# ---- block 1 ----
[src/rtl/ccm_capture_input.sv]
// TimerA CCM capture input: source select, synchronizer, edge detect, TAR capture and flags.
// Optional CCM_INPUT_FILTER_EN adds a 2-sample stability filter after the synchronizer.
module ccm_capture_input #(
    parameter int unsigned TAR_WIDTH   = 16,
    parameter int unsigned SYNC_STAGES = 2
) (
    input  logic                 TimerClock,
    input  logic                 reset,
    input  logic                 CCIA,
    input  logic                 CCIB,
    input  logic [1:0]           CCIS,
    input  logic [1:0]           CM,
    input  logic                 SCS,
    input  logic                 CAP,
    input  logic                 EQUn,
    input  logic [TAR_WIDTH-1:0] TAR,
    input  logic                 clrCCIFG,
    input  logic                 clrCOV,
    output logic                 CCI,
    output logic                 SCCI,
    output logic                 capWrite,
    output logic [TAR_WIDTH-1:0] capVal,
    output logic                 CCIFG,
    output logic                 COV
);

    localparam logic [1:0] CM_RISE = 2'd1;
    localparam logic [1:0] CM_FALL = 2'd2;
    localparam logic [1:0] CM_BOTH = 2'd3;

    logic                   sel_c;
    logic                   cci_c;
    logic [SYNC_STAGES-1:0] sync_q, sync_d;
    logic [1:0]             ccis_q;
    logic                   prev_q, prev_d;
    logic                   primed_q, primed_d;
    logic                   pending_q, pending_d;
    logic                   capwrite_q, capwrite_d;
    logic [TAR_WIDTH-1:0]   capval_q, capval_d;
    logic                   ccifg_q, ccifg_d;
    logic                   cov_q, cov_d;
    logic                   scci_q, scci_d;
    logic                   rise_c, fall_c, edge_c, trig_c, cap_c, ifg_set_c, ccis_chg_c;

    // Capture source mux
    always_comb begin
        sel_c = 1'b0;
        case (CCIS)
            2'd0:    sel_c = CCIA;
            2'd1:    sel_c = CCIB;
            2'd2:    sel_c = 1'b0;
            default: sel_c = 1'b1;
        endcase
    end

    assign sync_d = {sync_q[SYNC_STAGES-2:0], sel_c};

`ifdef CCM_INPUT_FILTER_EN
    logic filt_hold_q;
    logic filt_cci_q;

    // CCI follows the synchronizer only once two consecutive samples agree
    always_ff @(posedge TimerClock) begin
        if (reset) begin
            filt_hold_q <= 1'b0;
            filt_cci_q  <= 1'b0;
        end else begin
            filt_hold_q <= sync_q[SYNC_STAGES-1];
            if (sync_q[SYNC_STAGES-1] == filt_hold_q) begin
                filt_cci_q <= filt_hold_q;
            end
        end
    end

    assign cci_c = filt_cci_q;
`else
    assign cci_c = sync_q[SYNC_STAGES-1];
`endif

    // Edge detection and capture trigger
    always_comb begin
        rise_c     = cci_c & ~prev_q;
        fall_c     = ~cci_c & prev_q;
        edge_c     = 1'b0;
        case (CM)
            CM_RISE: edge_c = rise_c;
            CM_FALL: edge_c = fall_c;
            CM_BOTH: edge_c = rise_c | fall_c;
            default: edge_c = 1'b0;
        endcase
        ccis_chg_c = (CCIS != ccis_q);
        trig_c     = edge_c & CAP & primed_q;
        // SCS=1 defers the capture by one count; a pending capture always completes
        cap_c      = (trig_c & ~SCS) | pending_q;
        ifg_set_c  = cap_c | (~CAP & EQUn);
    end

    // Next-state for capture, flags and SCCI
    always_comb begin
        prev_d     = cci_c;
        primed_d   = ~ccis_chg_c;
        pending_d  = trig_c & SCS;
        capwrite_d = cap_c;
        capval_d   = capval_q;
        ccifg_d    = ccifg_q;
        cov_d      = cov_q;
        scci_d     = scci_q;
        if (cap_c) begin
            capval_d = TAR;
        end
        if (ifg_set_c) begin
            ccifg_d = 1'b1;
        end else if (clrCCIFG) begin
            ccifg_d = 1'b0;
        end
        if (cap_c && ccifg_q) begin
            cov_d = 1'b1;
        end else if (clrCOV) begin
            cov_d = 1'b0;
        end
        if (EQUn) begin
            scci_d = cci_c;
        end
    end

    always_ff @(posedge TimerClock) begin
        ccis_q <= CCIS;
        if (reset) begin
            sync_q     <= '0;
            prev_q     <= 1'b0;
            primed_q   <= 1'b0;
            pending_q  <= 1'b0;
            capwrite_q <= 1'b0;
            capval_q   <= '0;
            ccifg_q    <= 1'b0;
            cov_q      <= 1'b0;
            scci_q     <= 1'b0;
        end else begin
            sync_q     <= sync_d;
            prev_q     <= prev_d;
            primed_q   <= primed_d;
            pending_q  <= pending_d;
            capwrite_q <= capwrite_d;
            capval_q   <= capval_d;
            ccifg_q    <= ccifg_d;
            cov_q      <= cov_d;
            scci_q     <= scci_d;
        end
    end

    assign CCI      = cci_c;
    assign SCCI     = scci_q;
    assign capWrite = capwrite_q;
    assign capVal   = capval_q;
    assign CCIFG    = ccifg_q;
    assign COV      = cov_q;

endmodule

[config.mk]
export PLATFORM = sky130hd
export DESIGN_NAME = ccm_capture_input
export DESIGN_NICKNAME = d
export VERILOG_FILES = /design/src/rtl/ccm_capture_input.sv
export SDC_FILE = /design/constraint.sdc
export NUM_CORES = 1
export LEC_CHECK = 0
export ABC_AREA = 0
export CORE_MARGIN = 5
export CORE_UTILIZATION = 41
export DETAILED_ROUTE_END_ITERATION = 8
export MAX_ROUTING_LAYER = met4
export PLACE_DENSITY = 0.82
export SLEW_MARGIN = 20
export SYNTH_ARGS = -nofsm -noshare
export SYNTH_HDL_FRONTEND = slang
export SYNTH_SLANG_ARGS = --single-unit
[constraint.sdc]
create_clock -name TimerClock -period 1.7 [get_ports TimerClock]
set_input_delay 0.255 -clock TimerClock [delete_from_list [all_inputs] [get_ports TimerClock]]
set_output_delay 0.255 -clock TimerClock [all_outputs]
set_load 0.05 [all_outputs]
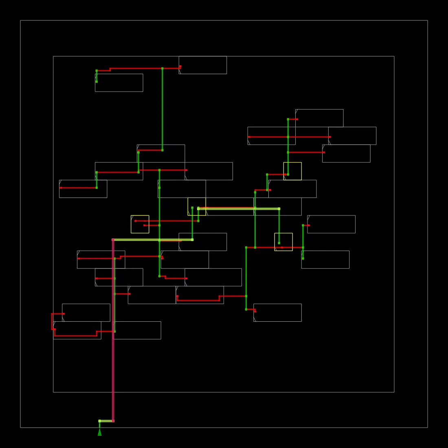
*Clock nets, block 1*
CTS buffer count: 3
Clk power: 0.282 mW

==> results.toml <==
# synthesis and place-and-route metrics
[cells_and_area]
seq-cell-share_pct = 32.8
seq_area_um2 = 544
n_all_inverters = 3
final.clkbuf_count = 3
final_layout_top_logic_cells = "sky130_fd_sc_hd__nand2b_1 (35), sky130_fd_sc_hd__clkdlybuf4s50_1 (28), sky130_fd_sc_hd__dfxtp_1 (26)"

[die]
std_cell_rows = 19
chip_area_um2 = 3920

[pwr]
power.total_mw = 1.11

[setup_path]
critical-path-top-delay-family = "flip-flops"
worstSetupPathType = "reg -> reg"
timing.critical_path.required_ps = 1970

[clocking]
clock_tree_from_tritoncts = "built"

[synth]
synth.cellmix.compoundShare_pct = 3.85
postSynthSeqShare_pct = 47.6
top_cells_by_count = "sky130_fd_sc_hd__nand2b_1 (35), sky130_fd_sc_hd__dfxtp_1 (27), sky130_fd_sc_hd__mux2i_1 (17), sky130_fd_sc_hd__nor2_1 (6), sky130_fd_sc_hd__clkbuf_1 (4)"
postSynthRegisterBits = 27
post_synth_main_logic_family = "simple AND/OR/NAND/NOR gates"

[timing]
fin_tns_setup_ps = 0
number_of_pins_exceeding_their_max_slew_limit_in_the_final_report = 0

[outcome]
status = "finished clean"

[placement]
dp_cells = 190
place_worst_setup_slack_ps = 27.3

[global_route]
grtUsageMet2_pct = 22.3

[detailed_routing]
vias = 908
met2_length_um = 1270

# ---- block 2 ----
### Metal layers overlaid, block 2

Bar = 20 µm.
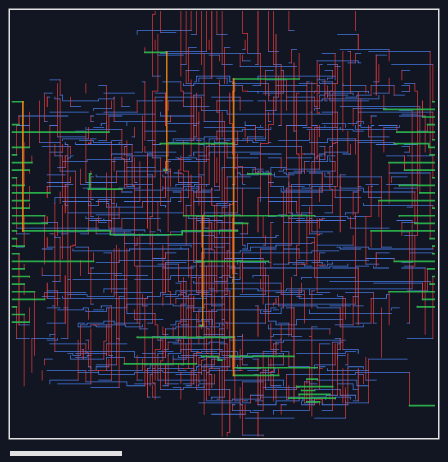
### Register map, names as in the netlist, block 2

Bar = 20 µm. Other sequential cells in the stronger gray, the rest of the logic in the fainter gray.
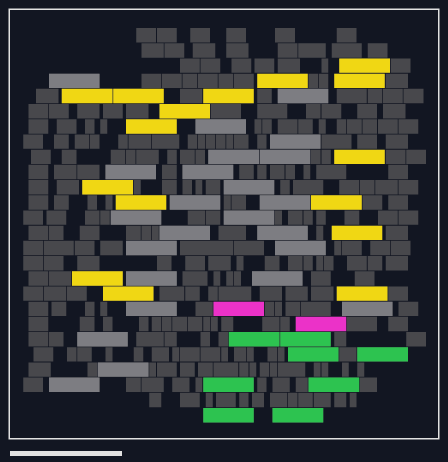
### Clock nets, block 2

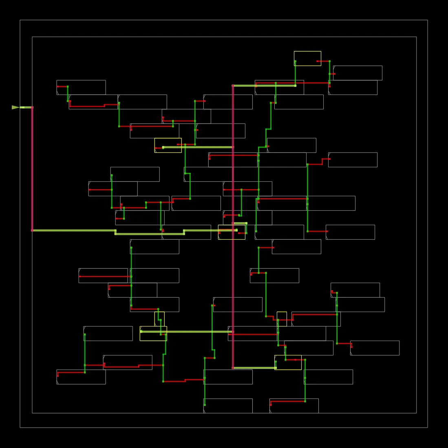
File: src/rtl/axis_combiner_n.sv
// ---------------------------------------------------------------------------
// axis_combiner_n
//
// N-input AXI-Stream round-robin combiner. Fixed-size bursts are taken from
// each input channel in ascending channel order and merged into one output
// stream. A channel whose burst-length field is zero is skipped. Each output
// word carries the index of its source channel and an end-of-round flag.
// The output goes through a two-entry registered stage (main + skid). This
// stage sustains one word per cycle, and input_ready never depends
// combinationally on output_ready.
//
// Ports:
//   clk            in   rising-edge clock
//   rst            in   asynchronous active-low reset
//   input_valid    in   [CHANNELS]            per-channel valid
//   input_data     in   [CHANNELS*DATA_WIDTH] channel i at [i*DATA_WIDTH +: DATA_WIDTH]
//   input_ready    out  [CHANNELS]            per-channel ready
//   output_valid   out  output word valid
//   output_data    out  [DATA_WIDTH]          output word
//   output_channel out  [CH_WIDTH]            source channel of the word
//   output_last    out  final word of a complete round
//   output_ready   in   downstream ready
// ---------------------------------------------------------------------------
module axis_combiner_n #(
  parameter int DATA_WIDTH = 16,
  parameter int CHANNELS = 3,
  parameter int COUNT_WIDTH = 8,
  parameter logic [CHANNELS*COUNT_WIDTH-1:0] CHANNEL_COUNTS = 24'h030102,
  // Derived from CHANNELS; leave at its default.
  parameter int CH_WIDTH = (CHANNELS > 1) ? $clog2(CHANNELS) : 1
) (
  input  logic                           clk,
  input  logic                           rst,
  input  logic [CHANNELS-1:0]            input_valid,
  input  logic [CHANNELS*DATA_WIDTH-1:0] input_data,
  output logic [CHANNELS-1:0]            input_ready,
  output logic                           output_valid,
  output logic [DATA_WIDTH-1:0]          output_data,
  output logic [CH_WIDTH-1:0]            output_channel,
  output logic                           output_last,
  input  logic                           output_ready
);

  // -------------------------------------------------------------------------
  // Elaboration-time helpers over the packed burst-length table
  // -------------------------------------------------------------------------
  function automatic logic [COUNT_WIDTH-1:0] count_of(input int ch);
    return CHANNEL_COUNTS[ch*COUNT_WIDTH +: COUNT_WIDTH];
  endfunction

  function automatic int first_nz();
    int r;
    r = 0;
    for (int k = CHANNELS - 1; k >= 0; k--) begin
      if (count_of(k) != '0) r = k;
    end
    return r;
  endfunction

  function automatic bit any_nz();
    bit r;
    r = 1'b0;
    for (int k = 0; k < CHANNELS; k++) begin
      if (count_of(k) != '0) r = 1'b1;
    end
    return r;
  endfunction

  // This function returns the next nonzero channel after ch in wrap-around
  // order. If no other channel is nonzero, it returns ch itself.
  function automatic int next_nz(input int ch);
    int r;
    r = ch;
    // The loop descends, so the smallest forward distance is kept last.
    for (int k = CHANNELS - 1; k >= 1; k--) begin
      if (count_of((ch + k) % CHANNELS) != '0) r = (ch + k) % CHANNELS;
    end
    return r;
  endfunction

  localparam logic [CH_WIDTH-1:0] FIRST_CH = CH_WIDTH'(first_nz());
  localparam bit                  ANY_NZ   = any_nz();

  // -------------------------------------------------------------------------
  // State
  // -------------------------------------------------------------------------
  logic [CH_WIDTH-1:0]    cur_ch_q, cur_ch_d;
  logic [COUNT_WIDTH-1:0] cnt_q, cnt_d;

  logic                  valid_m_q, valid_m_d;
  logic [DATA_WIDTH-1:0] data_m_q, data_m_d;
  logic [CH_WIDTH-1:0]   ch_m_q, ch_m_d;
  logic                  last_m_q, last_m_d;

  logic                  valid_s_q, valid_s_d;
  logic [DATA_WIDTH-1:0] data_s_q, data_s_d;
  logic [CH_WIDTH-1:0]   ch_s_q, ch_s_d;
  logic                  last_s_q, last_s_d;

  // -------------------------------------------------------------------------
  // Per-channel constant tables and ready decode
  // -------------------------------------------------------------------------
  logic [COUNT_WIDTH-1:0] last_cnt [CHANNELS];  // burst length minus one
  logic [CH_WIDTH-1:0]    next_ch  [CHANNELS];
  logic [CHANNELS-1:0]    wraps;                // next nonzero channel is at or below this one
  logic                   accept_ok;

  // Because skid occupancy gates ready, output_ready stays out of this path.
  assign accept_ok = !valid_s_q && rst && ANY_NZ;

  for (genvar gi = 0; gi < CHANNELS; gi++) begin : g_chan
    localparam int NXT = next_nz(gi);
    assign last_cnt[gi]    = count_of(gi) - 1'b1;
    assign next_ch[gi]     = CH_WIDTH'(NXT);
    assign wraps[gi]       = (NXT <= gi);
    assign input_ready[gi] = (cur_ch_q == CH_WIDTH'(gi)) && accept_ok;
  end

  // -------------------------------------------------------------------------
  // Current-channel select
  // -------------------------------------------------------------------------
  logic                   sel_valid;
  logic [DATA_WIDTH-1:0]  sel_data;
  logic [COUNT_WIDTH-1:0] sel_last_cnt;
  logic [CH_WIDTH-1:0]    sel_next;
  logic                   sel_wrap;

  always_comb begin
    sel_valid    = 1'b0;
    sel_data     = '0;
    sel_last_cnt = '0;
    sel_next     = '0;
    sel_wrap     = 1'b0;
    for (int i = 0; i < CHANNELS; i++) begin
      if (cur_ch_q == CH_WIDTH'(i)) begin
        sel_valid    = input_valid[i];
        sel_data     = input_data[i*DATA_WIDTH +: DATA_WIDTH];
        sel_last_cnt = last_cnt[i];
        sel_next     = next_ch[i];
        sel_wrap     = wraps[i];
      end
    end
  end

  logic xfer;
  logic burst_end;
  logic in_last;
  logic out_hs;

  assign xfer      = sel_valid && accept_ok;
  assign burst_end = (cnt_q == sel_last_cnt);
  assign in_last   = burst_end && sel_wrap;
  assign out_hs    = valid_m_q && output_ready;

  // -------------------------------------------------------------------------
  // Next-state logic: burst sequencing and main/skid output stage
  // -------------------------------------------------------------------------
  always_comb begin
    cur_ch_d  = cur_ch_q;
    cnt_d     = cnt_q;
    valid_m_d = valid_m_q;
    data_m_d  = data_m_q;
    ch_m_d    = ch_m_q;
    last_m_d  = last_m_q;
    valid_s_d = valid_s_q;
    data_s_d  = data_s_q;
    ch_s_d    = ch_s_q;
    last_s_d  = last_s_q;

    if (xfer) begin
      if (burst_end) begin
        cnt_d    = '0;
        cur_ch_d = sel_next;
      end else begin
        cnt_d = cnt_q + 1'b1;
      end
    end

    if (!valid_m_q || out_hs) begin
      // The main register is free this cycle. A parked skid word takes
      // priority. The skid cannot be full while xfer is high, because ready
      // is low then.
      if (valid_s_q) begin
        valid_m_d = 1'b1;
        data_m_d  = data_s_q;
        ch_m_d    = ch_s_q;
        last_m_d  = last_s_q;
        valid_s_d = 1'b0;
      end else begin
        valid_m_d = xfer;
        if (xfer) begin
          data_m_d = sel_data;
          ch_m_d   = cur_ch_q;
          last_m_d = in_last;
        end
      end
    end else if (xfer) begin
      valid_s_d = 1'b1;
      data_s_d  = sel_data;
      ch_s_d    = cur_ch_q;
      last_s_d  = in_last;
    end
  end

  always_ff @(posedge clk or negedge rst) begin
    if (!rst) begin
      cur_ch_q  <= FIRST_CH;
      cnt_q     <= '0;
      valid_m_q <= 1'b0;
      data_m_q  <= '0;
      ch_m_q    <= '0;
      last_m_q  <= 1'b0;
      valid_s_q <= 1'b0;
      data_s_q  <= '0;
      ch_s_q    <= '0;
      last_s_q  <= 1'b0;
    end else begin
      cur_ch_q  <= cur_ch_d;
      cnt_q     <= cnt_d;
      valid_m_q <= valid_m_d;
      data_m_q  <= data_m_d;
      ch_m_q    <= ch_m_d;
      last_m_q  <= last_m_d;
      valid_s_q <= valid_s_d;
      data_s_q  <= data_s_d;
      ch_s_q    <= ch_s_d;
      last_s_q  <= last_s_d;
    end
  end

  assign output_valid   = valid_m_q;
  assign output_data    = data_m_q;
  assign output_channel = ch_m_q;
  assign output_last    = last_m_q;

endmodule

File: config.mk
export PLATFORM = sky130hd
export DESIGN_NAME = axis_combiner_n
export DESIGN_NICKNAME = d
export VERILOG_FILES = /design/src/rtl/axis_combiner_n.sv
export SDC_FILE = /design/constraint.sdc
export NUM_CORES = 1
export LEC_CHECK = 0
export CAP_MARGIN = 10
export CORE_MARGIN = 2
export CORE_UTILIZATION = 52
export CTS_BUF_LIST = sky130_fd_sc_hd__clkbuf_8 sky130_fd_sc_hd__clkbuf_16
export DETAILED_ROUTE_END_ITERATION = 6
export GPL_ROUTABILITY_DRIVEN = 0
export PLACE_DENSITY = 0.86
export SYNTH_ARGS = -nofsm -noshare
export SYNTH_HDL_FRONTEND = slang
export SYNTH_SLANG_ARGS = --single-unit
File: constraint.sdc
create_clock -name clk -period 3.34 [get_ports clk]
set_input_delay 0.501 -clock clk [delete_from_list [all_inputs] [get_ports clk]]
set_output_delay 0.501 -clock clk [all_outputs]
set_load 0.005 [all_outputs]
==> results.toml <==
# synthesis and place-and-route metrics
[pwr]
comb_power_mw = 1.09
power.total_mw = 2.46
p_comb_share_pct = 44.4
power_per_cell_area_nw_per_um2 = 683

[outcome]
status = "finished clean"

[die]
chip_area_um2 = 5870
floorplan.die.height_um = 76.6
tapCellCount = 70

[detailed_routing]
drt_wl_total_um = 6510
vias = 2305

[synth]
simple_gate_share_pct = 9.81
netlist_area_um2 = 2740
yosys-mux-area-fraction_pct = 17.5
ys_dominant_reg_cell = "sky130_fd_sc_hd__dfrtp_1"

[cells_and_area]
final_net_count = 379
layout_top_cell_excl_fill_tap = "sky130_fd_sc_hd__clkdlybuf4s50_1"
comb_cells = 180

[clocking]
hold_buffers = 0

[min_path]
hold_path_class = "in -> async"

[setup_path]
timing.critical_path.from_type = "register"
About 'Metal layers overlaid' of block 2:
[M1] blue | wire length: 2960 µm
[M3] green | wire length: 425 µm
[M2] red | wire length: 3010 µm
[M4] orange | wire length: 117 µm

About 'Register map, names as in the netlist' of block 2:
[`ch_s_q`] magenta | sequential cells: 2
[`output_data`] yellow | sequential cells: 16
[`cnt_q`] green | sequential cells: 8
not colored: 24

About 'Clock nets' of block 2:
number of sequential cells: 50
total of clock buffers placed in the layout: 5
number of sinks handled by clock tree synthesis: 50
Clk power: 0.339 mW


# ---- block 3 ----
`src/rtl/hazard_unit_pkg.sv`:
```
// Shared encodings for the pipeline hazard controller.
// Exports fwd_sel_e: operand select codes used by the execute-stage muxes.
package hazard_unit_pkg;

  typedef enum logic [1:0] {
    FWD_RF  = 2'b00,
    FWD_WB  = 2'b01,
    FWD_MEM = 2'b10
  } fwd_sel_e;

endpackage

```
`src/rtl/hazard_fwd_sel.sv`:
```
// Forwarding comparator for one execute-stage source operand.
// Ports: rs_E (source tag), rd_M/reg_write_M, rd_W/reg_write_W, fwd (2-bit select).
module hazard_fwd_sel
  import hazard_unit_pkg::*;
#(
  parameter int REG_ADDR_WIDTH = 5
) (
  input  logic [REG_ADDR_WIDTH-1:0] rs_E,
  input  logic [REG_ADDR_WIDTH-1:0] rd_M,
  input  logic                      reg_write_M,
  input  logic [REG_ADDR_WIDTH-1:0] rd_W,
  input  logic                      reg_write_W,
  output logic [1:0]                fwd
);

  logic hit_m;
  logic hit_w;
  logic hit_w_only;

  assign hit_m = reg_write_M
              && (rd_M != '0)
              && (rd_M == rs_E);

  assign hit_w = reg_write_W
              && (rd_W != '0)
              && (rd_W == rs_E);

  // Younger result in M shadows an older one in W.
  assign hit_w_only = hit_w && !hit_m;

  always_comb begin
    fwd = FWD_RF;
    unique case (1'b1)
      hit_m:      fwd = FWD_MEM;
      hit_w_only: fwd = FWD_WB;
      default:    fwd = FWD_RF;
    endcase
  end

endmodule

```
`src/rtl/hazard_unit.sv`:
```
// Hazard controller: E/M/W tag shadows, forwarding selects, stall/flush, perf counters.
// Ports: i_clk/i_rst, Decode tags, i_pc_src_E, i_dmem_busy_M -> fwd selects, stalls, flushes, counters.
module hazard_unit
  import hazard_unit_pkg::*;
#(
  parameter int REG_ADDR_WIDTH = 5,
  parameter int CNT_WIDTH      = 32
) (
  input  logic                      i_clk,
  input  logic                      i_rst,
  input  logic [REG_ADDR_WIDTH-1:0] i_rs1_D,
  input  logic [REG_ADDR_WIDTH-1:0] i_rs2_D,
  input  logic                      i_use_rs1_D,
  input  logic                      i_use_rs2_D,
  input  logic [REG_ADDR_WIDTH-1:0] i_rd_D,
  input  logic                      i_reg_write_D,
  input  logic                      i_is_load_D,
  input  logic                      i_pc_src_E,
  input  logic                      i_dmem_busy_M,
  output logic [1:0]                o_forward_rs1_EX,
  output logic [1:0]                o_forward_rs2_EX,
  output logic                      o_stall_F,
  output logic                      o_stall_D,
  output logic                      o_stall_E,
  output logic                      o_stall_M,
  output logic                      o_flush_D,
  output logic                      o_flush_E,
  output logic                      o_flush_W,
  output logic [CNT_WIDTH-1:0]      o_stall_cnt,
  output logic [CNT_WIDTH-1:0]      o_flush_cnt
);

  typedef struct packed {
    logic [REG_ADDR_WIDTH-1:0] rs1;
    logic [REG_ADDR_WIDTH-1:0] rs2;
    logic [REG_ADDR_WIDTH-1:0] rd;
    logic                      reg_write;
    logic                      is_load;
  } sh_e_t;

  typedef struct packed {
    logic [REG_ADDR_WIDTH-1:0] rd;
    logic                      reg_write;
  } sh_mw_t;

  localparam logic [CNT_WIDTH-1:0] CNT_ONE = CNT_WIDTH'(1);

  sh_e_t  e_q;
  sh_e_t  e_d;
  sh_mw_t m_q;
  sh_mw_t w_q;

  logic [CNT_WIDTH-1:0] stall_cnt_q;
  logic [CNT_WIDTH-1:0] flush_cnt_q;

  logic rs1_dep;
  logic rs2_dep;
  logic lw_stall;
  logic lw_hold;
  logic mem_stall;
  logic stall_fd;
  logic stall_em;
  logic flush_d;
  logic flush_e;
  logic flush_w;

  // Unused sources are zeroed so they can never match a producer.
  always_comb begin
    e_d           = '0;
    e_d.rs1       = i_use_rs1_D ? i_rs1_D : '0;
    e_d.rs2       = i_use_rs2_D ? i_rs2_D : '0;
    e_d.rd        = i_rd_D;
    e_d.reg_write = i_reg_write_D;
    e_d.is_load   = i_is_load_D;
  end

  assign rs1_dep = i_use_rs1_D && (e_q.rd == i_rs1_D);
  assign rs2_dep = i_use_rs2_D && (e_q.rd == i_rs2_D);

  assign lw_stall = e_q.is_load
                 && (e_q.rd != '0)
                 && (rs1_dep || rs2_dep);

  assign mem_stall = i_dmem_busy_M;

  // A taken branch discards the dependent Decode instruction.
  assign lw_hold = lw_stall && !i_pc_src_E;

  assign stall_fd = lw_hold || mem_stall;
  assign stall_em = mem_stall;
  assign flush_w  = mem_stall;

  // Memory wait freezes everything; the branch retries afterwards.
  assign flush_d = i_pc_src_E && !mem_stall;
  assign flush_e = (lw_hold || i_pc_src_E) && !mem_stall;

  always_ff @(posedge i_clk) begin
    if (i_rst) begin
      e_q <= '0;
      m_q <= '0;
      w_q <= '0;
    end else begin
      if (flush_e) begin
        e_q <= '0;
      end else if (!stall_em) begin
        e_q <= e_d;
      end
      if (!stall_em) begin
        m_q <= {e_q.rd, e_q.reg_write};
      end
      if (flush_w) begin
        w_q <= '0;
      end else begin
        w_q <= m_q;
      end
    end
  end

  always_ff @(posedge i_clk) begin
    if (i_rst) begin
      stall_cnt_q <= '0;
      flush_cnt_q <= '0;
    end else begin
      if (stall_fd && !(&stall_cnt_q)) begin
        stall_cnt_q <= stall_cnt_q + CNT_ONE;
      end
      if (flush_d && !(&flush_cnt_q)) begin
        flush_cnt_q <= flush_cnt_q + CNT_ONE;
      end
    end
  end

  hazard_fwd_sel #(
    .REG_ADDR_WIDTH(REG_ADDR_WIDTH)
  ) u_fwd_rs1 (
    .rs_E       (e_q.rs1),
    .rd_M       (m_q.rd),
    .reg_write_M(m_q.reg_write),
    .rd_W       (w_q.rd),
    .reg_write_W(w_q.reg_write),
    .fwd        (o_forward_rs1_EX)
  );

  hazard_fwd_sel #(
    .REG_ADDR_WIDTH(REG_ADDR_WIDTH)
  ) u_fwd_rs2 (
    .rs_E       (e_q.rs2),
    .rd_M       (m_q.rd),
    .reg_write_M(m_q.reg_write),
    .rd_W       (w_q.rd),
    .reg_write_W(w_q.reg_write),
    .fwd        (o_forward_rs2_EX)
  );

  assign o_stall_F   = stall_fd;
  assign o_stall_D   = stall_fd;
  assign o_stall_E   = stall_em;
  assign o_stall_M   = stall_em;
  assign o_flush_D   = flush_d;
  assign o_flush_E   = flush_e;
  assign o_flush_W   = flush_w;
  assign o_stall_cnt = stall_cnt_q;
  assign o_flush_cnt = flush_cnt_q;

endmodule
```
`config.mk`:
```
export PLATFORM = sky130hd
export DESIGN_NAME = hazard_unit
export DESIGN_NICKNAME = d
export VERILOG_FILES = /design/src/rtl/hazard_unit_pkg.sv /design/src/rtl/hazard_fwd_sel.sv /design/src/rtl/hazard_unit.sv
export SDC_FILE = /design/constraint.sdc
export NUM_CORES = 1
export LEC_CHECK = 0
export ABC_CLOCK_PERIOD_IN_PS = 2100
export CORE_ASPECT_RATIO = 1.25
export CORE_UTILIZATION = 51
export CTS_CLUSTER_DIAMETER = 80
export DETAILED_ROUTE_END_ITERATION = 8
export PLACE_DENSITY_LB_ADDON = 0.3
export SETUP_SLACK_MARGIN = 0.15
export SLEW_MARGIN = 25
export SYNTH_ARGS = -nofsm -noshare
export SYNTH_HDL_FRONTEND = slang
export SYNTH_HIERARCHICAL = 1
export SYNTH_SLANG_ARGS = --single-unit
```
`constraint.sdc`:
```
create_clock -name i_clk -period 2.1 [get_ports i_clk]
set_input_delay 0.21 -clock i_clk [delete_from_list [all_inputs] [get_ports i_clk]]
set_output_delay 0.21 -clock i_clk [all_outputs]
set_load 0.01 [all_outputs]
```
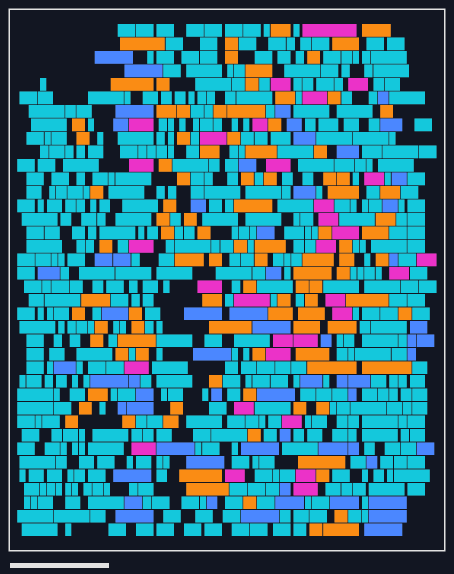
*Sizing map, block 3*
Bar = 20 µm.
[x3 and x4] orange | cells: 101 | share: 14%
[x6 and larger] magenta | cells: 31 | share: 4.4%
[x1 and smaller] cyan | cells: 508 | share: 72%
[x2] blue | cells: 62 | share: 8.8%

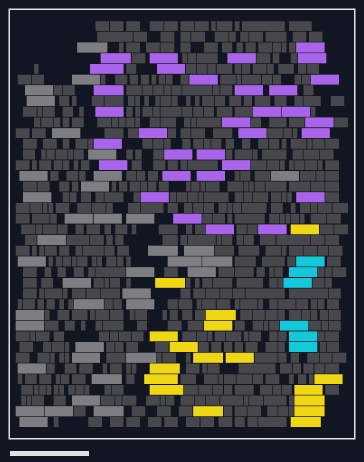
*Register map, names as in the netlist, block 3*
Bar = 20 µm. Other sequential cells in the stronger gray, the rest of the logic in the fainter gray.
[`e_q`] yellow | sequential cells: 17
[`w_q`] cyan | sequential cells: 6
[`o_stall_cnt`] purple | sequential cells: 32
not colored: 38

==> results.toml <==
# synthesis and place-and-route metrics
[timing]
report.final.setup_viol = 33
post-route-worst-setup-slack_ps = -190

[synth]
top_cells_by_count = "sky130_fd_sc_hd__dfxtp_1 (93), sky130_fd_sc_hd__nor2_1 (81), sky130_fd_sc_hd__nand3_1 (33), sky130_fd_sc_hd__xnor2_1 (30), sky130_fd_sc_hd__nand2_1 (29)"
count_of_cell_types_in_the_netlist = 48

[detailed_routing]
via_per_inst = 5.91
drt_drc_violations_left = 0
routed-wl-met3_um = 1040

[min_path]
hold_path_class = "in -> reg"

[clocking]
clk_pin_slew_worst_paths_ps = 90

[outcome]
violations_in_the_final_reports = "setup timing"
status = "complete, but fails checks"

[setup_path]
cp_data_arrival_time_ps = 2540
timing.critical_path.required_ps = 2350
worstSetupEndpointType = "register"
cp_num_buf_inv = 1

[cells_and_area]
final-nonclk-buf-share_pct = 23.3
comb-cell-share_pct = 43.7
largest_cell_class = "multi-input combinational cells"

[pwr]
p_leak_nw = 2.52

[die]
core_area_um2 = 8750

# ---- block 4 ----
===== src/rtl/fifo_ack_rd_packer_pkg.sv =====
// Shared types and helpers for the ack-style read-side word packer.
// Holds the FSM state encoding and the log2 helper used to size word counters.
package fifo_ack_rd_packer_pkg;

  typedef enum logic [1:0] {
    ST_IDLE  = 2'd0,
    ST_FILL  = 2'd1,
    ST_FLUSH = 2'd2
  } state_t;

  // Ceiling log2, evaluated at elaboration time to size counters.
  function automatic int func_log2(input int value);
    int result;
    result = 0;
    for (int i = 0; i < 31; i++) begin
      if ((1 << i) < value) result = i + 1;
    end
    return result;
  endfunction

endpackage


===== src/rtl/fifo_ack_rd_packer.sv =====
// Drains narrow words from an ack-style FIFO read port, packs RATIO words per beat
// and pushes beats into a val/ful write port; a sticky flush emits partial beats.
module fifo_ack_rd_packer
  import fifo_ack_rd_packer_pkg::*;
#(
  parameter int DATA_WD = 8,
  parameter int RATIO   = 4,
  localparam int CNT_WD = func_log2(RATIO) + 1
) (
  input  logic                       clk,
  input  logic                       rstn,
  input  logic                       up_rdy_i,
  output logic                       up_ack_o,
  input  logic [DATA_WD-1:0]         up_dat_i,
  input  logic                       flu_i,
  output logic                       dn_val_o,
  output logic [DATA_WD*RATIO-1:0]   dn_dat_o,
  output logic [CNT_WD-1:0]          dn_cnt_o,
  input  logic                       dn_ful_i,
  output logic [CNT_WD-1:0]          acc_cnt_o
);

  localparam int BEAT_WD = DATA_WD * RATIO;
  localparam logic [CNT_WD-1:0] LAST_LANE = CNT_WD'(RATIO - 1);
  localparam logic [CNT_WD-1:0] FULL_CNT  = CNT_WD'(RATIO);

  state_t               state_q;
  state_t               state_d;
  logic [BEAT_WD-1:0]   acc_q;
  logic [BEAT_WD-1:0]   acc_next;
  logic [BEAT_WD-1:0]   beat_data;
  logic [CNT_WD-1:0]    acc_cnt_q;
  logic [CNT_WD-1:0]    acc_cnt_d;
  logic [CNT_WD-1:0]    word_cnt;
  logic [BEAT_WD-1:0]   dat_q;
  logic [CNT_WD-1:0]    cnt_q;
  logic                 pnd_q;
  logic                 slot_free;
  logic                 flush_req;
  logic                 load;

  assign dn_val_o  = pnd_q && !dn_ful_i;
  assign slot_free = !pnd_q || dn_val_o;
  assign up_ack_o  = up_rdy_i && (state_q != ST_FLUSH) &&
                     ((acc_cnt_q < LAST_LANE) || slot_free);

  // Words held after this cycle, counting the one being acked now.
  assign word_cnt  = acc_cnt_q + {{(CNT_WD-1){1'b0}}, up_ack_o};
  assign flush_req = flu_i || (state_q == ST_FLUSH);

  assign dn_dat_o  = dat_q;
  assign dn_cnt_o  = cnt_q;
  assign acc_cnt_o = acc_cnt_q;

  // The acked word lands in lane acc_cnt_q; the beat masks lanes past word_cnt,
  // so a full beat and a partial beat share one datapath.
  for (genvar k = 0; k < RATIO; k++) begin : g_lane
    assign acc_next[k*DATA_WD +: DATA_WD] =
      (up_ack_o && (acc_cnt_q == CNT_WD'(k))) ? up_dat_i : acc_q[k*DATA_WD +: DATA_WD];
    assign beat_data[k*DATA_WD +: DATA_WD] =
      (CNT_WD'(k) < word_cnt) ? acc_next[k*DATA_WD +: DATA_WD] : '0;
  end

  always_ff @(posedge clk or negedge rstn) begin
    if (!rstn) state_q <= ST_IDLE;
    else       state_q <= state_d;
  end

  always_comb begin
    state_d   = state_q;
    load      = 1'b0;
    acc_cnt_d = word_cnt;
    if (word_cnt == FULL_CNT) begin
      // A completed beat also satisfies any flush raised this cycle.
      load      = 1'b1;
      acc_cnt_d = '0;
      state_d   = ST_IDLE;
    end else if (flush_req && (word_cnt != '0)) begin
      if (slot_free) begin
        load      = 1'b1;
        acc_cnt_d = '0;
        state_d   = ST_IDLE;
      end else begin
        state_d   = ST_FLUSH;
      end
    end else begin
      state_d = (word_cnt == '0) ? ST_IDLE : ST_FILL;
    end
  end

  always_ff @(posedge clk or negedge rstn) begin
    if (!rstn) begin
      acc_q     <= '0;
      acc_cnt_q <= '0;
    end else begin
      acc_q     <= acc_next;
      acc_cnt_q <= acc_cnt_d;
    end
  end

  // Slot contents only change on a load, so they stay stable while pending.
  always_ff @(posedge clk or negedge rstn) begin
    if (!rstn) begin
      pnd_q <= 1'b0;
      dat_q <= '0;
      cnt_q <= '0;
    end else begin
      if (load) begin
        pnd_q <= 1'b1;
        dat_q <= beat_data;
        cnt_q <= word_cnt;
      end else if (dn_val_o) begin
        pnd_q <= 1'b0;
      end
    end
  end

`ifdef SIM_KNOB_DBG
  a_val_while_full : assert property (@(posedge clk) disable iff (!rstn)
    !(dn_val_o && dn_ful_i))
    else $error("dn_val_o asserted while dn_ful_i is high");
  a_ack_without_rdy : assert property (@(posedge clk) disable iff (!rstn)
    !(up_ack_o && !up_rdy_i))
    else $error("up_ack_o asserted without up_rdy_i");
  a_empty_beat : assert property (@(posedge clk) disable iff (!rstn)
    !(dn_val_o && (dn_cnt_o == '0)))
    else $error("dn_val_o asserted with dn_cnt_o of zero");
`endif

endmodule


===== config.mk =====
export PLATFORM = sky130hd
export DESIGN_NAME = fifo_ack_rd_packer
export DESIGN_NICKNAME = d
export VERILOG_FILES = /design/src/rtl/fifo_ack_rd_packer_pkg.sv /design/src/rtl/fifo_ack_rd_packer.sv
export SDC_FILE = /design/constraint.sdc
export NUM_CORES = 1
export LEC_CHECK = 0
export CAP_MARGIN = 30
export CORE_UTILIZATION = 55
export CTS_CLUSTER_SIZE = 10
export DETAILED_ROUTE_END_ITERATION = 12
export GPL_TIMING_DRIVEN = 0
export PLACE_DENSITY = 0.85
export SKIP_CTS_REPAIR_TIMING = 1
export SLEW_MARGIN = 15
export SYNTH_ARGS = -nofsm -noshare
export SYNTH_HDL_FRONTEND = slang
export SYNTH_SLANG_ARGS = --single-unit

===== constraint.sdc =====
create_clock -name clk -period 4.61 [get_ports clk]
set_input_delay 0.922 -clock clk [delete_from_list [all_inputs] [get_ports clk]]
set_output_delay 0.922 -clock clk [all_outputs]
set_load 0.005 [all_outputs]

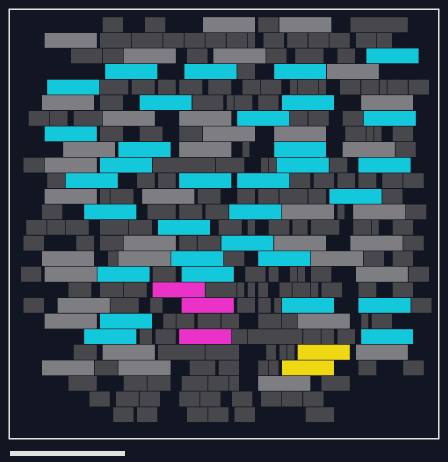
*Register map, names as in the netlist, block 4*
Bar = 20 µm. Other sequential cells in the stronger gray, the rest of the logic in the fainter gray.
[`state_q`] yellow | sequential cells: 2
[`acc_q`] cyan | sequential cells: 32
[`acc_cnt_o`] magenta | sequential cells: 3
not colored: 36

==> results.toml <==
# synthesis and place-and-route metrics
[setup_path]
critical-path-top-delay-family = "AND-OR/OR-AND gates"
worstSetupPathType = "in -> reg"
timing.critical_path.required_ps = 4830
critical_path.endpoint = "dn_dat_o[22]"
timing.critical_path.depth = 9

[global_route]
grt_overflow = 0
grt_busiest_layer = "met2"

[timing]
worst_slew_pin_tran_ps = 473
post-route-worst-setup-slack_ps = 1200
share_of_the_cycle_needed_by_the_critical_path_after_routing_pct = 73.9
number_of_pins_exceeding_their_max_slew_limit_in_the_final_report = 0
timing.hold.ws_ps = 396

[die]
std_cell_rows = 26

[pwr]
power.total_mw = 2.76
pwr.group.clock_mw = 0.509

[cells_and_area]
clock_area_share_pct = 5.52
seq_area_um2 = 1830
comb_area_um2 = 978
largest_cell_class = "sequential cells"

[placement]
dpl-instance-area_um2 = 3540
dp.final_hpwl_um = 3890

[detailed_routing]
routed.top_layer = "met4"
vias = 1781

[synth]
top_cell_area_share_pct = 62.9
postSynthRegisterBits = 73
synth.cellmix.compoundShare_pct = 10.0
top_cells_by_area = "sky130_fd_sc_hd__dfrtp_1 (63%), sky130_fd_sc_hd__mux2_2 (8.9%), sky130_fd_sc_hd__mux2i_1 (5.5%)"
top_cells_by_count = "sky130_fd_sc_hd__dfrtp_1 (73), sky130_fd_sc_hd__mux2_2 (23), sky130_fd_sc_hd__inv_1 (16), sky130_fd_sc_hd__mux2i_1 (16), sky130_fd_sc_hd__o2bb2ai_1 (16)"

[outcome]
status = "finished clean"

[clocking]
tritoncts.num_buffers = 9

# ---- block 5 ----
### Metal layers overlaid, block 5

Bar = 10 µm.
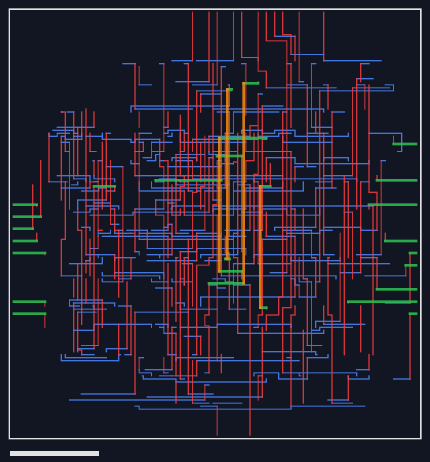
==> src/rtl/mc_control_fsm_if.sv <==
// Control bundle between the multi-cycle sequencer and the shared RV32I datapath.
// Latency: wires only; the master side's outputs are Moore outputs of the sequencer state.
// Backpressure: mem_ready stalls the memory states when the sequencer is built with MEM_WAIT_EN.
interface mc_control_fsm_if;
  logic [6:0] opcode;
  logic       mem_ready;
  logic       branch_taken;
  logic       pc_write;
  logic       ir_write;
  logic       reg_write;
  logic       mem_read;
  logic       mem_write;
  logic       adr_src;
  logic [1:0] alu_src_a;
  logic [1:0] alu_src_b;
  logic [1:0] alu_op;
  logic [1:0] result_src;
  logic       illegal;
  logic [3:0] state;

  // Sequencer side: reads the IR opcode and status, drives every strobe and select.
  modport master (
    input  opcode, mem_ready, branch_taken,
    output pc_write, ir_write, reg_write, mem_read, mem_write, adr_src,
           alu_src_a, alu_src_b, alu_op, result_src, illegal, state
  );

  // Datapath side: supplies opcode and status, obeys the strobes and selects.
  modport slave (
    output opcode, mem_ready, branch_taken,
    input  pc_write, ir_write, reg_write, mem_read, mem_write, adr_src,
           alu_src_a, alu_src_b, alu_op, result_src, illegal, state
  );
endinterface

==> src/rtl/mc_control_fsm.sv <==
// Main sequencer of the multi-cycle RV32I core: FETCH/DECODE/EXECUTE/MEM/WB control (optional MEM_WAIT_EN).
// Latency: Moore outputs from state; 3..5 cycles per instruction, plus one per memory wait cycle.
// Backpressure: with MEM_WAIT_EN, FETCH/MEMREAD/MEMWRITE hold until mem_ready; otherwise mem_ready is ignored.
module mc_control_fsm (
  input  logic           clk,
  input  logic           rst,
  mc_control_fsm_if.master ctl
);

  typedef enum logic [3:0] {
    S_FETCH    = 4'd0,
    S_DECODE   = 4'd1,
    S_MEMADR   = 4'd2,
    S_MEMREAD  = 4'd3,
    S_MEMWB    = 4'd4,
    S_MEMWRITE = 4'd5,
    S_EXEC_R   = 4'd6,
    S_EXEC_I   = 4'd7,
    S_ALU_WB   = 4'd8,
    S_JAL      = 4'd9,
    S_JALR     = 4'd10,
    S_BRANCH   = 4'd11,
    S_LUI      = 4'd12,
    S_AUIPC    = 4'd13,
    S_TRAP     = 4'd14,
    S_UNUSED   = 4'd15
  } state_e;

  localparam logic [6:0] OP_LOAD   = 7'b0000011;
  localparam logic [6:0] OP_STORE  = 7'b0100011;
  localparam logic [6:0] OP_R      = 7'b0110011;
  localparam logic [6:0] OP_I      = 7'b0010011;
  localparam logic [6:0] OP_JAL    = 7'b1101111;
  localparam logic [6:0] OP_JALR   = 7'b1100111;
  localparam logic [6:0] OP_BRANCH = 7'b1100011;
  localparam logic [6:0] OP_LUI    = 7'b0110111;
  localparam logic [6:0] OP_AUIPC  = 7'b0010111;

  state_e     state_q, state_d;
  logic       mem_ok;
  logic       pc_write_c, ir_write_c, reg_write_c, mem_read_c, mem_write_c;
  logic       adr_src_c, illegal_c;
  logic [1:0] alu_src_a_c, alu_src_b_c, alu_op_c, result_src_c;

`ifdef MEM_WAIT_EN
  assign mem_ok = ctl.mem_ready;
`else
  // Memory always completes in one cycle; the ready input is deliberately ignored.
  logic unused_mem_ready;
  assign unused_mem_ready = ctl.mem_ready;
  assign mem_ok           = 1'b1;
`endif

  // State register; reset lands in FETCH asynchronously, even mid-instruction.
  always_ff @(posedge clk or negedge rst) begin
    if (!rst) begin
      state_q <= S_FETCH;
    end else begin
      state_q <= state_d;
    end
  end

  // Next-state and per-state control outputs; anything not set by a state stays 0.
  always_comb begin
    state_d      = state_q;
    pc_write_c   = 1'b0;
    ir_write_c   = 1'b0;
    reg_write_c  = 1'b0;
    mem_read_c   = 1'b0;
    mem_write_c  = 1'b0;
    adr_src_c    = 1'b0;
    illegal_c    = 1'b0;
    alu_src_a_c  = 2'b00;
    alu_src_b_c  = 2'b00;
    alu_op_c     = 2'b00;
    result_src_c = 2'b00;

    case (state_q)
      S_FETCH: begin
        // Read instruction at PC, PC+4 goes straight to the PC; IR/PC load only when the read lands.
        mem_read_c   = 1'b1;
        ir_write_c   = mem_ok;
        pc_write_c   = mem_ok;
        alu_src_b_c  = 2'b10;
        result_src_c = 2'b10;
        if (mem_ok) state_d = S_DECODE;
      end
      S_DECODE: begin
        // old_pc + imm is precomputed into alu_out for branches and JAL.
        alu_src_a_c = 2'b01;
        alu_src_b_c = 2'b01;
        case (ctl.opcode)
          OP_LOAD, OP_STORE: state_d = S_MEMADR;
          OP_R:              state_d = S_EXEC_R;
          OP_I:              state_d = S_EXEC_I;
          OP_JAL:            state_d = S_JAL;
          OP_JALR:           state_d = S_JALR;
          OP_BRANCH:         state_d = S_BRANCH;
          OP_LUI:            state_d = S_LUI;
          OP_AUIPC:          state_d = S_AUIPC;
          default:           state_d = S_TRAP;
        endcase
      end
      S_MEMADR: begin
        alu_src_a_c = 2'b10;
        alu_src_b_c = 2'b01;
        // opcode[5] separates store from load; the IR is still stable here.
        state_d = ctl.opcode[5] ? S_MEMWRITE : S_MEMREAD;
      end
      S_MEMREAD: begin
        mem_read_c = 1'b1;
        adr_src_c  = 1'b1;
        if (mem_ok) state_d = S_MEMWB;
      end
      S_MEMWB: begin
        result_src_c = 2'b01;
        reg_write_c  = 1'b1;
        state_d      = S_FETCH;
      end
      S_MEMWRITE: begin
        mem_write_c = 1'b1;
        adr_src_c   = 1'b1;
        if (mem_ok) state_d = S_FETCH;
      end
      S_EXEC_R: begin
        alu_src_a_c = 2'b10;
        alu_op_c    = 2'b10;
        state_d     = S_ALU_WB;
      end
      S_EXEC_I: begin
        alu_src_a_c = 2'b10;
        alu_src_b_c = 2'b01;
        alu_op_c    = 2'b10;
        state_d     = S_ALU_WB;
      end
      S_ALU_WB: begin
        reg_write_c = 1'b1;
        state_d     = S_FETCH;
      end
      S_JAL: begin
        // PC takes the target already in alu_out while old_pc+4 is computed for the link write.
        alu_src_a_c = 2'b01;
        alu_src_b_c = 2'b10;
        pc_write_c  = 1'b1;
        state_d     = S_ALU_WB;
      end
      S_JALR: begin
        // rs1 + imm into alu_out, then reuse the JAL state for the jump and link.
        alu_src_a_c = 2'b10;
        alu_src_b_c = 2'b01;
        state_d     = S_JAL;
      end
      S_BRANCH: begin
        alu_src_a_c = 2'b10;
        alu_op_c    = 2'b01;
        pc_write_c  = ctl.branch_taken;
        state_d     = S_FETCH;
      end
      S_LUI: begin
        alu_src_a_c = 2'b11;
        alu_src_b_c = 2'b01;
        state_d     = S_ALU_WB;
      end
      S_AUIPC: begin
        alu_src_a_c = 2'b01;
        alu_src_b_c = 2'b01;
        state_d     = S_ALU_WB;
      end
      S_TRAP: begin
        illegal_c = 1'b1;
        state_d   = S_TRAP;
      end
      default: begin
        state_d = S_FETCH;
      end
    endcase
  end

  // Strobes are killed while reset is held; selects already show FETCH values since state_q is FETCH.
  always_comb begin
    ctl.pc_write   = rst & pc_write_c;
    ctl.ir_write   = rst & ir_write_c;
    ctl.reg_write  = rst & reg_write_c;
    ctl.mem_read   = rst & mem_read_c;
    ctl.mem_write  = rst & mem_write_c;
    ctl.adr_src    = adr_src_c;
    ctl.alu_src_a  = alu_src_a_c;
    ctl.alu_src_b  = alu_src_b_c;
    ctl.alu_op     = alu_op_c;
    ctl.result_src = result_src_c;
    ctl.illegal    = illegal_c;
    ctl.state      = state_q;
  end

endmodule

==> src/flat_wrapper.sv <==
// flat-port wrapper written by rule: the top's interface ports become plain ports
module mc_control_fsm_flat 
  (clk, rst, ctl_opcode, ctl_mem_ready, ctl_branch_taken, ctl_pc_write, ctl_ir_write, ctl_reg_write, ctl_mem_read, ctl_mem_write, ctl_adr_src, ctl_alu_src_a, ctl_alu_src_b, ctl_alu_op, ctl_result_src, ctl_illegal, ctl_state);
  mc_control_fsm_if ctl_i ();
  input  logic clk;
  input  logic rst;
  input wire logic [$bits(ctl_i.opcode)-1:0] ctl_opcode;
  input wire logic [$bits(ctl_i.mem_ready)-1:0] ctl_mem_ready;
  input wire logic [$bits(ctl_i.branch_taken)-1:0] ctl_branch_taken;
  output wire logic [$bits(ctl_i.pc_write)-1:0] ctl_pc_write;
  output wire logic [$bits(ctl_i.ir_write)-1:0] ctl_ir_write;
  output wire logic [$bits(ctl_i.reg_write)-1:0] ctl_reg_write;
  output wire logic [$bits(ctl_i.mem_read)-1:0] ctl_mem_read;
  output wire logic [$bits(ctl_i.mem_write)-1:0] ctl_mem_write;
  output wire logic [$bits(ctl_i.adr_src)-1:0] ctl_adr_src;
  output wire logic [$bits(ctl_i.alu_src_a)-1:0] ctl_alu_src_a;
  output wire logic [$bits(ctl_i.alu_src_b)-1:0] ctl_alu_src_b;
  output wire logic [$bits(ctl_i.alu_op)-1:0] ctl_alu_op;
  output wire logic [$bits(ctl_i.result_src)-1:0] ctl_result_src;
  output wire logic [$bits(ctl_i.illegal)-1:0] ctl_illegal;
  output wire logic [$bits(ctl_i.state)-1:0] ctl_state;
  assign ctl_i.opcode = ctl_opcode;
  assign ctl_i.mem_ready = ctl_mem_ready;
  assign ctl_i.branch_taken = ctl_branch_taken;
  assign ctl_pc_write = ctl_i.pc_write;
  assign ctl_ir_write = ctl_i.ir_write;
  assign ctl_reg_write = ctl_i.reg_write;
  assign ctl_mem_read = ctl_i.mem_read;
  assign ctl_mem_write = ctl_i.mem_write;
  assign ctl_adr_src = ctl_i.adr_src;
  assign ctl_alu_src_a = ctl_i.alu_src_a;
  assign ctl_alu_src_b = ctl_i.alu_src_b;
  assign ctl_alu_op = ctl_i.alu_op;
  assign ctl_result_src = ctl_i.result_src;
  assign ctl_illegal = ctl_i.illegal;
  assign ctl_state = ctl_i.state;
  mc_control_fsm u_core (.clk(clk), .rst(rst), .ctl(ctl_i));
endmodule
==> config.mk <==
export PLATFORM = sky130hd
export DESIGN_NAME = mc_control_fsm_flat
export DESIGN_NICKNAME = d
export VERILOG_FILES = /design/src/rtl/mc_control_fsm_if.sv /design/src/rtl/mc_control_fsm.sv /design/src/flat_wrapper.sv
export SDC_FILE = /design/constraint.sdc
export NUM_CORES = 1
export LEC_CHECK = 0
export ABC_AREA = 1
export CAP_MARGIN = 20
export CORE_AREA = 2 2 44 46
export DETAILED_ROUTE_END_ITERATION = 6
export DIE_AREA = 0 0 46 48
export MAX_ROUTING_LAYER = met4
export PLACE_DENSITY = 0.69
export SYNTH_ARGS = -nofsm -noshare
export SYNTH_HDL_FRONTEND = slang
export SYNTH_SLANG_ARGS = --single-unit
==> constraint.sdc <==
create_clock -name clk -period 1 [get_ports clk]
set_input_delay 0.15 -clock clk [delete_from_list [all_inputs] [get_ports clk]]
set_output_delay 0.15 -clock clk [all_outputs]
set_load 0.02 [all_outputs]
==> results.toml <==
# synthesis and place-and-route metrics
[setup_path]
timing.critical_path.depth = 5
worst-path-max-fanout = 7
worstSetupEndpointType = "primary output"
cp_num_buf_inv = 2

[timing]
post-route-worst-setup-slack_ps = -586
report.final.setup_viol = 23
worst_slew_pin_tran_ps = 370
share_of_the_cycle_needed_by_the_critical_path_after_routing_pct = 159
skew_ps = 9.89

[pwr]
p_comb_share_pct = 82.4
pwr.group.clock_mw = 0.226
switching_share_pct = 49.4

[placement]
routabilityCongestion = 0.786
dpl-instance-area_um2 = 1080

[synth]
top_cells_by_area = "sky130_fd_sc_hd__dfrtp_1 (19%), sky130_fd_sc_hd__nand2_1 (16%), sky130_fd_sc_hd__nor2_1 (14%)"
ys_dominant_reg_cell = "sky130_fd_sc_hd__dfrtp_1"

[die]
fp_util_pct = 31.3

[global_route]
grtUsageMet2_pct = 41.4
grt_pass1_wl_um = 3260
grt_overflow = 0

[cells_and_area]
clock_area_share_pct = 1.80
final_layout_top_logic_cells = "sky130_fd_sc_hd__buf_4 (27), sky130_fd_sc_hd__buf_6 (20), sky130_fd_sc_hd__nor2_1 (14)"

[clocking]
clk_pin_slew_worst_paths_ps = 50
clock_tree_from_tritoncts = "built"

[detailed_routing]
number_of_optimization_iterations_in_the_first_detailed_route_pass = 4

[outcome]
violations_in_the_final_reports = "setup timing"
status = "complete, but fails checks"
## Picture notes: 'Metal layers overlaid' of block 5
[M1] blue | wire length: 947 µm
[M2] red | wire length: 1260 µm
[M3] green | wire length: 78.7 µm
[M4] orange | wire length: 70.0 µm


# ---- block 6 ----
--- config.mk ---
export PLATFORM = sky130hd
export DESIGN_NAME = vcmd_enc_flat
export DESIGN_NICKNAME = d
export VERILOG_FILES = /design/src/rtl/vcmd_enc_if.sv /design/src/rtl/vcmd_enc.sv /design/src/flat_wrapper.sv
export SDC_FILE = /design/constraint.sdc
export NUM_CORES = 1
export LEC_CHECK = 0
export ABC_CLOCK_PERIOD_IN_PS = 3100
export CORE_MARGIN = 2
export CORE_UTILIZATION = 50
export CTS_BUF_LIST = sky130_fd_sc_hd__clkbuf_8
export DETAILED_ROUTE_END_ITERATION = 8
export PLACE_DENSITY = 0.76
export SLEW_MARGIN = 40
export SYNTH_ARGS = -nofsm -noshare
export SYNTH_HDL_FRONTEND = slang
export SYNTH_SLANG_ARGS = --single-unit
--- constraint.sdc ---
create_clock -name Clk -period 3.1 [get_ports Clk]
set_clock_uncertainty 0.1 [all_clocks]
set_input_delay 0.31 -clock Clk [delete_from_list [all_inputs] [get_ports Clk]]
set_output_delay 0.31 -clock Clk [all_outputs]
set_load 0.01 [all_outputs]
--- src/rtl/vcmd_enc_if.sv ---
// vcmd_enc_if: pixel request handshake and command byte stream between producer and encoder
interface vcmd_enc_if;
    logic       PixelValid;
    logic       PixelReady;
    logic [7:0] PixelX;
    logic [7:0] PixelY;
    logic [7:0] PixelData;
    logic [7:0] ByteOut;
    logic       ByteValid;
    logic       ByteReady;
    logic       Busy;
    modport master (
        output PixelValid, PixelX, PixelY, PixelData, ByteReady,
        input  PixelReady, ByteOut, ByteValid, Busy
    );
    modport slave (
        input  PixelValid, PixelX, PixelY, PixelData, ByteReady,
        output PixelReady, ByteOut, ByteValid, Busy
    );
endinterface

--- src/rtl/vcmd_enc.sv ---
// vcmd_enc: serialises pixel writes into SetXY/Write command bytes, tracking the receiver cursor
module vcmd_enc #(
    parameter logic [7:0] RESYNC_EVERY = 8'd0
) (
    input logic        Clk,
    input logic        nReset,
    vcmd_enc_if.slave  bus
);
    localparam logic [2:0] IDLE         = 3'd0;
    localparam logic [2:0] SEND_CMD_SET = 3'd1;
    localparam logic [2:0] SEND_X       = 3'd2;
    localparam logic [2:0] SEND_Y       = 3'd3;
    localparam logic [2:0] SEND_CMD_WR  = 3'd4;
    localparam logic [2:0] SEND_DATA    = 3'd5;
    logic [2:0] state_q, state_d;
    logic [7:0] x_q, x_d, y_q, y_d, dat_q, dat_d;
    logic [7:0] cur_x_q, cur_x_d, cur_y_q, cur_y_d, run_q, run_d;
    logic       cur_v_q, cur_v_d, rdy_q, rdy_d;
    logic       legal, force_resync, seq, accept, xfer, dxfer, carry;
    always_comb begin
        legal          = state_q <= SEND_DATA;
        bus.ByteValid  = legal && state_q != IDLE;
        bus.ByteOut    = state_q == SEND_CMD_SET ? 8'h11 :
                         state_q == SEND_X       ? x_q   :
                         state_q == SEND_Y       ? y_q   :
                         state_q == SEND_CMD_WR  ? 8'h20 :
                         state_q == SEND_DATA    ? dat_q : 8'h00;
        bus.Busy       = state_q != IDLE;
        bus.PixelReady = rdy_q && state_q == IDLE;
        force_resync   = RESYNC_EVERY != 8'd0 && run_q == RESYNC_EVERY;
        seq            = cur_v_q && bus.PixelX == cur_x_q && bus.PixelY == cur_y_q && !force_resync;
        accept         = bus.PixelValid && bus.PixelReady;
        xfer           = bus.ByteValid && bus.ByteReady;
        dxfer          = xfer && state_q == SEND_DATA;
        // X=255 carries into the receiver's unaddressable gap bit, so the cursor is lost
        carry          = x_q == 8'hff;
        rdy_d          = 1'b1;
        x_d            = accept ? bus.PixelX : x_q;
        y_d            = accept ? bus.PixelY : y_q;
        dat_d          = accept ? bus.PixelData : dat_q;
        run_d          = !accept ? run_q : !seq ? 8'd0 : run_q + {7'd0, run_q != 8'hff};
        state_d        = !legal ? IDLE :
                         accept ? (seq ? SEND_CMD_WR : SEND_CMD_SET) :
                         !xfer  ? state_q :
                         state_q == SEND_DATA ? IDLE : state_q + 3'd1;
        cur_v_d        = dxfer ? !carry : cur_v_q;
        cur_x_d        = dxfer && !carry ? x_q + 8'd1 : cur_x_q;
        cur_y_d        = dxfer && !carry ? y_q : cur_y_q;
    end
    always_ff @(posedge Clk or negedge nReset) begin
        if (!nReset) begin
            state_q <= IDLE;
            x_q     <= 8'd0;
            y_q     <= 8'd0;
            dat_q   <= 8'd0;
            cur_x_q <= 8'd0;
            cur_y_q <= 8'd0;
            cur_v_q <= 1'b0;
            run_q   <= 8'd0;
            rdy_q   <= 1'b0;
        end else begin
            state_q <= state_d;
            x_q     <= x_d;
            y_q     <= y_d;
            dat_q   <= dat_d;
            cur_x_q <= cur_x_d;
            cur_y_q <= cur_y_d;
            cur_v_q <= cur_v_d;
            run_q   <= run_d;
            rdy_q   <= rdy_d;
        end
    end
endmodule
--- src/flat_wrapper.sv ---
// flat-port wrapper written by rule: the top's interface ports become plain ports
module vcmd_enc_flat 
#(
    parameter logic [7:0] RESYNC_EVERY = 8'd0
)
  (Clk, nReset, bus_PixelValid, bus_PixelX, bus_PixelY, bus_PixelData, bus_ByteReady, bus_PixelReady, bus_ByteOut, bus_ByteValid, bus_Busy);
  vcmd_enc_if bus_i ();
  input logic Clk;
  input logic nReset;
  input wire logic [$bits(bus_i.PixelValid)-1:0] bus_PixelValid;
  input wire logic [$bits(bus_i.PixelX)-1:0] bus_PixelX;
  input wire logic [$bits(bus_i.PixelY)-1:0] bus_PixelY;
  input wire logic [$bits(bus_i.PixelData)-1:0] bus_PixelData;
  input wire logic [$bits(bus_i.ByteReady)-1:0] bus_ByteReady;
  output wire logic [$bits(bus_i.PixelReady)-1:0] bus_PixelReady;
  output wire logic [$bits(bus_i.ByteOut)-1:0] bus_ByteOut;
  output wire logic [$bits(bus_i.ByteValid)-1:0] bus_ByteValid;
  output wire logic [$bits(bus_i.Busy)-1:0] bus_Busy;
  assign bus_i.PixelValid = bus_PixelValid;
  assign bus_i.PixelX = bus_PixelX;
  assign bus_i.PixelY = bus_PixelY;
  assign bus_i.PixelData = bus_PixelData;
  assign bus_i.ByteReady = bus_ByteReady;
  assign bus_PixelReady = bus_i.PixelReady;
  assign bus_ByteOut = bus_i.ByteOut;
  assign bus_ByteValid = bus_i.ByteValid;
  assign bus_Busy = bus_i.Busy;
  vcmd_enc #(.RESYNC_EVERY(RESYNC_EVERY)) u_core (.Clk(Clk), .nReset(nReset), .bus(bus_i));
endmodule
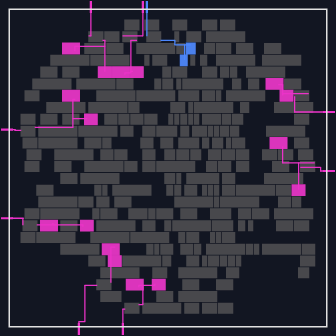
*Nets reached from selected ports, block 6*
[`bus_PixelY`] magenta | direction: input | end cells: 16 | buffers: 8 | wire: 159 µm
[`bus_PixelValid`] blue | direction: input | end cells: 2 | buffers: 1 | wire: 16.9 µm

==> results.toml <==
# synthesis and place-and-route metrics
[clocking]
clock_tree.root_cell = "sky130_fd_sc_hd__clkbuf_8"
clock_path_buffers = 2

[timing]
timing.hold.ws_ps = 407
achievable-frequency_mhz = 333
rsz_0062_raised_after_global_routing = "false"

[die]
std_cell_rows = 25
chipWidth_um = 72.8
io_pins = 39
chip_area_um2 = 5300

[global_route]
grt_busiest_layer = "met2"

[detailed_routing]
via_per_inst = 5.60
first_iter_violations = 103
wl_met1_um = 2210
vias = 1668

[cells_and_area]
buffers_excl_clock = 45
antenna_cells = 0
utilization_pct = 62.5
seq-cell-share_pct = 39.0

[min_path]
worst_hold_startpoint = "u_core.dat_q[0]"
min_to = "u_core.dat_q[0]"

[outcome]
status = "finished clean"

[pwr]
power.total_mw = 2.64

[setup_path]
timing.critical_path.required_ps = 2690

[synth]
synth.cellmix.compoundShare_pct = 13.0

[placement]
placement.io_buffers = 38

[job]
max_cap_violations = 0
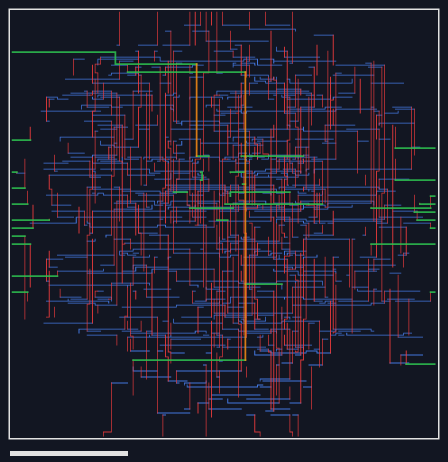
*Metal layers overlaid, block 6*
Bar = 20 µm.
[M3] green | wire length: 218 µm
[M1] blue | wire length: 2210 µm
[M2] red | wire length: 2310 µm
[M4] orange | wire length: 64.6 µm


# ---- block 7 ----
### src/rtl/add_arbiter.sv
// add_arbiter
//   Round-robin arbiter sharing one registered signed adder between NREQ
//   requesters. The requester id rides a tag pipeline matched to the adder
//   latency; results are returned in issue order through a small
//   first-word-fall-through response FIFO. Issue is credit-limited so that an
//   adder result always has a FIFO slot waiting for it.
//
//   Optional build macro: ADD_ARB_OVF_EN adds a per-result signed overflow flag.
//
//   Ports:
//     clk, rst_n            clock (rising edge), asynchronous active-low reset
//     req_valid/req_ready   per-requester handshake; ready is one-hot or zero
//     req_a/req_b           packed operands, requester i at [i*DIM +: DIM]
//     add_a/add_b/add_sum   connection to the external adder
//     rsp_valid/rsp_ready   response handshake (FIFO head)
//     rsp_id/rsp_sum        requester index and sum of the head result
//     rsp_ovf               (ADD_ARB_OVF_EN only) signed overflow of head result
module add_arbiter #(
    parameter int DIM       = 14,
    parameter int NREQ      = 4,
    parameter int ADD_LAT   = 1,
    parameter int RSP_DEPTH = 2
) (
    input  logic                    clk,
    input  logic                    rst_n,
    input  logic [NREQ-1:0]         req_valid,
    output logic [NREQ-1:0]         req_ready,
    input  logic [NREQ*DIM-1:0]     req_a,
    input  logic [NREQ*DIM-1:0]     req_b,
    output logic [DIM-1:0]          add_a,
    output logic [DIM-1:0]          add_b,
    input  logic [DIM-1:0]          add_sum,
    output logic                    rsp_valid,
    input  logic                    rsp_ready,
    output logic [$clog2(NREQ)-1:0] rsp_id,
    output logic [DIM-1:0]          rsp_sum
`ifdef ADD_ARB_OVF_EN
    ,
    output logic                    rsp_ovf
`endif
);

    localparam int IDW = $clog2(NREQ);
    localparam int PW  = (RSP_DEPTH > 1) ? $clog2(RSP_DEPTH) : 1;
    localparam int CW  = $clog2(RSP_DEPTH + 1);

    logic [IDW-1:0] ptr;
    logic           tag_v  [ADD_LAT];
    logic [IDW-1:0] tag_id [ADD_LAT];
    logic [IDW-1:0] mem_id  [RSP_DEPTH];
    logic [DIM-1:0] mem_sum [RSP_DEPTH];
    logic [PW-1:0]  wr_ptr, rd_ptr;
    logic [CW-1:0]  fifo_cnt;
`ifdef ADD_ARB_OVF_EN
    logic           tag_sa  [ADD_LAT];
    logic           tag_sb  [ADD_LAT];
    logic           mem_ovf [RSP_DEPTH];
    logic           push_ovf;
`endif

    logic           push, pop, issue_ok, gnt_any, transfer;
    logic [IDW-1:0] gnt_id;
    logic [IDW:0]   scan;
    logic [31:0]    inflight, occ;

    function automatic logic [PW-1:0] ptr_inc(input logic [PW-1:0] p);
        return (p == PW'(RSP_DEPTH - 1)) ? '0 : p + 1'b1;
    endfunction

    assign rsp_valid = (fifo_cnt != '0);
    assign pop       = rsp_valid & rsp_ready;
    assign push      = tag_v[ADD_LAT-1];

    // Occupancy counts FIFO entries plus results still inside the adder, so a
    // grant is only made when a slot is guaranteed at the result's push cycle.
    always_comb begin
        inflight = '0;
        for (int unsigned i = 0; i < ADD_LAT; i++)
            inflight = inflight + 32'(tag_v[i]);
        occ      = 32'(fifo_cnt) + inflight - 32'(pop);
        issue_ok = (occ < 32'(RSP_DEPTH));
    end

    // Round-robin scan starting one past the last granted requester. Gated by
    // rst_n so ready drops immediately while reset is held.
    always_comb begin
        gnt_any = 1'b0;
        gnt_id  = '0;
        scan    = '0;
        if (rst_n && issue_ok) begin
            for (int unsigned k = 1; k <= NREQ; k++) begin
                scan = {1'b0, ptr} + k[IDW:0];
                if (scan >= (IDW+1)'(NREQ))
                    scan = scan - (IDW+1)'(NREQ);
                if (!gnt_any && req_valid[scan[IDW-1:0]]) begin
                    gnt_any = 1'b1;
                    gnt_id  = scan[IDW-1:0];
                end
            end
        end
    end

    always_comb begin
        req_ready = '0;
        if (gnt_any)
            req_ready[gnt_id] = 1'b1;
    end

    assign transfer = |(req_valid & req_ready);
    assign add_a    = gnt_any ? req_a[gnt_id*DIM +: DIM] : '0;
    assign add_b    = gnt_any ? req_b[gnt_id*DIM +: DIM] : '0;

    always_ff @(posedge clk or negedge rst_n) begin
        if (!rst_n)
            ptr <= IDW'(NREQ - 1);
        else if (transfer)
            ptr <= gnt_id;
    end

    always_ff @(posedge clk or negedge rst_n) begin
        if (!rst_n) begin
            for (int unsigned i = 0; i < ADD_LAT; i++) begin
                tag_v[i]  <= 1'b0;
                tag_id[i] <= '0;
`ifdef ADD_ARB_OVF_EN
                tag_sa[i] <= 1'b0;
                tag_sb[i] <= 1'b0;
`endif
            end
        end else begin
            tag_v[0]  <= transfer;
            tag_id[0] <= gnt_id;
`ifdef ADD_ARB_OVF_EN
            tag_sa[0] <= add_a[DIM-1];
            tag_sb[0] <= add_b[DIM-1];
`endif
            for (int unsigned i = 1; i < ADD_LAT; i++) begin
                tag_v[i]  <= tag_v[i-1];
                tag_id[i] <= tag_id[i-1];
`ifdef ADD_ARB_OVF_EN
                tag_sa[i] <= tag_sa[i-1];
                tag_sb[i] <= tag_sb[i-1];
`endif
            end
        end
    end

`ifdef ADD_ARB_OVF_EN
    // Signed overflow: equal operand signs, result sign differs.
    assign push_ovf = (tag_sa[ADD_LAT-1] == tag_sb[ADD_LAT-1]) &&
                      (add_sum[DIM-1] != tag_sa[ADD_LAT-1]);
`endif

    always_ff @(posedge clk or negedge rst_n) begin
        if (!rst_n) begin
            wr_ptr   <= '0;
            rd_ptr   <= '0;
            fifo_cnt <= '0;
            for (int unsigned i = 0; i < RSP_DEPTH; i++) begin
                mem_id[i]  <= '0;
                mem_sum[i] <= '0;
`ifdef ADD_ARB_OVF_EN
                mem_ovf[i] <= 1'b0;
`endif
            end
        end else begin
            if (push) begin
                mem_id[wr_ptr]  <= tag_id[ADD_LAT-1];
                mem_sum[wr_ptr] <= add_sum;
`ifdef ADD_ARB_OVF_EN
                mem_ovf[wr_ptr] <= push_ovf;
`endif
                wr_ptr <= ptr_inc(wr_ptr);
            end
            if (pop)
                rd_ptr <= ptr_inc(rd_ptr);
            case ({push, pop})
                2'b10:   fifo_cnt <= fifo_cnt + 1'b1;
                2'b01:   fifo_cnt <= fifo_cnt - 1'b1;
                default: fifo_cnt <= fifo_cnt;
            endcase
        end
    end

    assign rsp_id  = rsp_valid ? mem_id[rd_ptr]  : '0;
    assign rsp_sum = rsp_valid ? mem_sum[rd_ptr] : '0;
`ifdef ADD_ARB_OVF_EN
    assign rsp_ovf = rsp_valid ? mem_ovf[rd_ptr] : 1'b0;
`endif

endmodule
### config.mk
export PLATFORM = sky130hd
export DESIGN_NAME = add_arbiter
export DESIGN_NICKNAME = d
export VERILOG_FILES = /design/src/rtl/add_arbiter.sv
export SDC_FILE = /design/constraint.sdc
export NUM_CORES = 1
export LEC_CHECK = 0
export ABC_CLOCK_PERIOD_IN_PS = 4600
export CAP_MARGIN = 20
export CORE_ASPECT_RATIO = 0.8
export CORE_UTILIZATION = 35
export DETAILED_ROUTE_END_ITERATION = 16
export GPL_TIMING_DRIVEN = 0
export MAX_ROUTING_LAYER = met4
export PLACE_DENSITY = 0.76
export SETUP_SLACK_MARGIN = 0.02
export SLEW_MARGIN = 0
export SYNTH_ARGS = -nofsm -noshare
export SYNTH_HDL_FRONTEND = slang
export SYNTH_SLANG_ARGS = --single-unit
### constraint.sdc
create_clock -name clk -period 4.6 [get_ports clk]
set_input_delay 1.15 -clock clk [delete_from_list [all_inputs] [get_ports clk]]
set_output_delay 1.15 -clock clk [all_outputs]
set_load 0.03 [all_outputs]
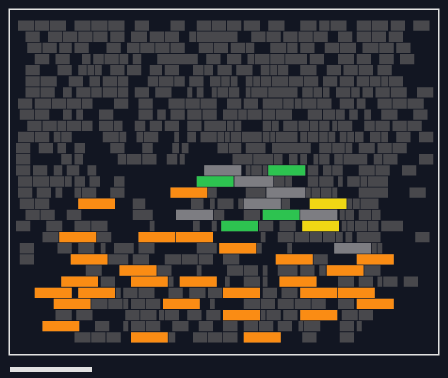
*Register map, names as in the netlist, block 7*
Bar = 20 µm. Other sequential cells in the stronger gray, the rest of the logic in the fainter gray.
[`fifo_cnt`] yellow | sequential cells: 2
[`mem_sum`] orange | sequential cells: 28
[`mem_id`] green | sequential cells: 4 | where: middle
not colored: 7

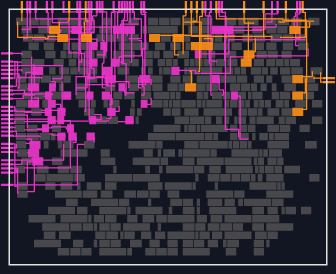
*Nets reached from selected ports, block 7*
[`req_b`] magenta | direction: input | end cells: 42 | buffers: 56 | wire: 1490 µm
[`add_a`] orange | direction: output | end cells: 14 | buffers: 14 | wire: 330 µm

==> results.toml <==
# synthesis and place-and-route metrics
[timing]
fin_tns_setup_ps = -1150
number_of_pins_exceeding_their_max_slew_limit_in_the_final_report = 0
report.final.setup_viol = 25
share_of_the_cycle_needed_by_the_critical_path_after_routing_pct = 102
post-route-worst-setup-slack_ps = -99.8

[placement]
dp.final_hpwl_um = 8350
placement.io_buffers = 181

[outcome]
violations_in_the_final_reports = "setup timing"
status = "complete, but fails checks"

[pwr]
vdd.ir_drop.worst_v = 0.000295
clock_power_share_pct = 8.6

[cells_and_area]
design.seq.count = 41
antenna_cells = 0
layout_top_cell_excl_fill_tap = "sky130_fd_sc_hd__clkdlybuf4s50_1"

[setup_path]
worst-path-max-fanout = 4
cp_data_arrival_time_ps = 3550

[synth]
simple_gate_share_pct = 14.0
synth_top_cell_by_count = "sky130_fd_sc_hd__dfrtp_1"

[global_route]
grt_usage_pct = 26.5

# ---- block 8 ----
## src/rtl/lsq_regress_ctrl_if.sv

```systemverilog
// +------------------------------------------------------------------+
// | lsq_regress_ctrl_if : request, sample-RAM, accumulator and       |
// | inverse-unit signals of the regression sequencer.  Rev 1.0       |
// +------------------------------------------------------------------+
`default_nettype none
`timescale 1ns/1ps

interface lsq_regress_ctrl_if #(
  parameter int AW = 8,
  parameter int DW = 16
);
  logic          req;
  logic          abort;
  logic          busy;
  logic          done;
  logic          err;
  logic          mem_rd;
  logic [AW-1:0] mem_addr;
  logic [DW-1:0] mem_x;
  logic [DW-1:0] mem_y;
  logic          blk_clr_n;
  logic          acc_start;
  logic [DW-1:0] acc_xi;
  logic [DW-1:0] acc_yi;
  logic          xtx_valid;
  logic          xty_valid;
  logic          inv_start;

  modport master (
    input  req, abort, mem_x, mem_y, xtx_valid, xty_valid,
    output busy, done, err, mem_rd, mem_addr, blk_clr_n,
           acc_start, acc_xi, acc_yi, inv_start
  );

  modport slave (
    output req, abort, mem_x, mem_y, xtx_valid, xty_valid,
    input  busy, done, err, mem_rd, mem_addr, blk_clr_n,
           acc_start, acc_xi, acc_yi, inv_start
  );
endinterface

`default_nettype wire

```

## src/rtl/lsq_regress_ctrl.sv

```systemverilog
// +------------------------------------------------------------------+
// | lsq_regress_ctrl : sequencer for one least-squares regression    |
// | pass (stream, accumulate, invert).  Rev 1.0                      |
// +------------------------------------------------------------------+
`default_nettype none
`timescale 1ns/1ps

module lsq_regress_ctrl #(
  parameter int N       = 256,
  parameter int AW      = 8,
  parameter int DW      = 16,
  parameter int INV_LAT = 8,
  parameter int ACC_TO  = 1023
) (
  input  logic                 clk,
  input  logic                 rst_n,
  lsq_regress_ctrl_if.master   bus
);

  // One counter serves both the WAIT_ACC timeout and the INV latency.
  localparam int TMAX = (ACC_TO > INV_LAT) ? ACC_TO : INV_LAT;
  localparam int TW   = $clog2(TMAX + 1);

  localparam logic [AW:0]   ADDR_LAST = (AW+1)'(N - 1);
  localparam logic [TW-1:0] TO_LAST   = TW'(ACC_TO);
  localparam logic [TW-1:0] TO_WARN   = TW'(ACC_TO - 1);
  localparam logic [TW-1:0] INV_LAST  = TW'(INV_LAT - 1);

  typedef enum logic [2:0] {
    IDLE     = 3'd0,
    CLEAR    = 3'd1,
    LAUNCH   = 3'd2,
    STREAM   = 3'd3,
    WAIT_ACC = 3'd4,
    INV      = 3'd5,
    DONE     = 3'd6
  } state_t;

  state_t        state, state_d;
  logic [AW:0]   addr_cnt, addr_d;
  logic [TW-1:0] tcnt, tcnt_d;
  logic          stream_vld;
  logic          busy_q, done_q, err_q, mem_rd_q, acc_start_q, inv_start_q, blk_clr_n_q;
  logic          busy_d, done_d, err_d, mem_rd_d, acc_start_d, inv_start_d, blk_clr_n_d;
  logic          abort_hit;

  always_ff @(posedge clk or negedge rst_n) begin
    if (!rst_n) begin
      state       <= IDLE;
      addr_cnt    <= '0;
      tcnt        <= '0;
      stream_vld  <= 1'b0;
      busy_q      <= 1'b0;
      done_q      <= 1'b0;
      err_q       <= 1'b0;
      mem_rd_q    <= 1'b0;
      acc_start_q <= 1'b0;
      inv_start_q <= 1'b0;
      blk_clr_n_q <= 1'b1;
    end else begin
      state       <= state_d;
      addr_cnt    <= addr_d;
      tcnt        <= tcnt_d;
      stream_vld  <= mem_rd_q;
      busy_q      <= busy_d;
      done_q      <= done_d;
      err_q       <= err_d;
      mem_rd_q    <= mem_rd_d;
      acc_start_q <= acc_start_d;
      inv_start_q <= inv_start_d;
      blk_clr_n_q <= blk_clr_n_d;
    end
  end

  always_comb begin
    state_d   = state;
    addr_d    = addr_cnt;
    tcnt_d    = tcnt;
    err_d     = 1'b0;
    abort_hit = 1'b0;

    case (state)
      IDLE: begin
        if (bus.req) state_d = CLEAR;
      end
      CLEAR: begin
        state_d = LAUNCH;
        addr_d  = '0;
        tcnt_d  = '0;
      end
      LAUNCH: begin
        state_d = STREAM;
        addr_d  = addr_cnt + 1'b1;
      end
      STREAM: begin
        if (addr_cnt == ADDR_LAST) state_d = WAIT_ACC;
        else                       addr_d  = addr_cnt + 1'b1;
      end
      WAIT_ACC: begin
        // err is registered, so it is raised one count early to coincide
        // with the last WAIT_ACC cycle.
        if (tcnt == TO_LAST) begin
          state_d = IDLE;
        end else if (bus.xtx_valid && bus.xty_valid) begin
          state_d = INV;
          tcnt_d  = '0;
        end else begin
          tcnt_d = tcnt + 1'b1;
          err_d  = (tcnt == TO_WARN);
        end
      end
      INV: begin
        if (tcnt == INV_LAST) state_d = DONE;
        else                  tcnt_d  = tcnt + 1'b1;
      end
      DONE: begin
        state_d = IDLE;
      end
      default: begin
        state_d = IDLE;
      end
    endcase

    if (state != IDLE && bus.abort) begin
      state_d   = IDLE;
      abort_hit = 1'b1;
      err_d     = 1'b0;
    end

    busy_d      = (state_d != IDLE);
    done_d      = (state_d == DONE);
    mem_rd_d    = (state_d == LAUNCH) || (state_d == STREAM);
    acc_start_d = (state_d == LAUNCH);
    blk_clr_n_d = !((state_d == CLEAR) || abort_hit);

    // inv_start holds across IDLE so the inverse outputs stay valid.
    if ((state_d == INV) || (state_d == DONE))         inv_start_d = 1'b1;
    else if ((state_d == CLEAR) || abort_hit)          inv_start_d = 1'b0;
    else                                               inv_start_d = inv_start_q;
  end

  assign bus.busy      = busy_q;
  assign bus.done      = done_q;
  assign bus.err       = err_q;
  assign bus.mem_rd    = mem_rd_q;
  assign bus.mem_addr  = addr_cnt[AW-1:0];
  assign bus.blk_clr_n = blk_clr_n_q;
  assign bus.acc_start = acc_start_q;
  assign bus.inv_start = inv_start_q;
  assign bus.acc_xi    = stream_vld ? bus.mem_x : {DW{1'b0}};
  assign bus.acc_yi    = stream_vld ? bus.mem_y : {DW{1'b0}};

endmodule

`default_nettype wire

```

## src/flat_wrapper.sv

```systemverilog
// flat-port wrapper written by rule: the top's interface ports become plain ports
module lsq_regress_ctrl_flat 
#(
  parameter int N       = 256,
  parameter int AW      = 8,
  parameter int DW      = 16,
  parameter int INV_LAT = 8,
  parameter int ACC_TO  = 1023
)
  (clk, rst_n, bus_req, bus_abort, bus_mem_x, bus_mem_y, bus_xtx_valid, bus_xty_valid, bus_busy, bus_done, bus_err, bus_mem_rd, bus_mem_addr, bus_blk_clr_n, bus_acc_start, bus_acc_xi, bus_acc_yi, bus_inv_start);
  lsq_regress_ctrl_if #(.AW(AW), .DW(DW)) bus_i ();
  input  logic clk;
  input  logic rst_n;
  input wire logic [$bits(bus_i.req)-1:0] bus_req;
  input wire logic [$bits(bus_i.abort)-1:0] bus_abort;
  input wire logic [$bits(bus_i.mem_x)-1:0] bus_mem_x;
  input wire logic [$bits(bus_i.mem_y)-1:0] bus_mem_y;
  input wire logic [$bits(bus_i.xtx_valid)-1:0] bus_xtx_valid;
  input wire logic [$bits(bus_i.xty_valid)-1:0] bus_xty_valid;
  output wire logic [$bits(bus_i.busy)-1:0] bus_busy;
  output wire logic [$bits(bus_i.done)-1:0] bus_done;
  output wire logic [$bits(bus_i.err)-1:0] bus_err;
  output wire logic [$bits(bus_i.mem_rd)-1:0] bus_mem_rd;
  output wire logic [$bits(bus_i.mem_addr)-1:0] bus_mem_addr;
  output wire logic [$bits(bus_i.blk_clr_n)-1:0] bus_blk_clr_n;
  output wire logic [$bits(bus_i.acc_start)-1:0] bus_acc_start;
  output wire logic [$bits(bus_i.acc_xi)-1:0] bus_acc_xi;
  output wire logic [$bits(bus_i.acc_yi)-1:0] bus_acc_yi;
  output wire logic [$bits(bus_i.inv_start)-1:0] bus_inv_start;
  assign bus_i.req = bus_req;
  assign bus_i.abort = bus_abort;
  assign bus_i.mem_x = bus_mem_x;
  assign bus_i.mem_y = bus_mem_y;
  assign bus_i.xtx_valid = bus_xtx_valid;
  assign bus_i.xty_valid = bus_xty_valid;
  assign bus_busy = bus_i.busy;
  assign bus_done = bus_i.done;
  assign bus_err = bus_i.err;
  assign bus_mem_rd = bus_i.mem_rd;
  assign bus_mem_addr = bus_i.mem_addr;
  assign bus_blk_clr_n = bus_i.blk_clr_n;
  assign bus_acc_start = bus_i.acc_start;
  assign bus_acc_xi = bus_i.acc_xi;
  assign bus_acc_yi = bus_i.acc_yi;
  assign bus_inv_start = bus_i.inv_start;
  lsq_regress_ctrl #(.N(N), .AW(AW), .DW(DW), .INV_LAT(INV_LAT), .ACC_TO(ACC_TO)) u_core (.clk(clk), .rst_n(rst_n), .bus(bus_i));
endmodule
```

## config.mk

```make
export PLATFORM = sky130hd
export DESIGN_NAME = lsq_regress_ctrl_flat
export DESIGN_NICKNAME = d
export VERILOG_FILES = /design/src/rtl/lsq_regress_ctrl_if.sv /design/src/rtl/lsq_regress_ctrl.sv /design/src/flat_wrapper.sv
export SDC_FILE = /design/constraint.sdc
export NUM_CORES = 1
export LEC_CHECK = 0
export CAP_MARGIN = 20
export CORE_MARGIN = 3
export CORE_UTILIZATION = 45
export CTS_CLUSTER_DIAMETER = 120
export DETAILED_ROUTE_END_ITERATION = 12
export PLACE_DENSITY = 0.82
export SLEW_MARGIN = 10
export SYNTH_ARGS = -nofsm -noshare
export SYNTH_HDL_FRONTEND = slang
export SYNTH_SLANG_ARGS = --single-unit
```

## constraint.sdc

```tcl
create_clock -name clk -period 6.6 [get_ports clk]
set_input_delay 1.98 -clock clk [delete_from_list [all_inputs] [get_ports clk]]
set_output_delay 1.98 -clock clk [all_outputs]
set_load 0.01 [all_outputs]
```

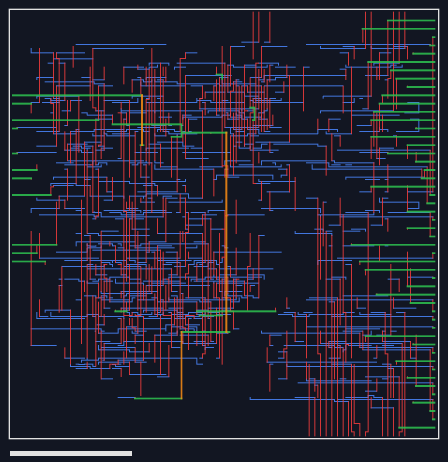
*Metal layers overlaid, block 8*
Bar = 20 µm.
[M4] orange | wire length: 51.7 µm
[M3] green | wire length: 368 µm
[M1] blue | wire length: 2160 µm
[M2] red | wire length: 2160 µm

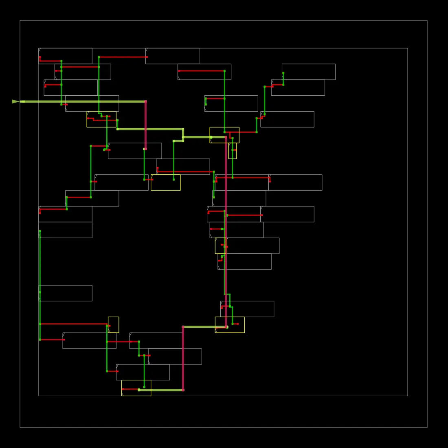
*Clock nets, block 8*
Layout Skew: 12.5 ps
number of sequential cells: 30

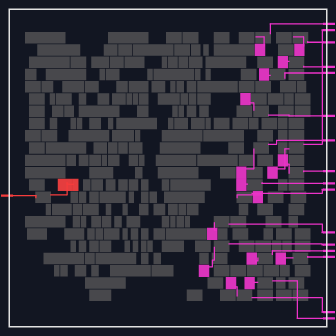
*Nets reached from selected ports, block 8*
[`bus_xtx_valid`] red | direction: input | end cells: 2 | buffers: 1 | wire: 14.1 µm
[`bus_acc_yi`] magenta | direction: output | end cells: 16 | buffers: 16 | wire: 269 µm

==> results.toml <==
# synthesis and place-and-route metrics
[outcome]
status = "finished clean"

[synth]
synth_top_cell_by_count = "sky130_fd_sc_hd__and2_1"
syn_inst = 203

[timing]
timing.slew.headroom_pct = 50.1
finalWorstPathRequiredPeriod_ps = 5080
share_of_the_cycle_needed_by_the_critical_path_after_routing_pct = 77.0

[pwr]
power.total_mw = 0.781
vdd.ir_drop.worst_v = 0.000210
power_per_cell_area_nw_per_um2 = 286

[setup_path]
timing.critical_path.required_ps = 4620
timing.critical_path.from_type = "input port"
reg2reg_slack_ps = 4320

[cells_and_area]
utilization_pct = 71.9
buffers_excl_clock = 86
post_route_cells_drive_above_1_share_pct = 5.73
clock_area_share_pct = 3.02
largest_cell_class = "multi-input combinational cells"
areaGrowthSynthToFinish_pct = 47.9

[placement]
dpl-instance-area_um2 = 2650
dp_cells = 319

[die]
chip_area_um2 = 4910
chipWidth_um = 70.1
std_cell_rows = 22
core_area_um2 = 3800

[clocking]
clk_pin_slew_worst_paths_ps = 70
cts_max_level = 2
clock_tree_from_tritoncts = "built"

[min_path]
hold_path_class = "reg -> reg"

[global_route]
grt_usage_pct = 19.5

# ---- block 9 ----
`src/rtl/tick_gen_pkg.sv`:
```
// rtl/tick_gen_pkg.sv - state encoding and divisor helper for tick_generator
package tick_gen_pkg;

    typedef enum logic [1:0] {
        ST_IDLE    = 2'd0,
        ST_RUN     = 2'd1,
        ST_PENDING = 2'd2
    } state_t;

    // A divisor of zero has no meaning for the counter, so it is promoted to 1.
    function automatic logic [31:0] sanitize_div(input logic [31:0] value);
        return (value == 32'd0) ? 32'd1 : value;
    endfunction

endpackage

```
`src/rtl/tick_generator.sv`:
```
// rtl/tick_generator.sv - programmable clock-enable tick and 50% div_clk with
// boundary-aligned divisor reload through a load/ack handshake
module tick_generator
    import tick_gen_pkg::*;
#(
    parameter int WIDTH       = 16,
    parameter int DEFAULT_DIV = 2
) (
    input  logic             clk,
    input  logic             reset,
    input  logic             enable,
    input  logic [WIDTH-1:0] div_value,
    input  logic             div_load,
    output logic             div_ack,
    output logic             tick,
    output logic             div_clk,
    output logic             busy
);

    state_t           r_state;
    logic [WIDTH-1:0] r_count;
    logic [WIDTH-1:0] r_divisor;
    logic [WIDTH-1:0] r_shadow;
    logic             r_tick;
    logic             r_div_clk;
    logic             r_ack;
    logic             r_busy;

    state_t           w_next_state;
    logic [WIDTH-1:0] w_req;
    logic             w_term;
    logic             w_running;

    assign w_req     = WIDTH'(sanitize_div(32'(div_value)));
    assign w_running = (r_state != ST_IDLE);
    assign w_term    = (r_count == (r_divisor - WIDTH'(1)));

    always_comb begin
        w_next_state = r_state;
        if (!w_running) begin
            if (enable) w_next_state = ST_RUN;
        end else if (!enable) begin
            w_next_state = ST_IDLE;
        end else if (div_load) begin
            w_next_state = ST_PENDING;
        end else begin
            w_next_state = (r_state == ST_PENDING && !w_term) ? ST_PENDING : ST_RUN;
        end
    end

    always_ff @(posedge clk or negedge reset) begin
        if (!reset) begin
            r_state   <= ST_IDLE;
            r_count   <= '0;
            r_divisor <= WIDTH'(DEFAULT_DIV);
            r_shadow  <= '0;
            r_tick    <= 1'b0;
            r_div_clk <= 1'b0;
            r_ack     <= 1'b0;
            r_busy    <= 1'b0;
        end else begin
            r_state <= w_next_state;
            r_busy  <= (w_next_state == ST_PENDING);
            r_tick  <= 1'b0;
            r_ack   <= 1'b0;
            if (!w_running || !enable) begin
                r_count <= '0;
                // Stopping never leaves a load dangling: a fresh request wins,
                // otherwise any shadow value is committed right away.
                if (div_load) begin
                    r_divisor <= w_req;
                    r_ack     <= 1'b1;
                end else if (r_state == ST_PENDING) begin
                    r_divisor <= r_shadow;
                    r_ack     <= 1'b1;
                end
            end else begin
                if (w_term) begin
                    r_count   <= '0;
                    r_tick    <= 1'b1;
                    r_div_clk <= ~r_div_clk;
                end else begin
                    r_count <= r_count + WIDTH'(1);
                end
                if (r_state == ST_PENDING && w_term) begin
                    r_divisor <= r_shadow;
                    r_ack     <= 1'b1;
                end
                if (div_load) r_shadow <= w_req;
            end
        end
    end

    assign tick    = r_tick;
    assign div_clk = r_div_clk;
    assign div_ack = r_ack;
    assign busy    = r_busy;

endmodule

```
`config.mk`:
```
export PLATFORM = sky130hd
export DESIGN_NAME = tick_generator
export DESIGN_NICKNAME = d
export VERILOG_FILES = /design/src/rtl/tick_gen_pkg.sv /design/src/rtl/tick_generator.sv
export SDC_FILE = /design/constraint.sdc
export NUM_CORES = 1
export LEC_CHECK = 0
export CORE_ASPECT_RATIO = 0.8
export CORE_UTILIZATION = 45
export CTS_BUF_LIST = sky130_fd_sc_hd__clkbuf_4 sky130_fd_sc_hd__clkbuf_8
export CTS_CLUSTER_SIZE = 12
export DETAILED_ROUTE_END_ITERATION = 16
export HOLD_SLACK_MARGIN = 0.08
export SYNTH_ARGS = -nofsm -noshare
export SYNTH_HDL_FRONTEND = slang
export SYNTH_SLANG_ARGS = --single-unit
```
`constraint.sdc`:
```
create_clock -name clk -period 5 [get_ports clk]
set_input_delay 1.25 -clock clk [delete_from_list [all_inputs] [get_ports clk]]
set_output_delay 1.25 -clock clk [all_outputs]
set_load 0.02 [all_outputs]
```
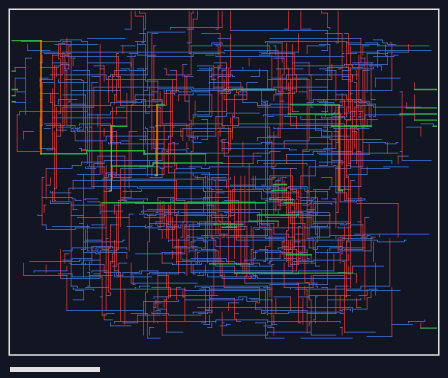
*Metal layers overlaid, block 9*
Bar = 20 µm.
[M3] green | wire length: 265 µm
[M2] red | wire length: 3170 µm
[M1] blue | wire length: 3840 µm
[M4] orange | wire length: 74.1 µm

==> results.toml <==
# synthesis and place-and-route metrics
[synth]
synth_top_cell_by_count = "sky130_fd_sc_hd__dfrtp_1"
synth-async-reset-ratio_pct = 100
synth-area-yosys_um2 = 3120
enable_flop_cells = 0

[cells_and_area]
buffers_excl_clock = 24
comb_cells = 248
final-nonclk-buf-share_pct = 6.69
antenna_cells = 0
n_all_inverters = 6

[timing]
timing.hold.ws_ps = 484
finalHoldViolCount = 0
fin_tns_setup_ps = 0

[clocking]
cts_max_level = 2

[min_path]
worstHoldPathCells = 1

[detailed_routing]
first_iter_violations = 196
drt_drc_violations_left = 0
drt_wl_total_um = 7340
number_of_nets_still_failing_antenna_checks_after_routing = 0

[pwr]
sequentialPowerShare_pct = 50.5
power.total_mw = 1.16

[die]
tapCellCount = 84

[global_route]
grtUsageMet2_pct = 30.6
grt_antenna_before_repair = 0

[placement]
dpl-instance-area_um2 = 3360
place_worst_setup_slack_ps = 1380

[setup_path]
critical_path.cell_chain = "inv_1, ha_1, or3b_2, nor4_2, mux2_2, a31oi_1, o2111ai_2, o21ai_4, a22oi_1"

[outcome]
status = "finished clean"
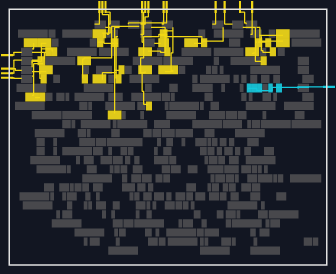
*Nets reached from selected ports, block 9*
[`div_load`] cyan | direction: input | end cells: 5 | buffers: 1 | wire: 29.1 µm
[`div_value`] yellow | direction: input | end cells: 35 | buffers: 16 | wire: 394 µm


# ---- block 10 ----
### Clock nets, block 10

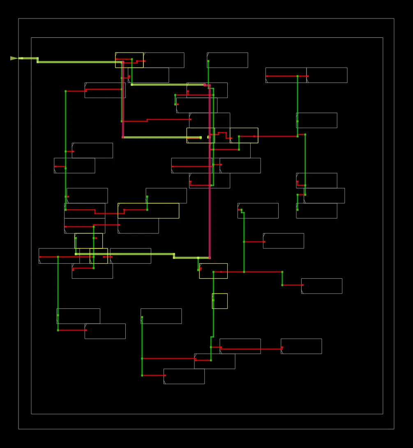
$ cat config.mk
export PLATFORM = sky130hd
export DESIGN_NAME = ethernet_fmc_core_ctrl
export DESIGN_NICKNAME = d
export VERILOG_FILES = /design/src/rtl/ethernet_fmc_pkg.sv /design/src/rtl/ethernet_fmc_core_ctrl_chan.sv /design/src/rtl/ethernet_fmc_core_ctrl.sv
export SDC_FILE = /design/constraint.sdc
export NUM_CORES = 1
export LEC_CHECK = 0
export ABC_CLOCK_PERIOD_IN_PS = 2200
export CAP_MARGIN = 10
export CORE_ASPECT_RATIO = 1.1
export CORE_MARGIN = 2
export CORE_UTILIZATION = 40
export CTS_CLUSTER_DIAMETER = 40
export DETAILED_ROUTE_END_ITERATION = 16
export GPL_TIMING_DRIVEN = 0
export HOLD_SLACK_MARGIN = 0.15
export PLACE_DENSITY = 0.71
export SYNTH_ARGS = -nofsm -noshare
export SYNTH_HDL_FRONTEND = slang
export SYNTH_SLANG_ARGS = --single-unit
export TNS_END_PERCENT = 30
$ cat constraint.sdc
create_clock -name clk_i -period 2.2 [get_ports clk_i]
set_clock_uncertainty 0.2 [all_clocks]
set_input_delay 0.22 -clock clk_i [delete_from_list [all_inputs] [get_ports clk_i]]
set_output_delay 0.22 -clock clk_i [all_outputs]
set_load 0.03 [all_outputs]
$ cat src/rtl/ethernet_fmc_pkg.sv
// Shared types and default timing for the Ethernet FMC core power sequencer.
package ethernet_fmc_pkg;

   typedef enum logic [1:0] {
      OFF    = 2'd0,
      CLK_ON = 2'd1,
      RUN    = 2'd2,
      DRAIN  = 2'd3
   } core_ctrl_state_t;

   localparam int DEFAULT_NUM_CORES     = 4;
   localparam int DEFAULT_SYNC_STAGES   = 2;
   localparam int DEFAULT_RELEASE_DELAY = 8;
   localparam int DEFAULT_GATE_DELAY    = 4;

   // Counter only has to reach max(delay)-1, so clog2 of the larger delay suffices.
   function automatic int cnt_width(input int a, input int b);
      int m;
      int w;
      m = (a > b) ? a : b;
      w = $clog2(m);
      return (w < 1) ? 1 : w;
   endfunction

endpackage

$ cat src/rtl/ethernet_fmc_core_ctrl_chan.sv
// One core channel: enable synchroniser, power sequencing FSM and delay counter.
module ethernet_fmc_core_ctrl_chan
   import ethernet_fmc_pkg::*;
#(
   parameter int SYNC_STAGES   = DEFAULT_SYNC_STAGES,
   parameter int RELEASE_DELAY = DEFAULT_RELEASE_DELAY,
   parameter int GATE_DELAY    = DEFAULT_GATE_DELAY,
   parameter int CNT_W         = cnt_width(RELEASE_DELAY, GATE_DELAY)
) (
   input  logic clk_i,
   input  logic reset_i,
   input  logic core_en_i,
   input  logic grant_i,
   output logic req_o,
   output logic active_next_o,
   output logic core_clk_en_o,
   output logic core_reset_n_o,
   output logic core_running_o
);

   logic [SYNC_STAGES-1:0] sync_reg;
   logic                   en_s;
   core_ctrl_state_t       state_reg, state_next;
   logic [CNT_W-1:0]       cnt_reg, cnt_next;
   logic                   clk_en_reg;
   logic                   run_reg;

   assign en_s = sync_reg[SYNC_STAGES-1];

   always_comb begin
      state_next = state_reg;
      cnt_next   = cnt_reg;
      case (state_reg)
         OFF: begin
            if (en_s && grant_i) begin
               state_next = CLK_ON;
               cnt_next   = '0;
            end
         end
         CLK_ON: begin
            // A dropped request aborts straight into the drain sequence.
            if (!en_s) begin
               state_next = DRAIN;
               cnt_next   = '0;
            end else if (cnt_reg == CNT_W'(RELEASE_DELAY - 1)) begin
               state_next = RUN;
            end else begin
               cnt_next = cnt_reg + CNT_W'(1);
            end
         end
         RUN: begin
            if (!en_s) begin
               state_next = DRAIN;
               cnt_next   = '0;
            end
         end
         DRAIN: begin
            if (cnt_reg == CNT_W'(GATE_DELAY - 1)) begin
               state_next = OFF;
            end else begin
               cnt_next = cnt_reg + CNT_W'(1);
            end
         end
         default: begin
            state_next = OFF;
            cnt_next   = '0;
         end
      endcase
   end

   // Outputs are registered from the next state so they change on the same edge as the FSM.
   always_ff @(posedge clk_i) begin
      if (reset_i) begin
         sync_reg   <= '0;
         state_reg  <= OFF;
         cnt_reg    <= '0;
         clk_en_reg <= 1'b0;
         run_reg    <= 1'b0;
      end else begin
         sync_reg   <= {sync_reg[SYNC_STAGES-2:0], core_en_i};
         state_reg  <= state_next;
         cnt_reg    <= cnt_next;
         clk_en_reg <= (state_next != OFF);
         run_reg    <= (state_next == RUN);
      end
   end

   assign req_o          = (state_reg == OFF) && en_s;
   assign active_next_o  = (state_next == CLK_ON) || (state_next == DRAIN);
   assign core_clk_en_o  = clk_en_reg;
   // Reset release and the running flag are both exactly "in RUN".
   assign core_reset_n_o = run_reg;
   assign core_running_o = run_reg;

endmodule

$ cat src/rtl/ethernet_fmc_core_ctrl.sv
// Multi-core power sequencer: per-channel FSMs, fixed-priority power-up grant, busy flag.
module ethernet_fmc_core_ctrl
   import ethernet_fmc_pkg::*;
#(
   parameter int NUM_CORES     = DEFAULT_NUM_CORES,
   parameter int SYNC_STAGES   = DEFAULT_SYNC_STAGES,
   parameter int RELEASE_DELAY = DEFAULT_RELEASE_DELAY,
   parameter int GATE_DELAY    = DEFAULT_GATE_DELAY
) (
   input  logic                 clk_i,
   input  logic                 reset_i,
   input  logic [NUM_CORES-1:0] core_en_i,
   output logic [NUM_CORES-1:0] core_clk_en_o,
   output logic [NUM_CORES-1:0] core_reset_n_o,
   output logic [NUM_CORES-1:0] core_running_o,
   output logic                 busy_o
);

   localparam int CNT_W = cnt_width(RELEASE_DELAY, GATE_DELAY);

   logic [NUM_CORES-1:0] req;
   logic [NUM_CORES-1:0] grant;
   logic [NUM_CORES-1:0] active_next;
   logic                 busy_reg;

   // Isolate the lowest set request bit: one power-up admission per cycle.
   assign grant = req & (~req + NUM_CORES'(1));

   genvar gi;
   generate
      for (gi = 0; gi < NUM_CORES; gi++) begin : g_chan
         ethernet_fmc_core_ctrl_chan #(
            .SYNC_STAGES   (SYNC_STAGES),
            .RELEASE_DELAY (RELEASE_DELAY),
            .GATE_DELAY    (GATE_DELAY),
            .CNT_W         (CNT_W)
         ) u_chan (
            .clk_i          (clk_i),
            .reset_i        (reset_i),
            .core_en_i      (core_en_i[gi]),
            .grant_i        (grant[gi]),
            .req_o          (req[gi]),
            .active_next_o  (active_next[gi]),
            .core_clk_en_o  (core_clk_en_o[gi]),
            .core_reset_n_o (core_reset_n_o[gi]),
            .core_running_o (core_running_o[gi])
         );
      end
   endgenerate

   always_ff @(posedge clk_i) begin
      if (reset_i) begin
         busy_reg <= 1'b0;
      end else begin
         busy_reg <= |active_next;
      end
   end

   assign busy_o = busy_reg;

endmodule

==> results.toml <==
# synthesis and place-and-route metrics
[outcome]
status = "finished clean"

[setup_path]
timing.critical_path.from_type = "register"
timing.critical_path.depth = 6
worstSetupPathType = "reg -> reg"
critical-path-top-delay-family = "AND-OR/OR-AND gates"
critical_path.reg2reg.startpoint = "g_chan[3].u_chan.cnt_reg[0]"

[pwr]
sequentialPowerShare_pct = 43.6
p_leak_nw = 0.889

[clocking]
post-cts-setup-buffers = 0
clk_pin_slew_worst_paths_ps = 70

[synth]
synth_area_leader_cell = "sky130_fd_sc_hd__dfxtp_1"
postSynthSeqShare_pct = 41.4
top_cell_area_share_pct = 41.4
synth_top_cell_by_count = "sky130_fd_sc_hd__dfxtp_1"
synth-async-reset-ratio_pct = 0
post_synthesis_net_count = 207

[global_route]
grt_use_met3_pct = 4.54
grt_util_met1_pct = 16.1
grt_antenna_before_repair = 0

[cells_and_area]
layout_top_cell_excl_fill_tap = "sky130_fd_sc_hd__dfxtp_1"
final_net_count = 232
post_route_cells_drive_above_1_share_pct = 17.7
finish.instance_area_um2 = 2170
final-nonclk-buf-share_pct = 14.0

[timing]
share_of_the_cycle_needed_by_the_critical_path_after_routing_pct = 98.0
fin_tns_setup_ps = 0

[detailed_routing]
vias = 1363
first_iter_violations = 40

[min_path]
hold_path_class = "reg -> reg"

[die]
tapCellCount = 54
Notes on 'Clock nets' of block 10 above:
CTS buffer count: 5
clk ins delay skew pair: 290 ps
number of sequential cells: 37
total of clock buffers placed in the layout: 5
number of sinks handled by clock tree synthesis: 37


# ---- block 11 ----
### Clock nets, block 11

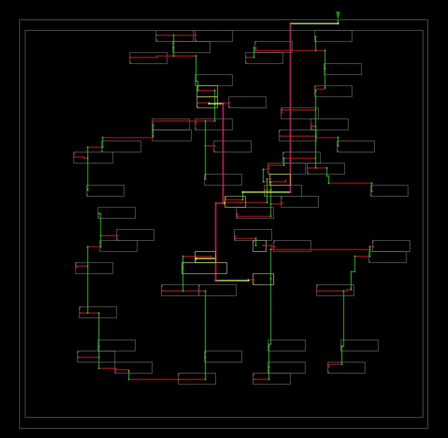
### Sizing map, block 11

Bar = 20 µm.
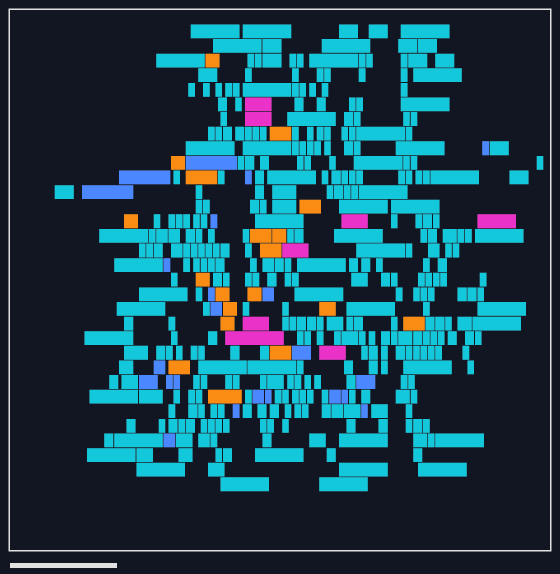
[src/rtl/uart_rx_core.sv]
// ---------------------------------------------------------------------------
// uart_rx_core
//   UART receiver. The frame is 8N1 and LSB first. Rx_in is oversampled with
//   the system clock, and every bit is sampled at its middle. The middle is
//   found by timing half a bit period from the start-bit falling edge.
//   Each good byte appears on data_out together with a one-cycle data_valid
//   strobe. A stop bit that is sampled low gives a one-cycle frame_err pulse
//   instead.
//
//   Optional feature, macro RX_PARITY_EN:
//     defined   -> the frame is 8E1. A parity bit follows the data bits, and
//                  a parity mismatch gives a one-cycle parity_err pulse
//                  instead of data_valid.
//     undefined -> the frame is 8N1 and parity_err is tied low.
//
// Parameters
//   Fclk        system clock frequency in Hz
//   Fuart       baud rate in bit/s; Fclk/Fuart must be at least 4
//
// Ports
//   clk_Rx      in   system clock; all logic runs on its rising edge
//   reset       in   asynchronous, active-high reset
//   Rx_in       in   serial line; idles high; asynchronous to clk_Rx
//   data_out    out  [7:0] last good byte; holds until the next good byte
//   data_valid  out  one-cycle pulse in the cycle data_out is updated
//   frame_err   out  one-cycle pulse when the stop bit is sampled low
//   parity_err  out  one-cycle pulse on a parity mismatch (RX_PARITY_EN)
//   busy        out  high from start-edge detection until the FSM is IDLE
// ---------------------------------------------------------------------------
module uart_rx_core #(
  parameter int Fclk  = 50000000,
  parameter int Fuart = 9600
) (
  input  logic       clk_Rx,
  input  logic       reset,
  input  logic       Rx_in,
  output logic [7:0] data_out,
  output logic       data_valid,
  output logic       frame_err,
  output logic       parity_err,
  output logic       busy
);

  localparam int divider = Fclk / Fuart;
  localparam logic [24:0] HALF_LAST = 25'(divider / 2 - 1);
  localparam logic [24:0] BIT_LAST  = 25'(divider - 1);

  typedef enum logic [2:0] {
    IDLE,
    START_BIT,
    DATA_BIT,
    PARITY_BIT,
    STOP_BIT,
    WAIT_IDLE
  } state_t;

  state_t      state;
  state_t      next_state;
  logic        rx_m;
  logic        rx_s;
  logic        rx_d;
  logic [24:0] cnt;
  logic [2:0]  bit_cnt;
  logic [7:0]  shreg;
  logic        fall_edge;
  logic        half_done;
  logic        bit_done;
  logic        valid_set;
  logic        frame_set;

  assign fall_edge = rx_d & ~rx_s;
  assign half_done = (cnt == HALF_LAST);
  assign bit_done  = (cnt == BIT_LAST);

`ifdef RX_PARITY_EN
  logic parity_bit;
  logic good_parity;
  logic parity_set;

  // Even parity: the data bits and the parity bit together must XOR to 0.
  assign good_parity = ~^{shreg, parity_bit};
`endif

  // Two-flop synchronizer, plus one extra delayed copy for edge detection.
  // The flops reset to the idle (high) line level, so leaving reset does not
  // look like a start edge.
  always_ff @(posedge clk_Rx or posedge reset) begin
    if (reset) begin
      rx_m <= 1'b1;
      rx_s <= 1'b1;
      rx_d <= 1'b1;
    end else begin
      rx_m <= Rx_in;
      rx_s <= rx_m;
      rx_d <= rx_s;
    end
  end

  // FSM state register.
  always_ff @(posedge clk_Rx or posedge reset) begin
    if (reset) begin
      state <= IDLE;
    end else begin
      state <= next_state;
    end
  end

  // FSM next-state logic. A start edge is looked for only in IDLE, so a
  // falling edge in the middle of a frame is ignored.
  always_comb begin
    next_state = state;
    case (state)
      IDLE: begin
        if (fall_edge) next_state = START_BIT;
      end
      START_BIT: begin
        // If the line is high again at mid start bit, the edge was a glitch.
        if (half_done) next_state = rx_s ? IDLE : DATA_BIT;
      end
      DATA_BIT: begin
        if (bit_done && bit_cnt == 3'd7) begin
`ifdef RX_PARITY_EN
          next_state = PARITY_BIT;
`else
          next_state = STOP_BIT;
`endif
        end
      end
      PARITY_BIT: begin
        if (bit_done) next_state = STOP_BIT;
      end
      STOP_BIT: begin
        // A low stop bit may be a break, so wait for the line to go idle.
        if (bit_done) next_state = rx_s ? IDLE : WAIT_IDLE;
      end
      WAIT_IDLE: begin
        if (rx_s) next_state = IDLE;
      end
      default: next_state = IDLE;
    endcase
  end

  // FSM outputs. The end-of-frame results are decoded here and registered
  // below. This is what makes the strobes appear one cycle after the sample
  // taken in the middle of the stop bit.
  always_comb begin
    busy      = (state != IDLE);
    valid_set = 1'b0;
    frame_set = 1'b0;
`ifdef RX_PARITY_EN
    parity_set = 1'b0;
`endif
    if (state == STOP_BIT && bit_done) begin
      frame_set = ~rx_s;
`ifdef RX_PARITY_EN
      valid_set  = rx_s & good_parity;
      parity_set = rx_s & ~good_parity;
`else
      valid_set  = rx_s;
`endif
    end
  end

  // Bit timing, data shifting, and the registered result strobes.
  // - The start bit counts only half a period. This puts every later sample
  //   in the middle of its bit.
  // - data_out changes only on a good frame.
  always_ff @(posedge clk_Rx or posedge reset) begin
    if (reset) begin
      cnt        <= '0;
      bit_cnt    <= '0;
      shreg      <= '0;
      data_out   <= '0;
      data_valid <= 1'b0;
      frame_err  <= 1'b0;
`ifdef RX_PARITY_EN
      parity_bit <= 1'b0;
      parity_err <= 1'b0;
`endif
    end else begin
      case (state)
        IDLE, WAIT_IDLE: cnt <= '0;
        START_BIT:       cnt <= half_done ? '0 : cnt + 25'd1;
        default:         cnt <= bit_done  ? '0 : cnt + 25'd1;
      endcase

      if (state == IDLE) begin
        bit_cnt <= '0;
      end else if (state == DATA_BIT && bit_done) begin
        shreg[bit_cnt] <= rx_s;
        bit_cnt        <= bit_cnt + 3'd1;
      end

`ifdef RX_PARITY_EN
      if (state == PARITY_BIT && bit_done) parity_bit <= rx_s;
      parity_err <= parity_set;
`endif

      data_valid <= valid_set;
      frame_err  <= frame_set;
      if (valid_set) data_out <= shreg;
    end
  end

`ifndef RX_PARITY_EN
  assign parity_err = 1'b0;
`endif

endmodule
[config.mk]
export PLATFORM = sky130hd
export DESIGN_NAME = uart_rx_core
export DESIGN_NICKNAME = d
export VERILOG_FILES = /design/src/rtl/uart_rx_core.sv
export SDC_FILE = /design/constraint.sdc
export NUM_CORES = 1
export LEC_CHECK = 0
export ABC_AREA = 1
export ABC_CLOCK_PERIOD_IN_PS = 2000
export CAP_MARGIN = 20
export CORE_UTILIZATION = 30
export DETAILED_ROUTE_END_ITERATION = 8
export SLEW_MARGIN = 20
export SYNTH_ARGS = -nofsm -noshare
export SYNTH_HDL_FRONTEND = slang
export SYNTH_SLANG_ARGS = --single-unit
[constraint.sdc]
create_clock -name clk_Rx -period 2 [get_ports clk_Rx]
set_clock_uncertainty 0.1 [all_clocks]
set_input_delay 0.3 -clock clk_Rx [delete_from_list [all_inputs] [get_ports clk_Rx]]
set_output_delay 0.3 -clock clk_Rx [all_outputs]
set_load 0.05 [all_outputs]
==> results.toml <==
# synthesis and place-and-route metrics
[synth]
enable_flop_cells = 0
count_of_cell_types_in_the_netlist = 31
syn_inst = 391
synth-cells-yosys = 391
post_synthesis_net_count = 398
synth_top_cell_by_count = "sky130_fd_sc_hd__nand2_1"
ys_sh_adder_pct = 1.72

[cells_and_area]
clock_area_share_pct = 3.59

[setup_path]
worstRegToRegCells = 9
reg2reg_slack_ps = 220
critical_path.reg2reg.startpoint = "cnt[0]"

[outcome]
status = "finished clean"

[timing]
timing.hold.ws_ps = 203

[detailed_routing]
wl_met1_um = 3200

[clocking]
cts_max_level = 2

[pwr]
sequentialPowerShare_pct = 43.7
p_switching_mw = 0.924
## Picture notes: 'Clock nets' of block 11
Clk power: 0.772 mW
total of clock buffers placed in the layout: 6
number of sequential cells: 52
number of sinks handled by clock tree synthesis: 52

## Picture notes: 'Sizing map' of block 11
[x1 and smaller] cyan | cells: 366 | share: 88%
[x6 and larger] magenta | cells: 8 | share: 1.9%
[x3 and x4] orange | cells: 19 | share: 4.6%
[x2] blue | cells: 23 | share: 5.5%


# ---- block 12 ----
<file path="src/rtl/tpg_sched_pkg.sv">
// Shared types for the test-pattern frame scheduler: mode/state encodings,
// host register field positions and the active configuration record.
package tpg_sched_pkg;

  typedef enum logic [2:0] {
    STNDRT   = 3'd0,
    OFFSET   = 3'd1,
    GRAD     = 3'd2,
    ONECOLOR = 3'd3,
    IMAGE    = 3'd4
  } mode_e;

  typedef enum logic [1:0] {
    IDLE = 2'd0,
    RUN  = 2'd1,
    PEND = 2'd2
  } state_e;

  localparam int REG_CTRL   = 0;
  localparam int REG_WIDTH  = 1;
  localparam int REG_HEIGHT = 2;
  localparam int REG_COLOR  = 3;

  localparam int CTRL_EN_BIT    = 0;
  localparam int CTRL_BW_BIT    = 1;
  localparam int CTRL_AUTO_BIT  = 2;
  localparam int CTRL_MODE_LSB  = 4;
  localparam int CTRL_DWELL_LSB = 8;
  localparam int CTRL_IL_LSB    = 16;
  localparam int CTRL_OFF_LSB   = 24;
  localparam int COLOR_LSB      = 0;
  localparam int MASK_LSB       = 24;

  typedef struct packed {
    logic        enable;
    logic        mode_bw;
    logic        auto_cycle;
    mode_e       mode;
    logic [7:0]  dwell;
    logic [5:0]  interlaced;
    logic [7:0]  offset_frames;
    logic [31:0] width;
    logic [31:0] height;
    logic [23:0] color;
    logic [4:0]  mode_mask;
  } cfg_t;

  // Out-of-range mode selects fall back to the standard pattern.
  function automatic mode_e clamp_mode(input logic [2:0] m, input int num_modes);
    return (int'(m) < num_modes) ? mode_e'(m) : STNDRT;
  endfunction

  // A zero dimension would stall the generator, so it is committed as 1.
  function automatic logic [31:0] dim_min1(input logic [15:0] d);
    return (d == 16'd0) ? 32'd1 : {16'd0, d};
  endfunction

endpackage

</file>
<file path="src/rtl/tpg_mode_rotator.sv">
// Combinational: picks the next enabled pattern mode above the current one,
// wrapping to mode 0; o_changed low when no other mode is enabled.
module tpg_mode_rotator
  import tpg_sched_pkg::*;
#(
  parameter int NUM_MODES = 5
) (
  input  mode_e      i_mode,
  input  logic [4:0] i_mask,
  output mode_e      o_next,
  output logic       o_changed
);

  logic [3:0] w_sum;
  logic [2:0] w_idx;

  // Scan from farthest to nearest so the nearest enabled mode wins.
  always_comb begin
    o_next    = i_mode;
    o_changed = 1'b0;
    w_sum     = 4'd0;
    w_idx     = 3'd0;
    for (int k = NUM_MODES - 1; k >= 1; k--) begin
      w_sum = {1'b0, i_mode} + 4'(k);
      if (w_sum >= 4'(NUM_MODES)) w_sum = w_sum - 4'(NUM_MODES);
      w_idx = w_sum[2:0];
      if (i_mask[w_idx]) begin
        o_next    = mode_e'(w_idx);
        o_changed = 1'b1;
      end
    end
  end

endmodule

</file>
<file path="src/rtl/tpg_frame_scheduler.sv">
// Shadows host register writes and commits them to the pattern generator only at
// frame boundaries (1 cycle after the write in IDLE, 1 cycle after fb otherwise); optional auto mode rotation.
module tpg_frame_scheduler
  import tpg_sched_pkg::*;
#(
  parameter int DW                = 32,
  parameter int REGS_NUM          = 4,
  parameter int NUM_MODES         = 5,
  parameter int DEF_WIDTH         = 600,
  parameter int DEF_HEIGHT        = 800,
  parameter int DEF_INTERLACED    = 3,
  parameter int DEF_OFFSET_FRAMES = 25,
  parameter int DEF_MODE          = 2
) (
  input  logic                         clk_i,
  input  logic                         reset_n_i,
  input  logic [REGS_NUM-1:0]          word_valid_wr_i,
  input  logic [REGS_NUM-1:0][DW-1:0]  word_i,
  input  logic                         end_of_video_i,
  input  logic                         valid_i,
  input  logic                         ready_i,
  output logic                         enable_o,
  output logic [2:0]                   mode_o,
  output logic                         mode_bw_o,
  output logic [31:0]                  width_o,
  output logic [31:0]                  height_o,
  output logic [5:0]                   interlaced_o,
  output logic [7:0]                   offset_frames_o,
  output logic [23:0]                  color_onecolor_o,
  output logic [DW-1:0]                status_o
);

  localparam logic [31:0] C_SH_CTRL_RST = {8'(DEF_OFFSET_FRAMES), 2'b00, 6'(DEF_INTERLACED),
                                           8'd0, 1'b0, 3'(DEF_MODE), 4'd0};
  localparam logic [31:0] C_SH_WIDTH_RST  = 32'(DEF_WIDTH);
  localparam logic [31:0] C_SH_HEIGHT_RST = 32'(DEF_HEIGHT);

  localparam cfg_t C_CFG_RST = '{
    enable:        1'b0,
    mode_bw:       1'b0,
    auto_cycle:    1'b0,
    mode:          mode_e'(3'(DEF_MODE)),
    dwell:         8'd0,
    interlaced:    6'(DEF_INTERLACED),
    offset_frames: 8'(DEF_OFFSET_FRAMES),
    width:         32'(DEF_WIDTH),
    height:        32'(DEF_HEIGHT),
    color:         24'd0,
    mode_mask:     5'd0
  };

  state_e                       r_state;
  cfg_t                         r_cfg;
  logic [REGS_NUM-1:0][DW-1:0]  r_shadow;
  logic [15:0]                  r_frame_cnt;
  logic [7:0]                   r_dwell_cnt;

  logic [REGS_NUM-1:0][DW-1:0]  w_fwd;
  cfg_t                         w_new_cfg;
  logic                         w_fb;
  logic                         w_wr_any;
  logic [8:0]                   w_dwell_nxt;
  logic [8:0]                   w_dwell_lim;
  mode_e                        w_next_mode;
  logic                         w_mode_changed;
  logic                         w_unused_fwd;

  assign w_fb        = end_of_video_i & valid_i & ready_i;
  assign w_wr_any    = |word_valid_wr_i;
  assign w_dwell_nxt = {1'b0, r_dwell_cnt} + 9'd1;
  assign w_dwell_lim = (r_cfg.dwell == 8'd0) ? 9'd1 : {1'b0, r_cfg.dwell};

  // Write strobes are forwarded so a write landing on the commit cycle is not lost.
  always_comb begin
    w_fwd = r_shadow;
    for (int i = 0; i < REGS_NUM; i++) begin
      if (word_valid_wr_i[i]) w_fwd[i] = word_i[i];
    end
    w_new_cfg               = C_CFG_RST;
    w_new_cfg.enable        = w_fwd[REG_CTRL][CTRL_EN_BIT];
    w_new_cfg.mode_bw       = w_fwd[REG_CTRL][CTRL_BW_BIT];
    w_new_cfg.auto_cycle    = w_fwd[REG_CTRL][CTRL_AUTO_BIT];
    w_new_cfg.mode          = clamp_mode(w_fwd[REG_CTRL][CTRL_MODE_LSB +: 3], NUM_MODES);
    w_new_cfg.dwell         = w_fwd[REG_CTRL][CTRL_DWELL_LSB +: 8];
    w_new_cfg.interlaced    = w_fwd[REG_CTRL][CTRL_IL_LSB +: 6];
    w_new_cfg.offset_frames = w_fwd[REG_CTRL][CTRL_OFF_LSB +: 8];
    w_new_cfg.width         = dim_min1(w_fwd[REG_WIDTH][15:0]);
    w_new_cfg.height        = dim_min1(w_fwd[REG_HEIGHT][15:0]);
    w_new_cfg.color         = w_fwd[REG_COLOR][COLOR_LSB +: 24];
    w_new_cfg.mode_mask     = w_fwd[REG_COLOR][MASK_LSB +: 5];
  end

  assign w_unused_fwd = ^w_fwd;

  tpg_mode_rotator #(
    .NUM_MODES (NUM_MODES)
  ) u_rotator (
    .i_mode    (r_cfg.mode),
    .i_mask    (r_cfg.mode_mask),
    .o_next    (w_next_mode),
    .o_changed (w_mode_changed)
  );

  always_ff @(posedge clk_i or negedge reset_n_i) begin
    if (!reset_n_i) begin
      r_state              <= IDLE;
      r_cfg                <= C_CFG_RST;
      r_shadow             <= '0;
      r_shadow[REG_CTRL]   <= C_SH_CTRL_RST;
      r_shadow[REG_WIDTH]  <= C_SH_WIDTH_RST;
      r_shadow[REG_HEIGHT] <= C_SH_HEIGHT_RST;
      r_frame_cnt          <= '0;
      r_dwell_cnt          <= '0;
    end else begin
      for (int i = 0; i < REGS_NUM; i++) begin
        if (word_valid_wr_i[i]) r_shadow[i] <= word_i[i];
      end
      if (w_fb) r_frame_cnt <= r_frame_cnt + 16'd1;

      case (r_state)
        IDLE: begin
          if (w_wr_any) begin
            r_cfg       <= w_new_cfg;
            r_dwell_cnt <= '0;
            r_state     <= w_new_cfg.enable ? RUN : IDLE;
          end
        end
        RUN: begin
          // A fresh write outranks auto rotation even when it lands on fb.
          if (w_wr_any) begin
            r_state <= PEND;
          end else if (w_fb && r_cfg.auto_cycle) begin
            if (w_dwell_nxt >= w_dwell_lim) begin
              r_dwell_cnt <= '0;
              if (w_mode_changed) r_cfg.mode <= w_next_mode;
            end else begin
              r_dwell_cnt <= w_dwell_nxt[7:0];
            end
          end
        end
        PEND: begin
          if (w_fb) begin
            r_cfg       <= w_new_cfg;
            r_dwell_cnt <= '0;
            r_state     <= w_new_cfg.enable ? RUN : IDLE;
          end
        end
        default: r_state <= IDLE;
      endcase
    end
  end

  assign enable_o         = r_cfg.enable;
  assign mode_o           = r_cfg.mode;
  assign mode_bw_o        = r_cfg.mode_bw;
  assign width_o          = r_cfg.width;
  assign height_o         = r_cfg.height;
  assign interlaced_o     = r_cfg.interlaced;
  assign offset_frames_o  = r_cfg.offset_frames;
  assign color_onecolor_o = r_cfg.color;

  always_comb begin
    status_o        = '0;
    status_o[2:0]   = r_cfg.mode;
    status_o[3]     = (r_state == PEND);
    status_o[5:4]   = r_state;
    status_o[31:16] = r_frame_cnt;
  end

endmodule
</file>
<file path="config.mk">
export PLATFORM = sky130hd
export DESIGN_NAME = tpg_frame_scheduler
export DESIGN_NICKNAME = d
export VERILOG_FILES = /design/src/rtl/tpg_sched_pkg.sv /design/src/rtl/tpg_mode_rotator.sv /design/src/rtl/tpg_frame_scheduler.sv
export SDC_FILE = /design/constraint.sdc
export NUM_CORES = 1
export LEC_CHECK = 0
export CORE_AREA = 2 2 148 150
export CTS_BUF_LIST = sky130_fd_sc_hd__clkbuf_8 sky130_fd_sc_hd__clkbuf_16
export CTS_CLUSTER_DIAMETER = 30
export DETAILED_ROUTE_END_ITERATION = 12
export DIE_AREA = 0 0 150 152
export GPL_TIMING_DRIVEN = 0
export PLACE_DENSITY = 0.79
export SETUP_SLACK_MARGIN = 0.4
export SLEW_MARGIN = 20
export SYNTH_ARGS = -nofsm -noshare
export SYNTH_HDL_FRONTEND = slang
export SYNTH_HIERARCHICAL = 1
export SYNTH_SLANG_ARGS = --single-unit
</file>
<file path="constraint.sdc">
create_clock -name clk_i -period 4.44 [get_ports clk_i]
set_input_delay 0.888 -clock clk_i [delete_from_list [all_inputs] [get_ports clk_i]]
set_output_delay 0.888 -clock clk_i [all_outputs]
set_load 0.005 [all_outputs]
</file>
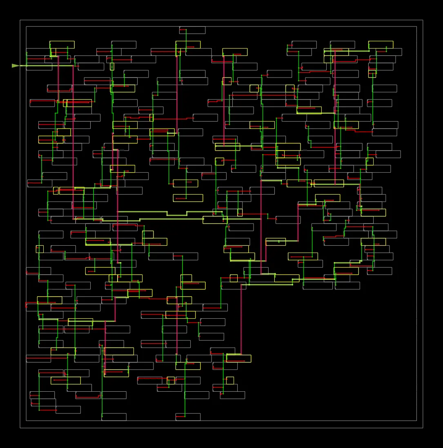
*Clock nets, block 12*
total of clock buffers placed in the layout: 42
Layout Skew: 12.6 ps
clk ins delay skew pair: 520 ps
number of sinks handled by clock tree synthesis: 204
CTS buffer count: 39

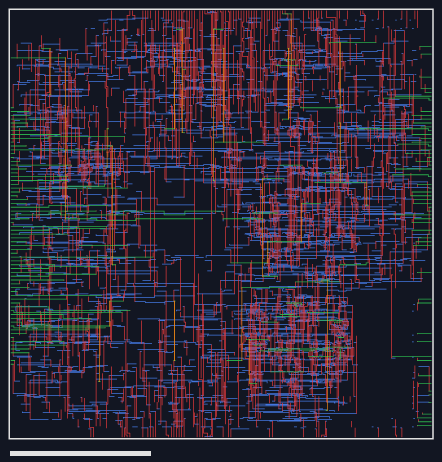
*Metal layers overlaid, block 12*
Bar = 50 µm.
[M2] red | wire length: 11400 µm
[M1] blue | wire length: 9510 µm
[M3] green | wire length: 1880 µm
[M4] orange | wire length: 586 µm

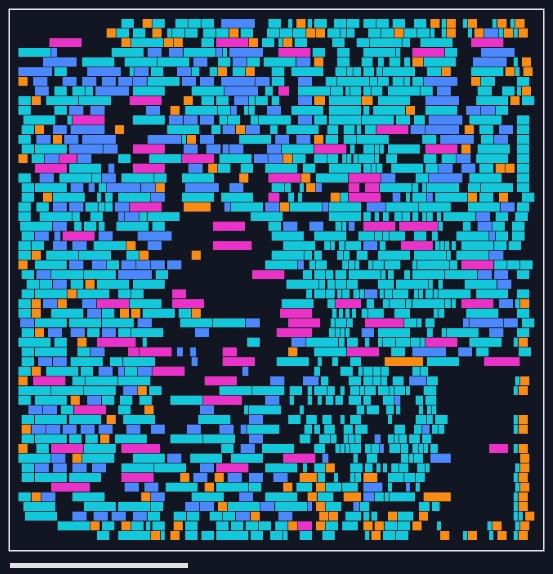
*Sizing map, block 12*
Bar = 50 µm.
[x6 and larger] magenta | cells: 61 | share: 5.2%
[x3 and x4] orange | cells: 141 | share: 12%
[x2] blue | cells: 221 | share: 19%
[x1 and smaller] cyan | cells: 740 | share: 64%

==> results.toml <==
# synthesis and place-and-route metrics
[synth]
postSynthRegisterBits = 204
ys.warnings.count = 6
post_synth_main_logic_family = "multiplexers"
ys_sh_adder_pct = 2.51
top_cells_by_area = "sky130_fd_sc_hd__dfrtp_1 (43%), sky130_fd_sc_hd__mux2_2 (17%), sky130_fd_sc_hd__buf_4 (8.8%)"
top_cell_area_share_pct = 43.4
synthesis.area_per_instance_um2 = 12.1

[detailed_routing]
routed.top_layer = "met4"

[outcome]
status = "finished clean"

[cells_and_area]
seq-cell-share_pct = 36.1
buffers_excl_clock = 353
seq_area_um2 = 5140

[clocking]
clock_tree.root_cell = "sky130_fd_sc_hd__clkbuf_16"
clock_tree_from_tritoncts = "built"
post-cts-setup-buffers = 0

[setup_path]
timing.critical_path.from_type = "register"
crit_path_max_incr_delay_ps = 710
worstRegToRegCells = 13
worstSetupPathType = "reg -> reg"

[placement]
placement.io_buffers = 194


==> gallery <==
Clock nets.
shot_01.png
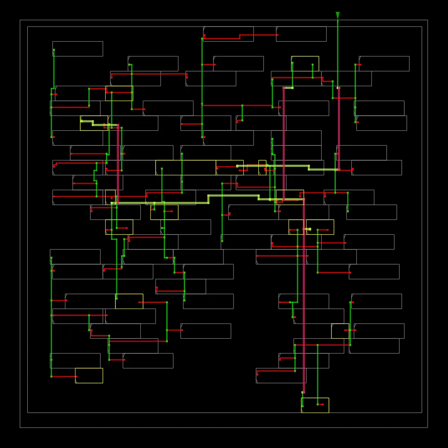
shot_02.png
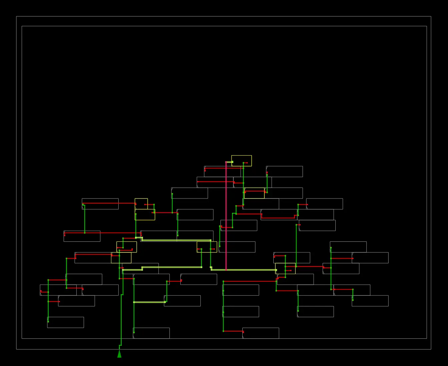
shot_03.png
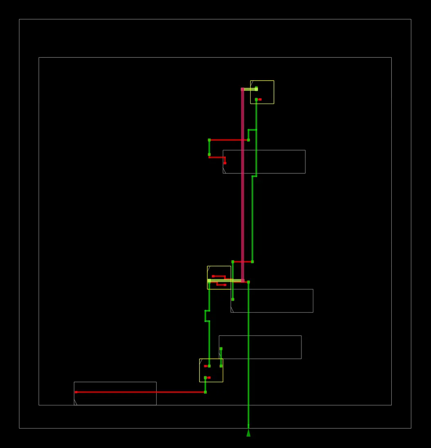
shot_04.png
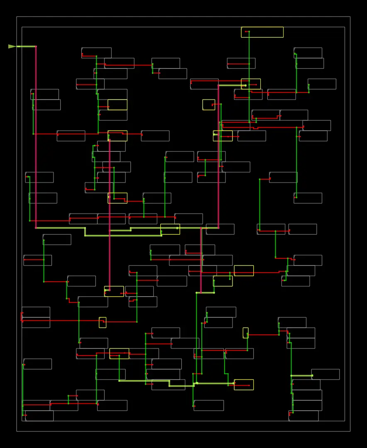
shot_05.png
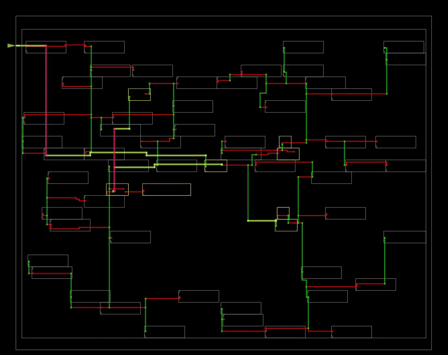
shot_06.png
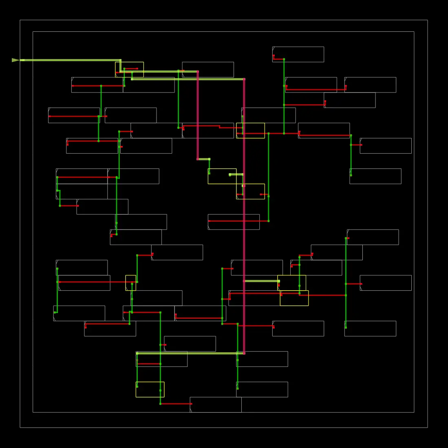
- fewest sequential cells: shot_03.png
- most sequential cells: shot_04.png
shot_06.png is block 6.
shot_04.png is block 3.
shot_03.png is block 5.
shot_01.png is block 4.
shot_02.png is block 7.
shot_05.png is block 9.


==> notes/layouts.md <==
Pictures saved along the way, in no particular order.

Sizing map.
(a)
Bar = 20 µm.
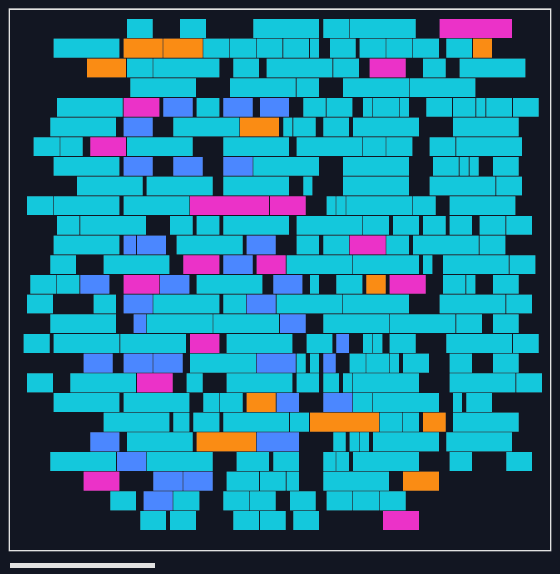
(b)
Bar = 20 µm.
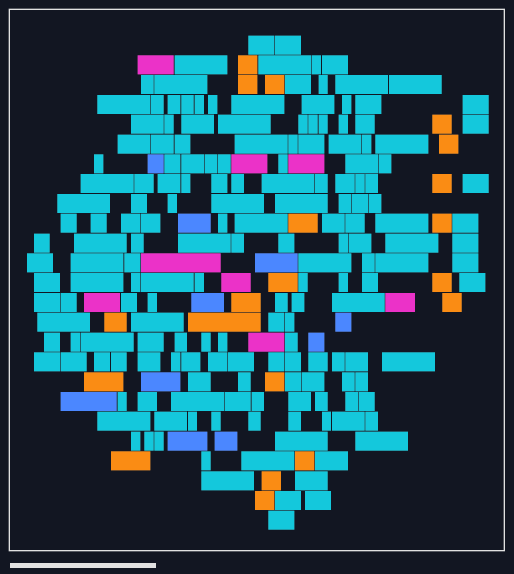
(c)
Bar = 20 µm.
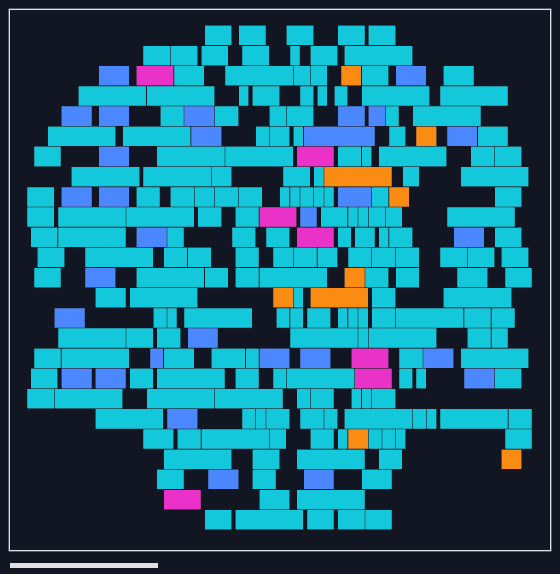
(d)
Bar = 10 µm.
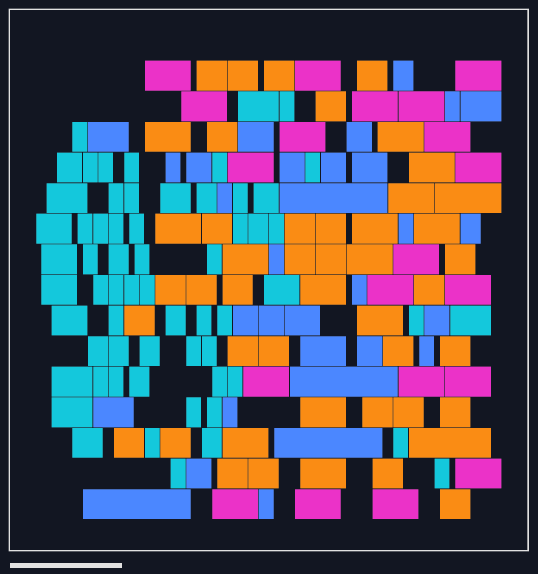
(e)
Bar = 20 µm.
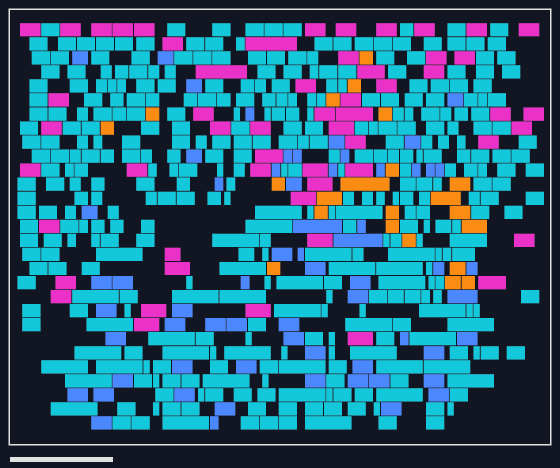
(f)
Bar = 20 µm.
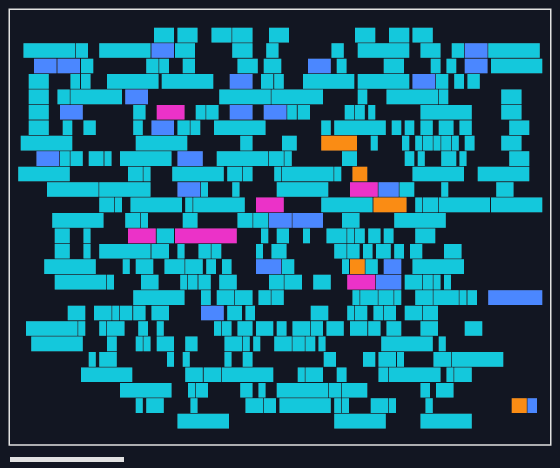
block 5 -> (d)
block 6 -> (c)
block 10 -> (b)
block 4 -> (a)
block 7 -> (e)
block 9 -> (f)
Of these, smallest die: (d)

Power figures rest on the tool's default switching activity, not on a simulated workload.
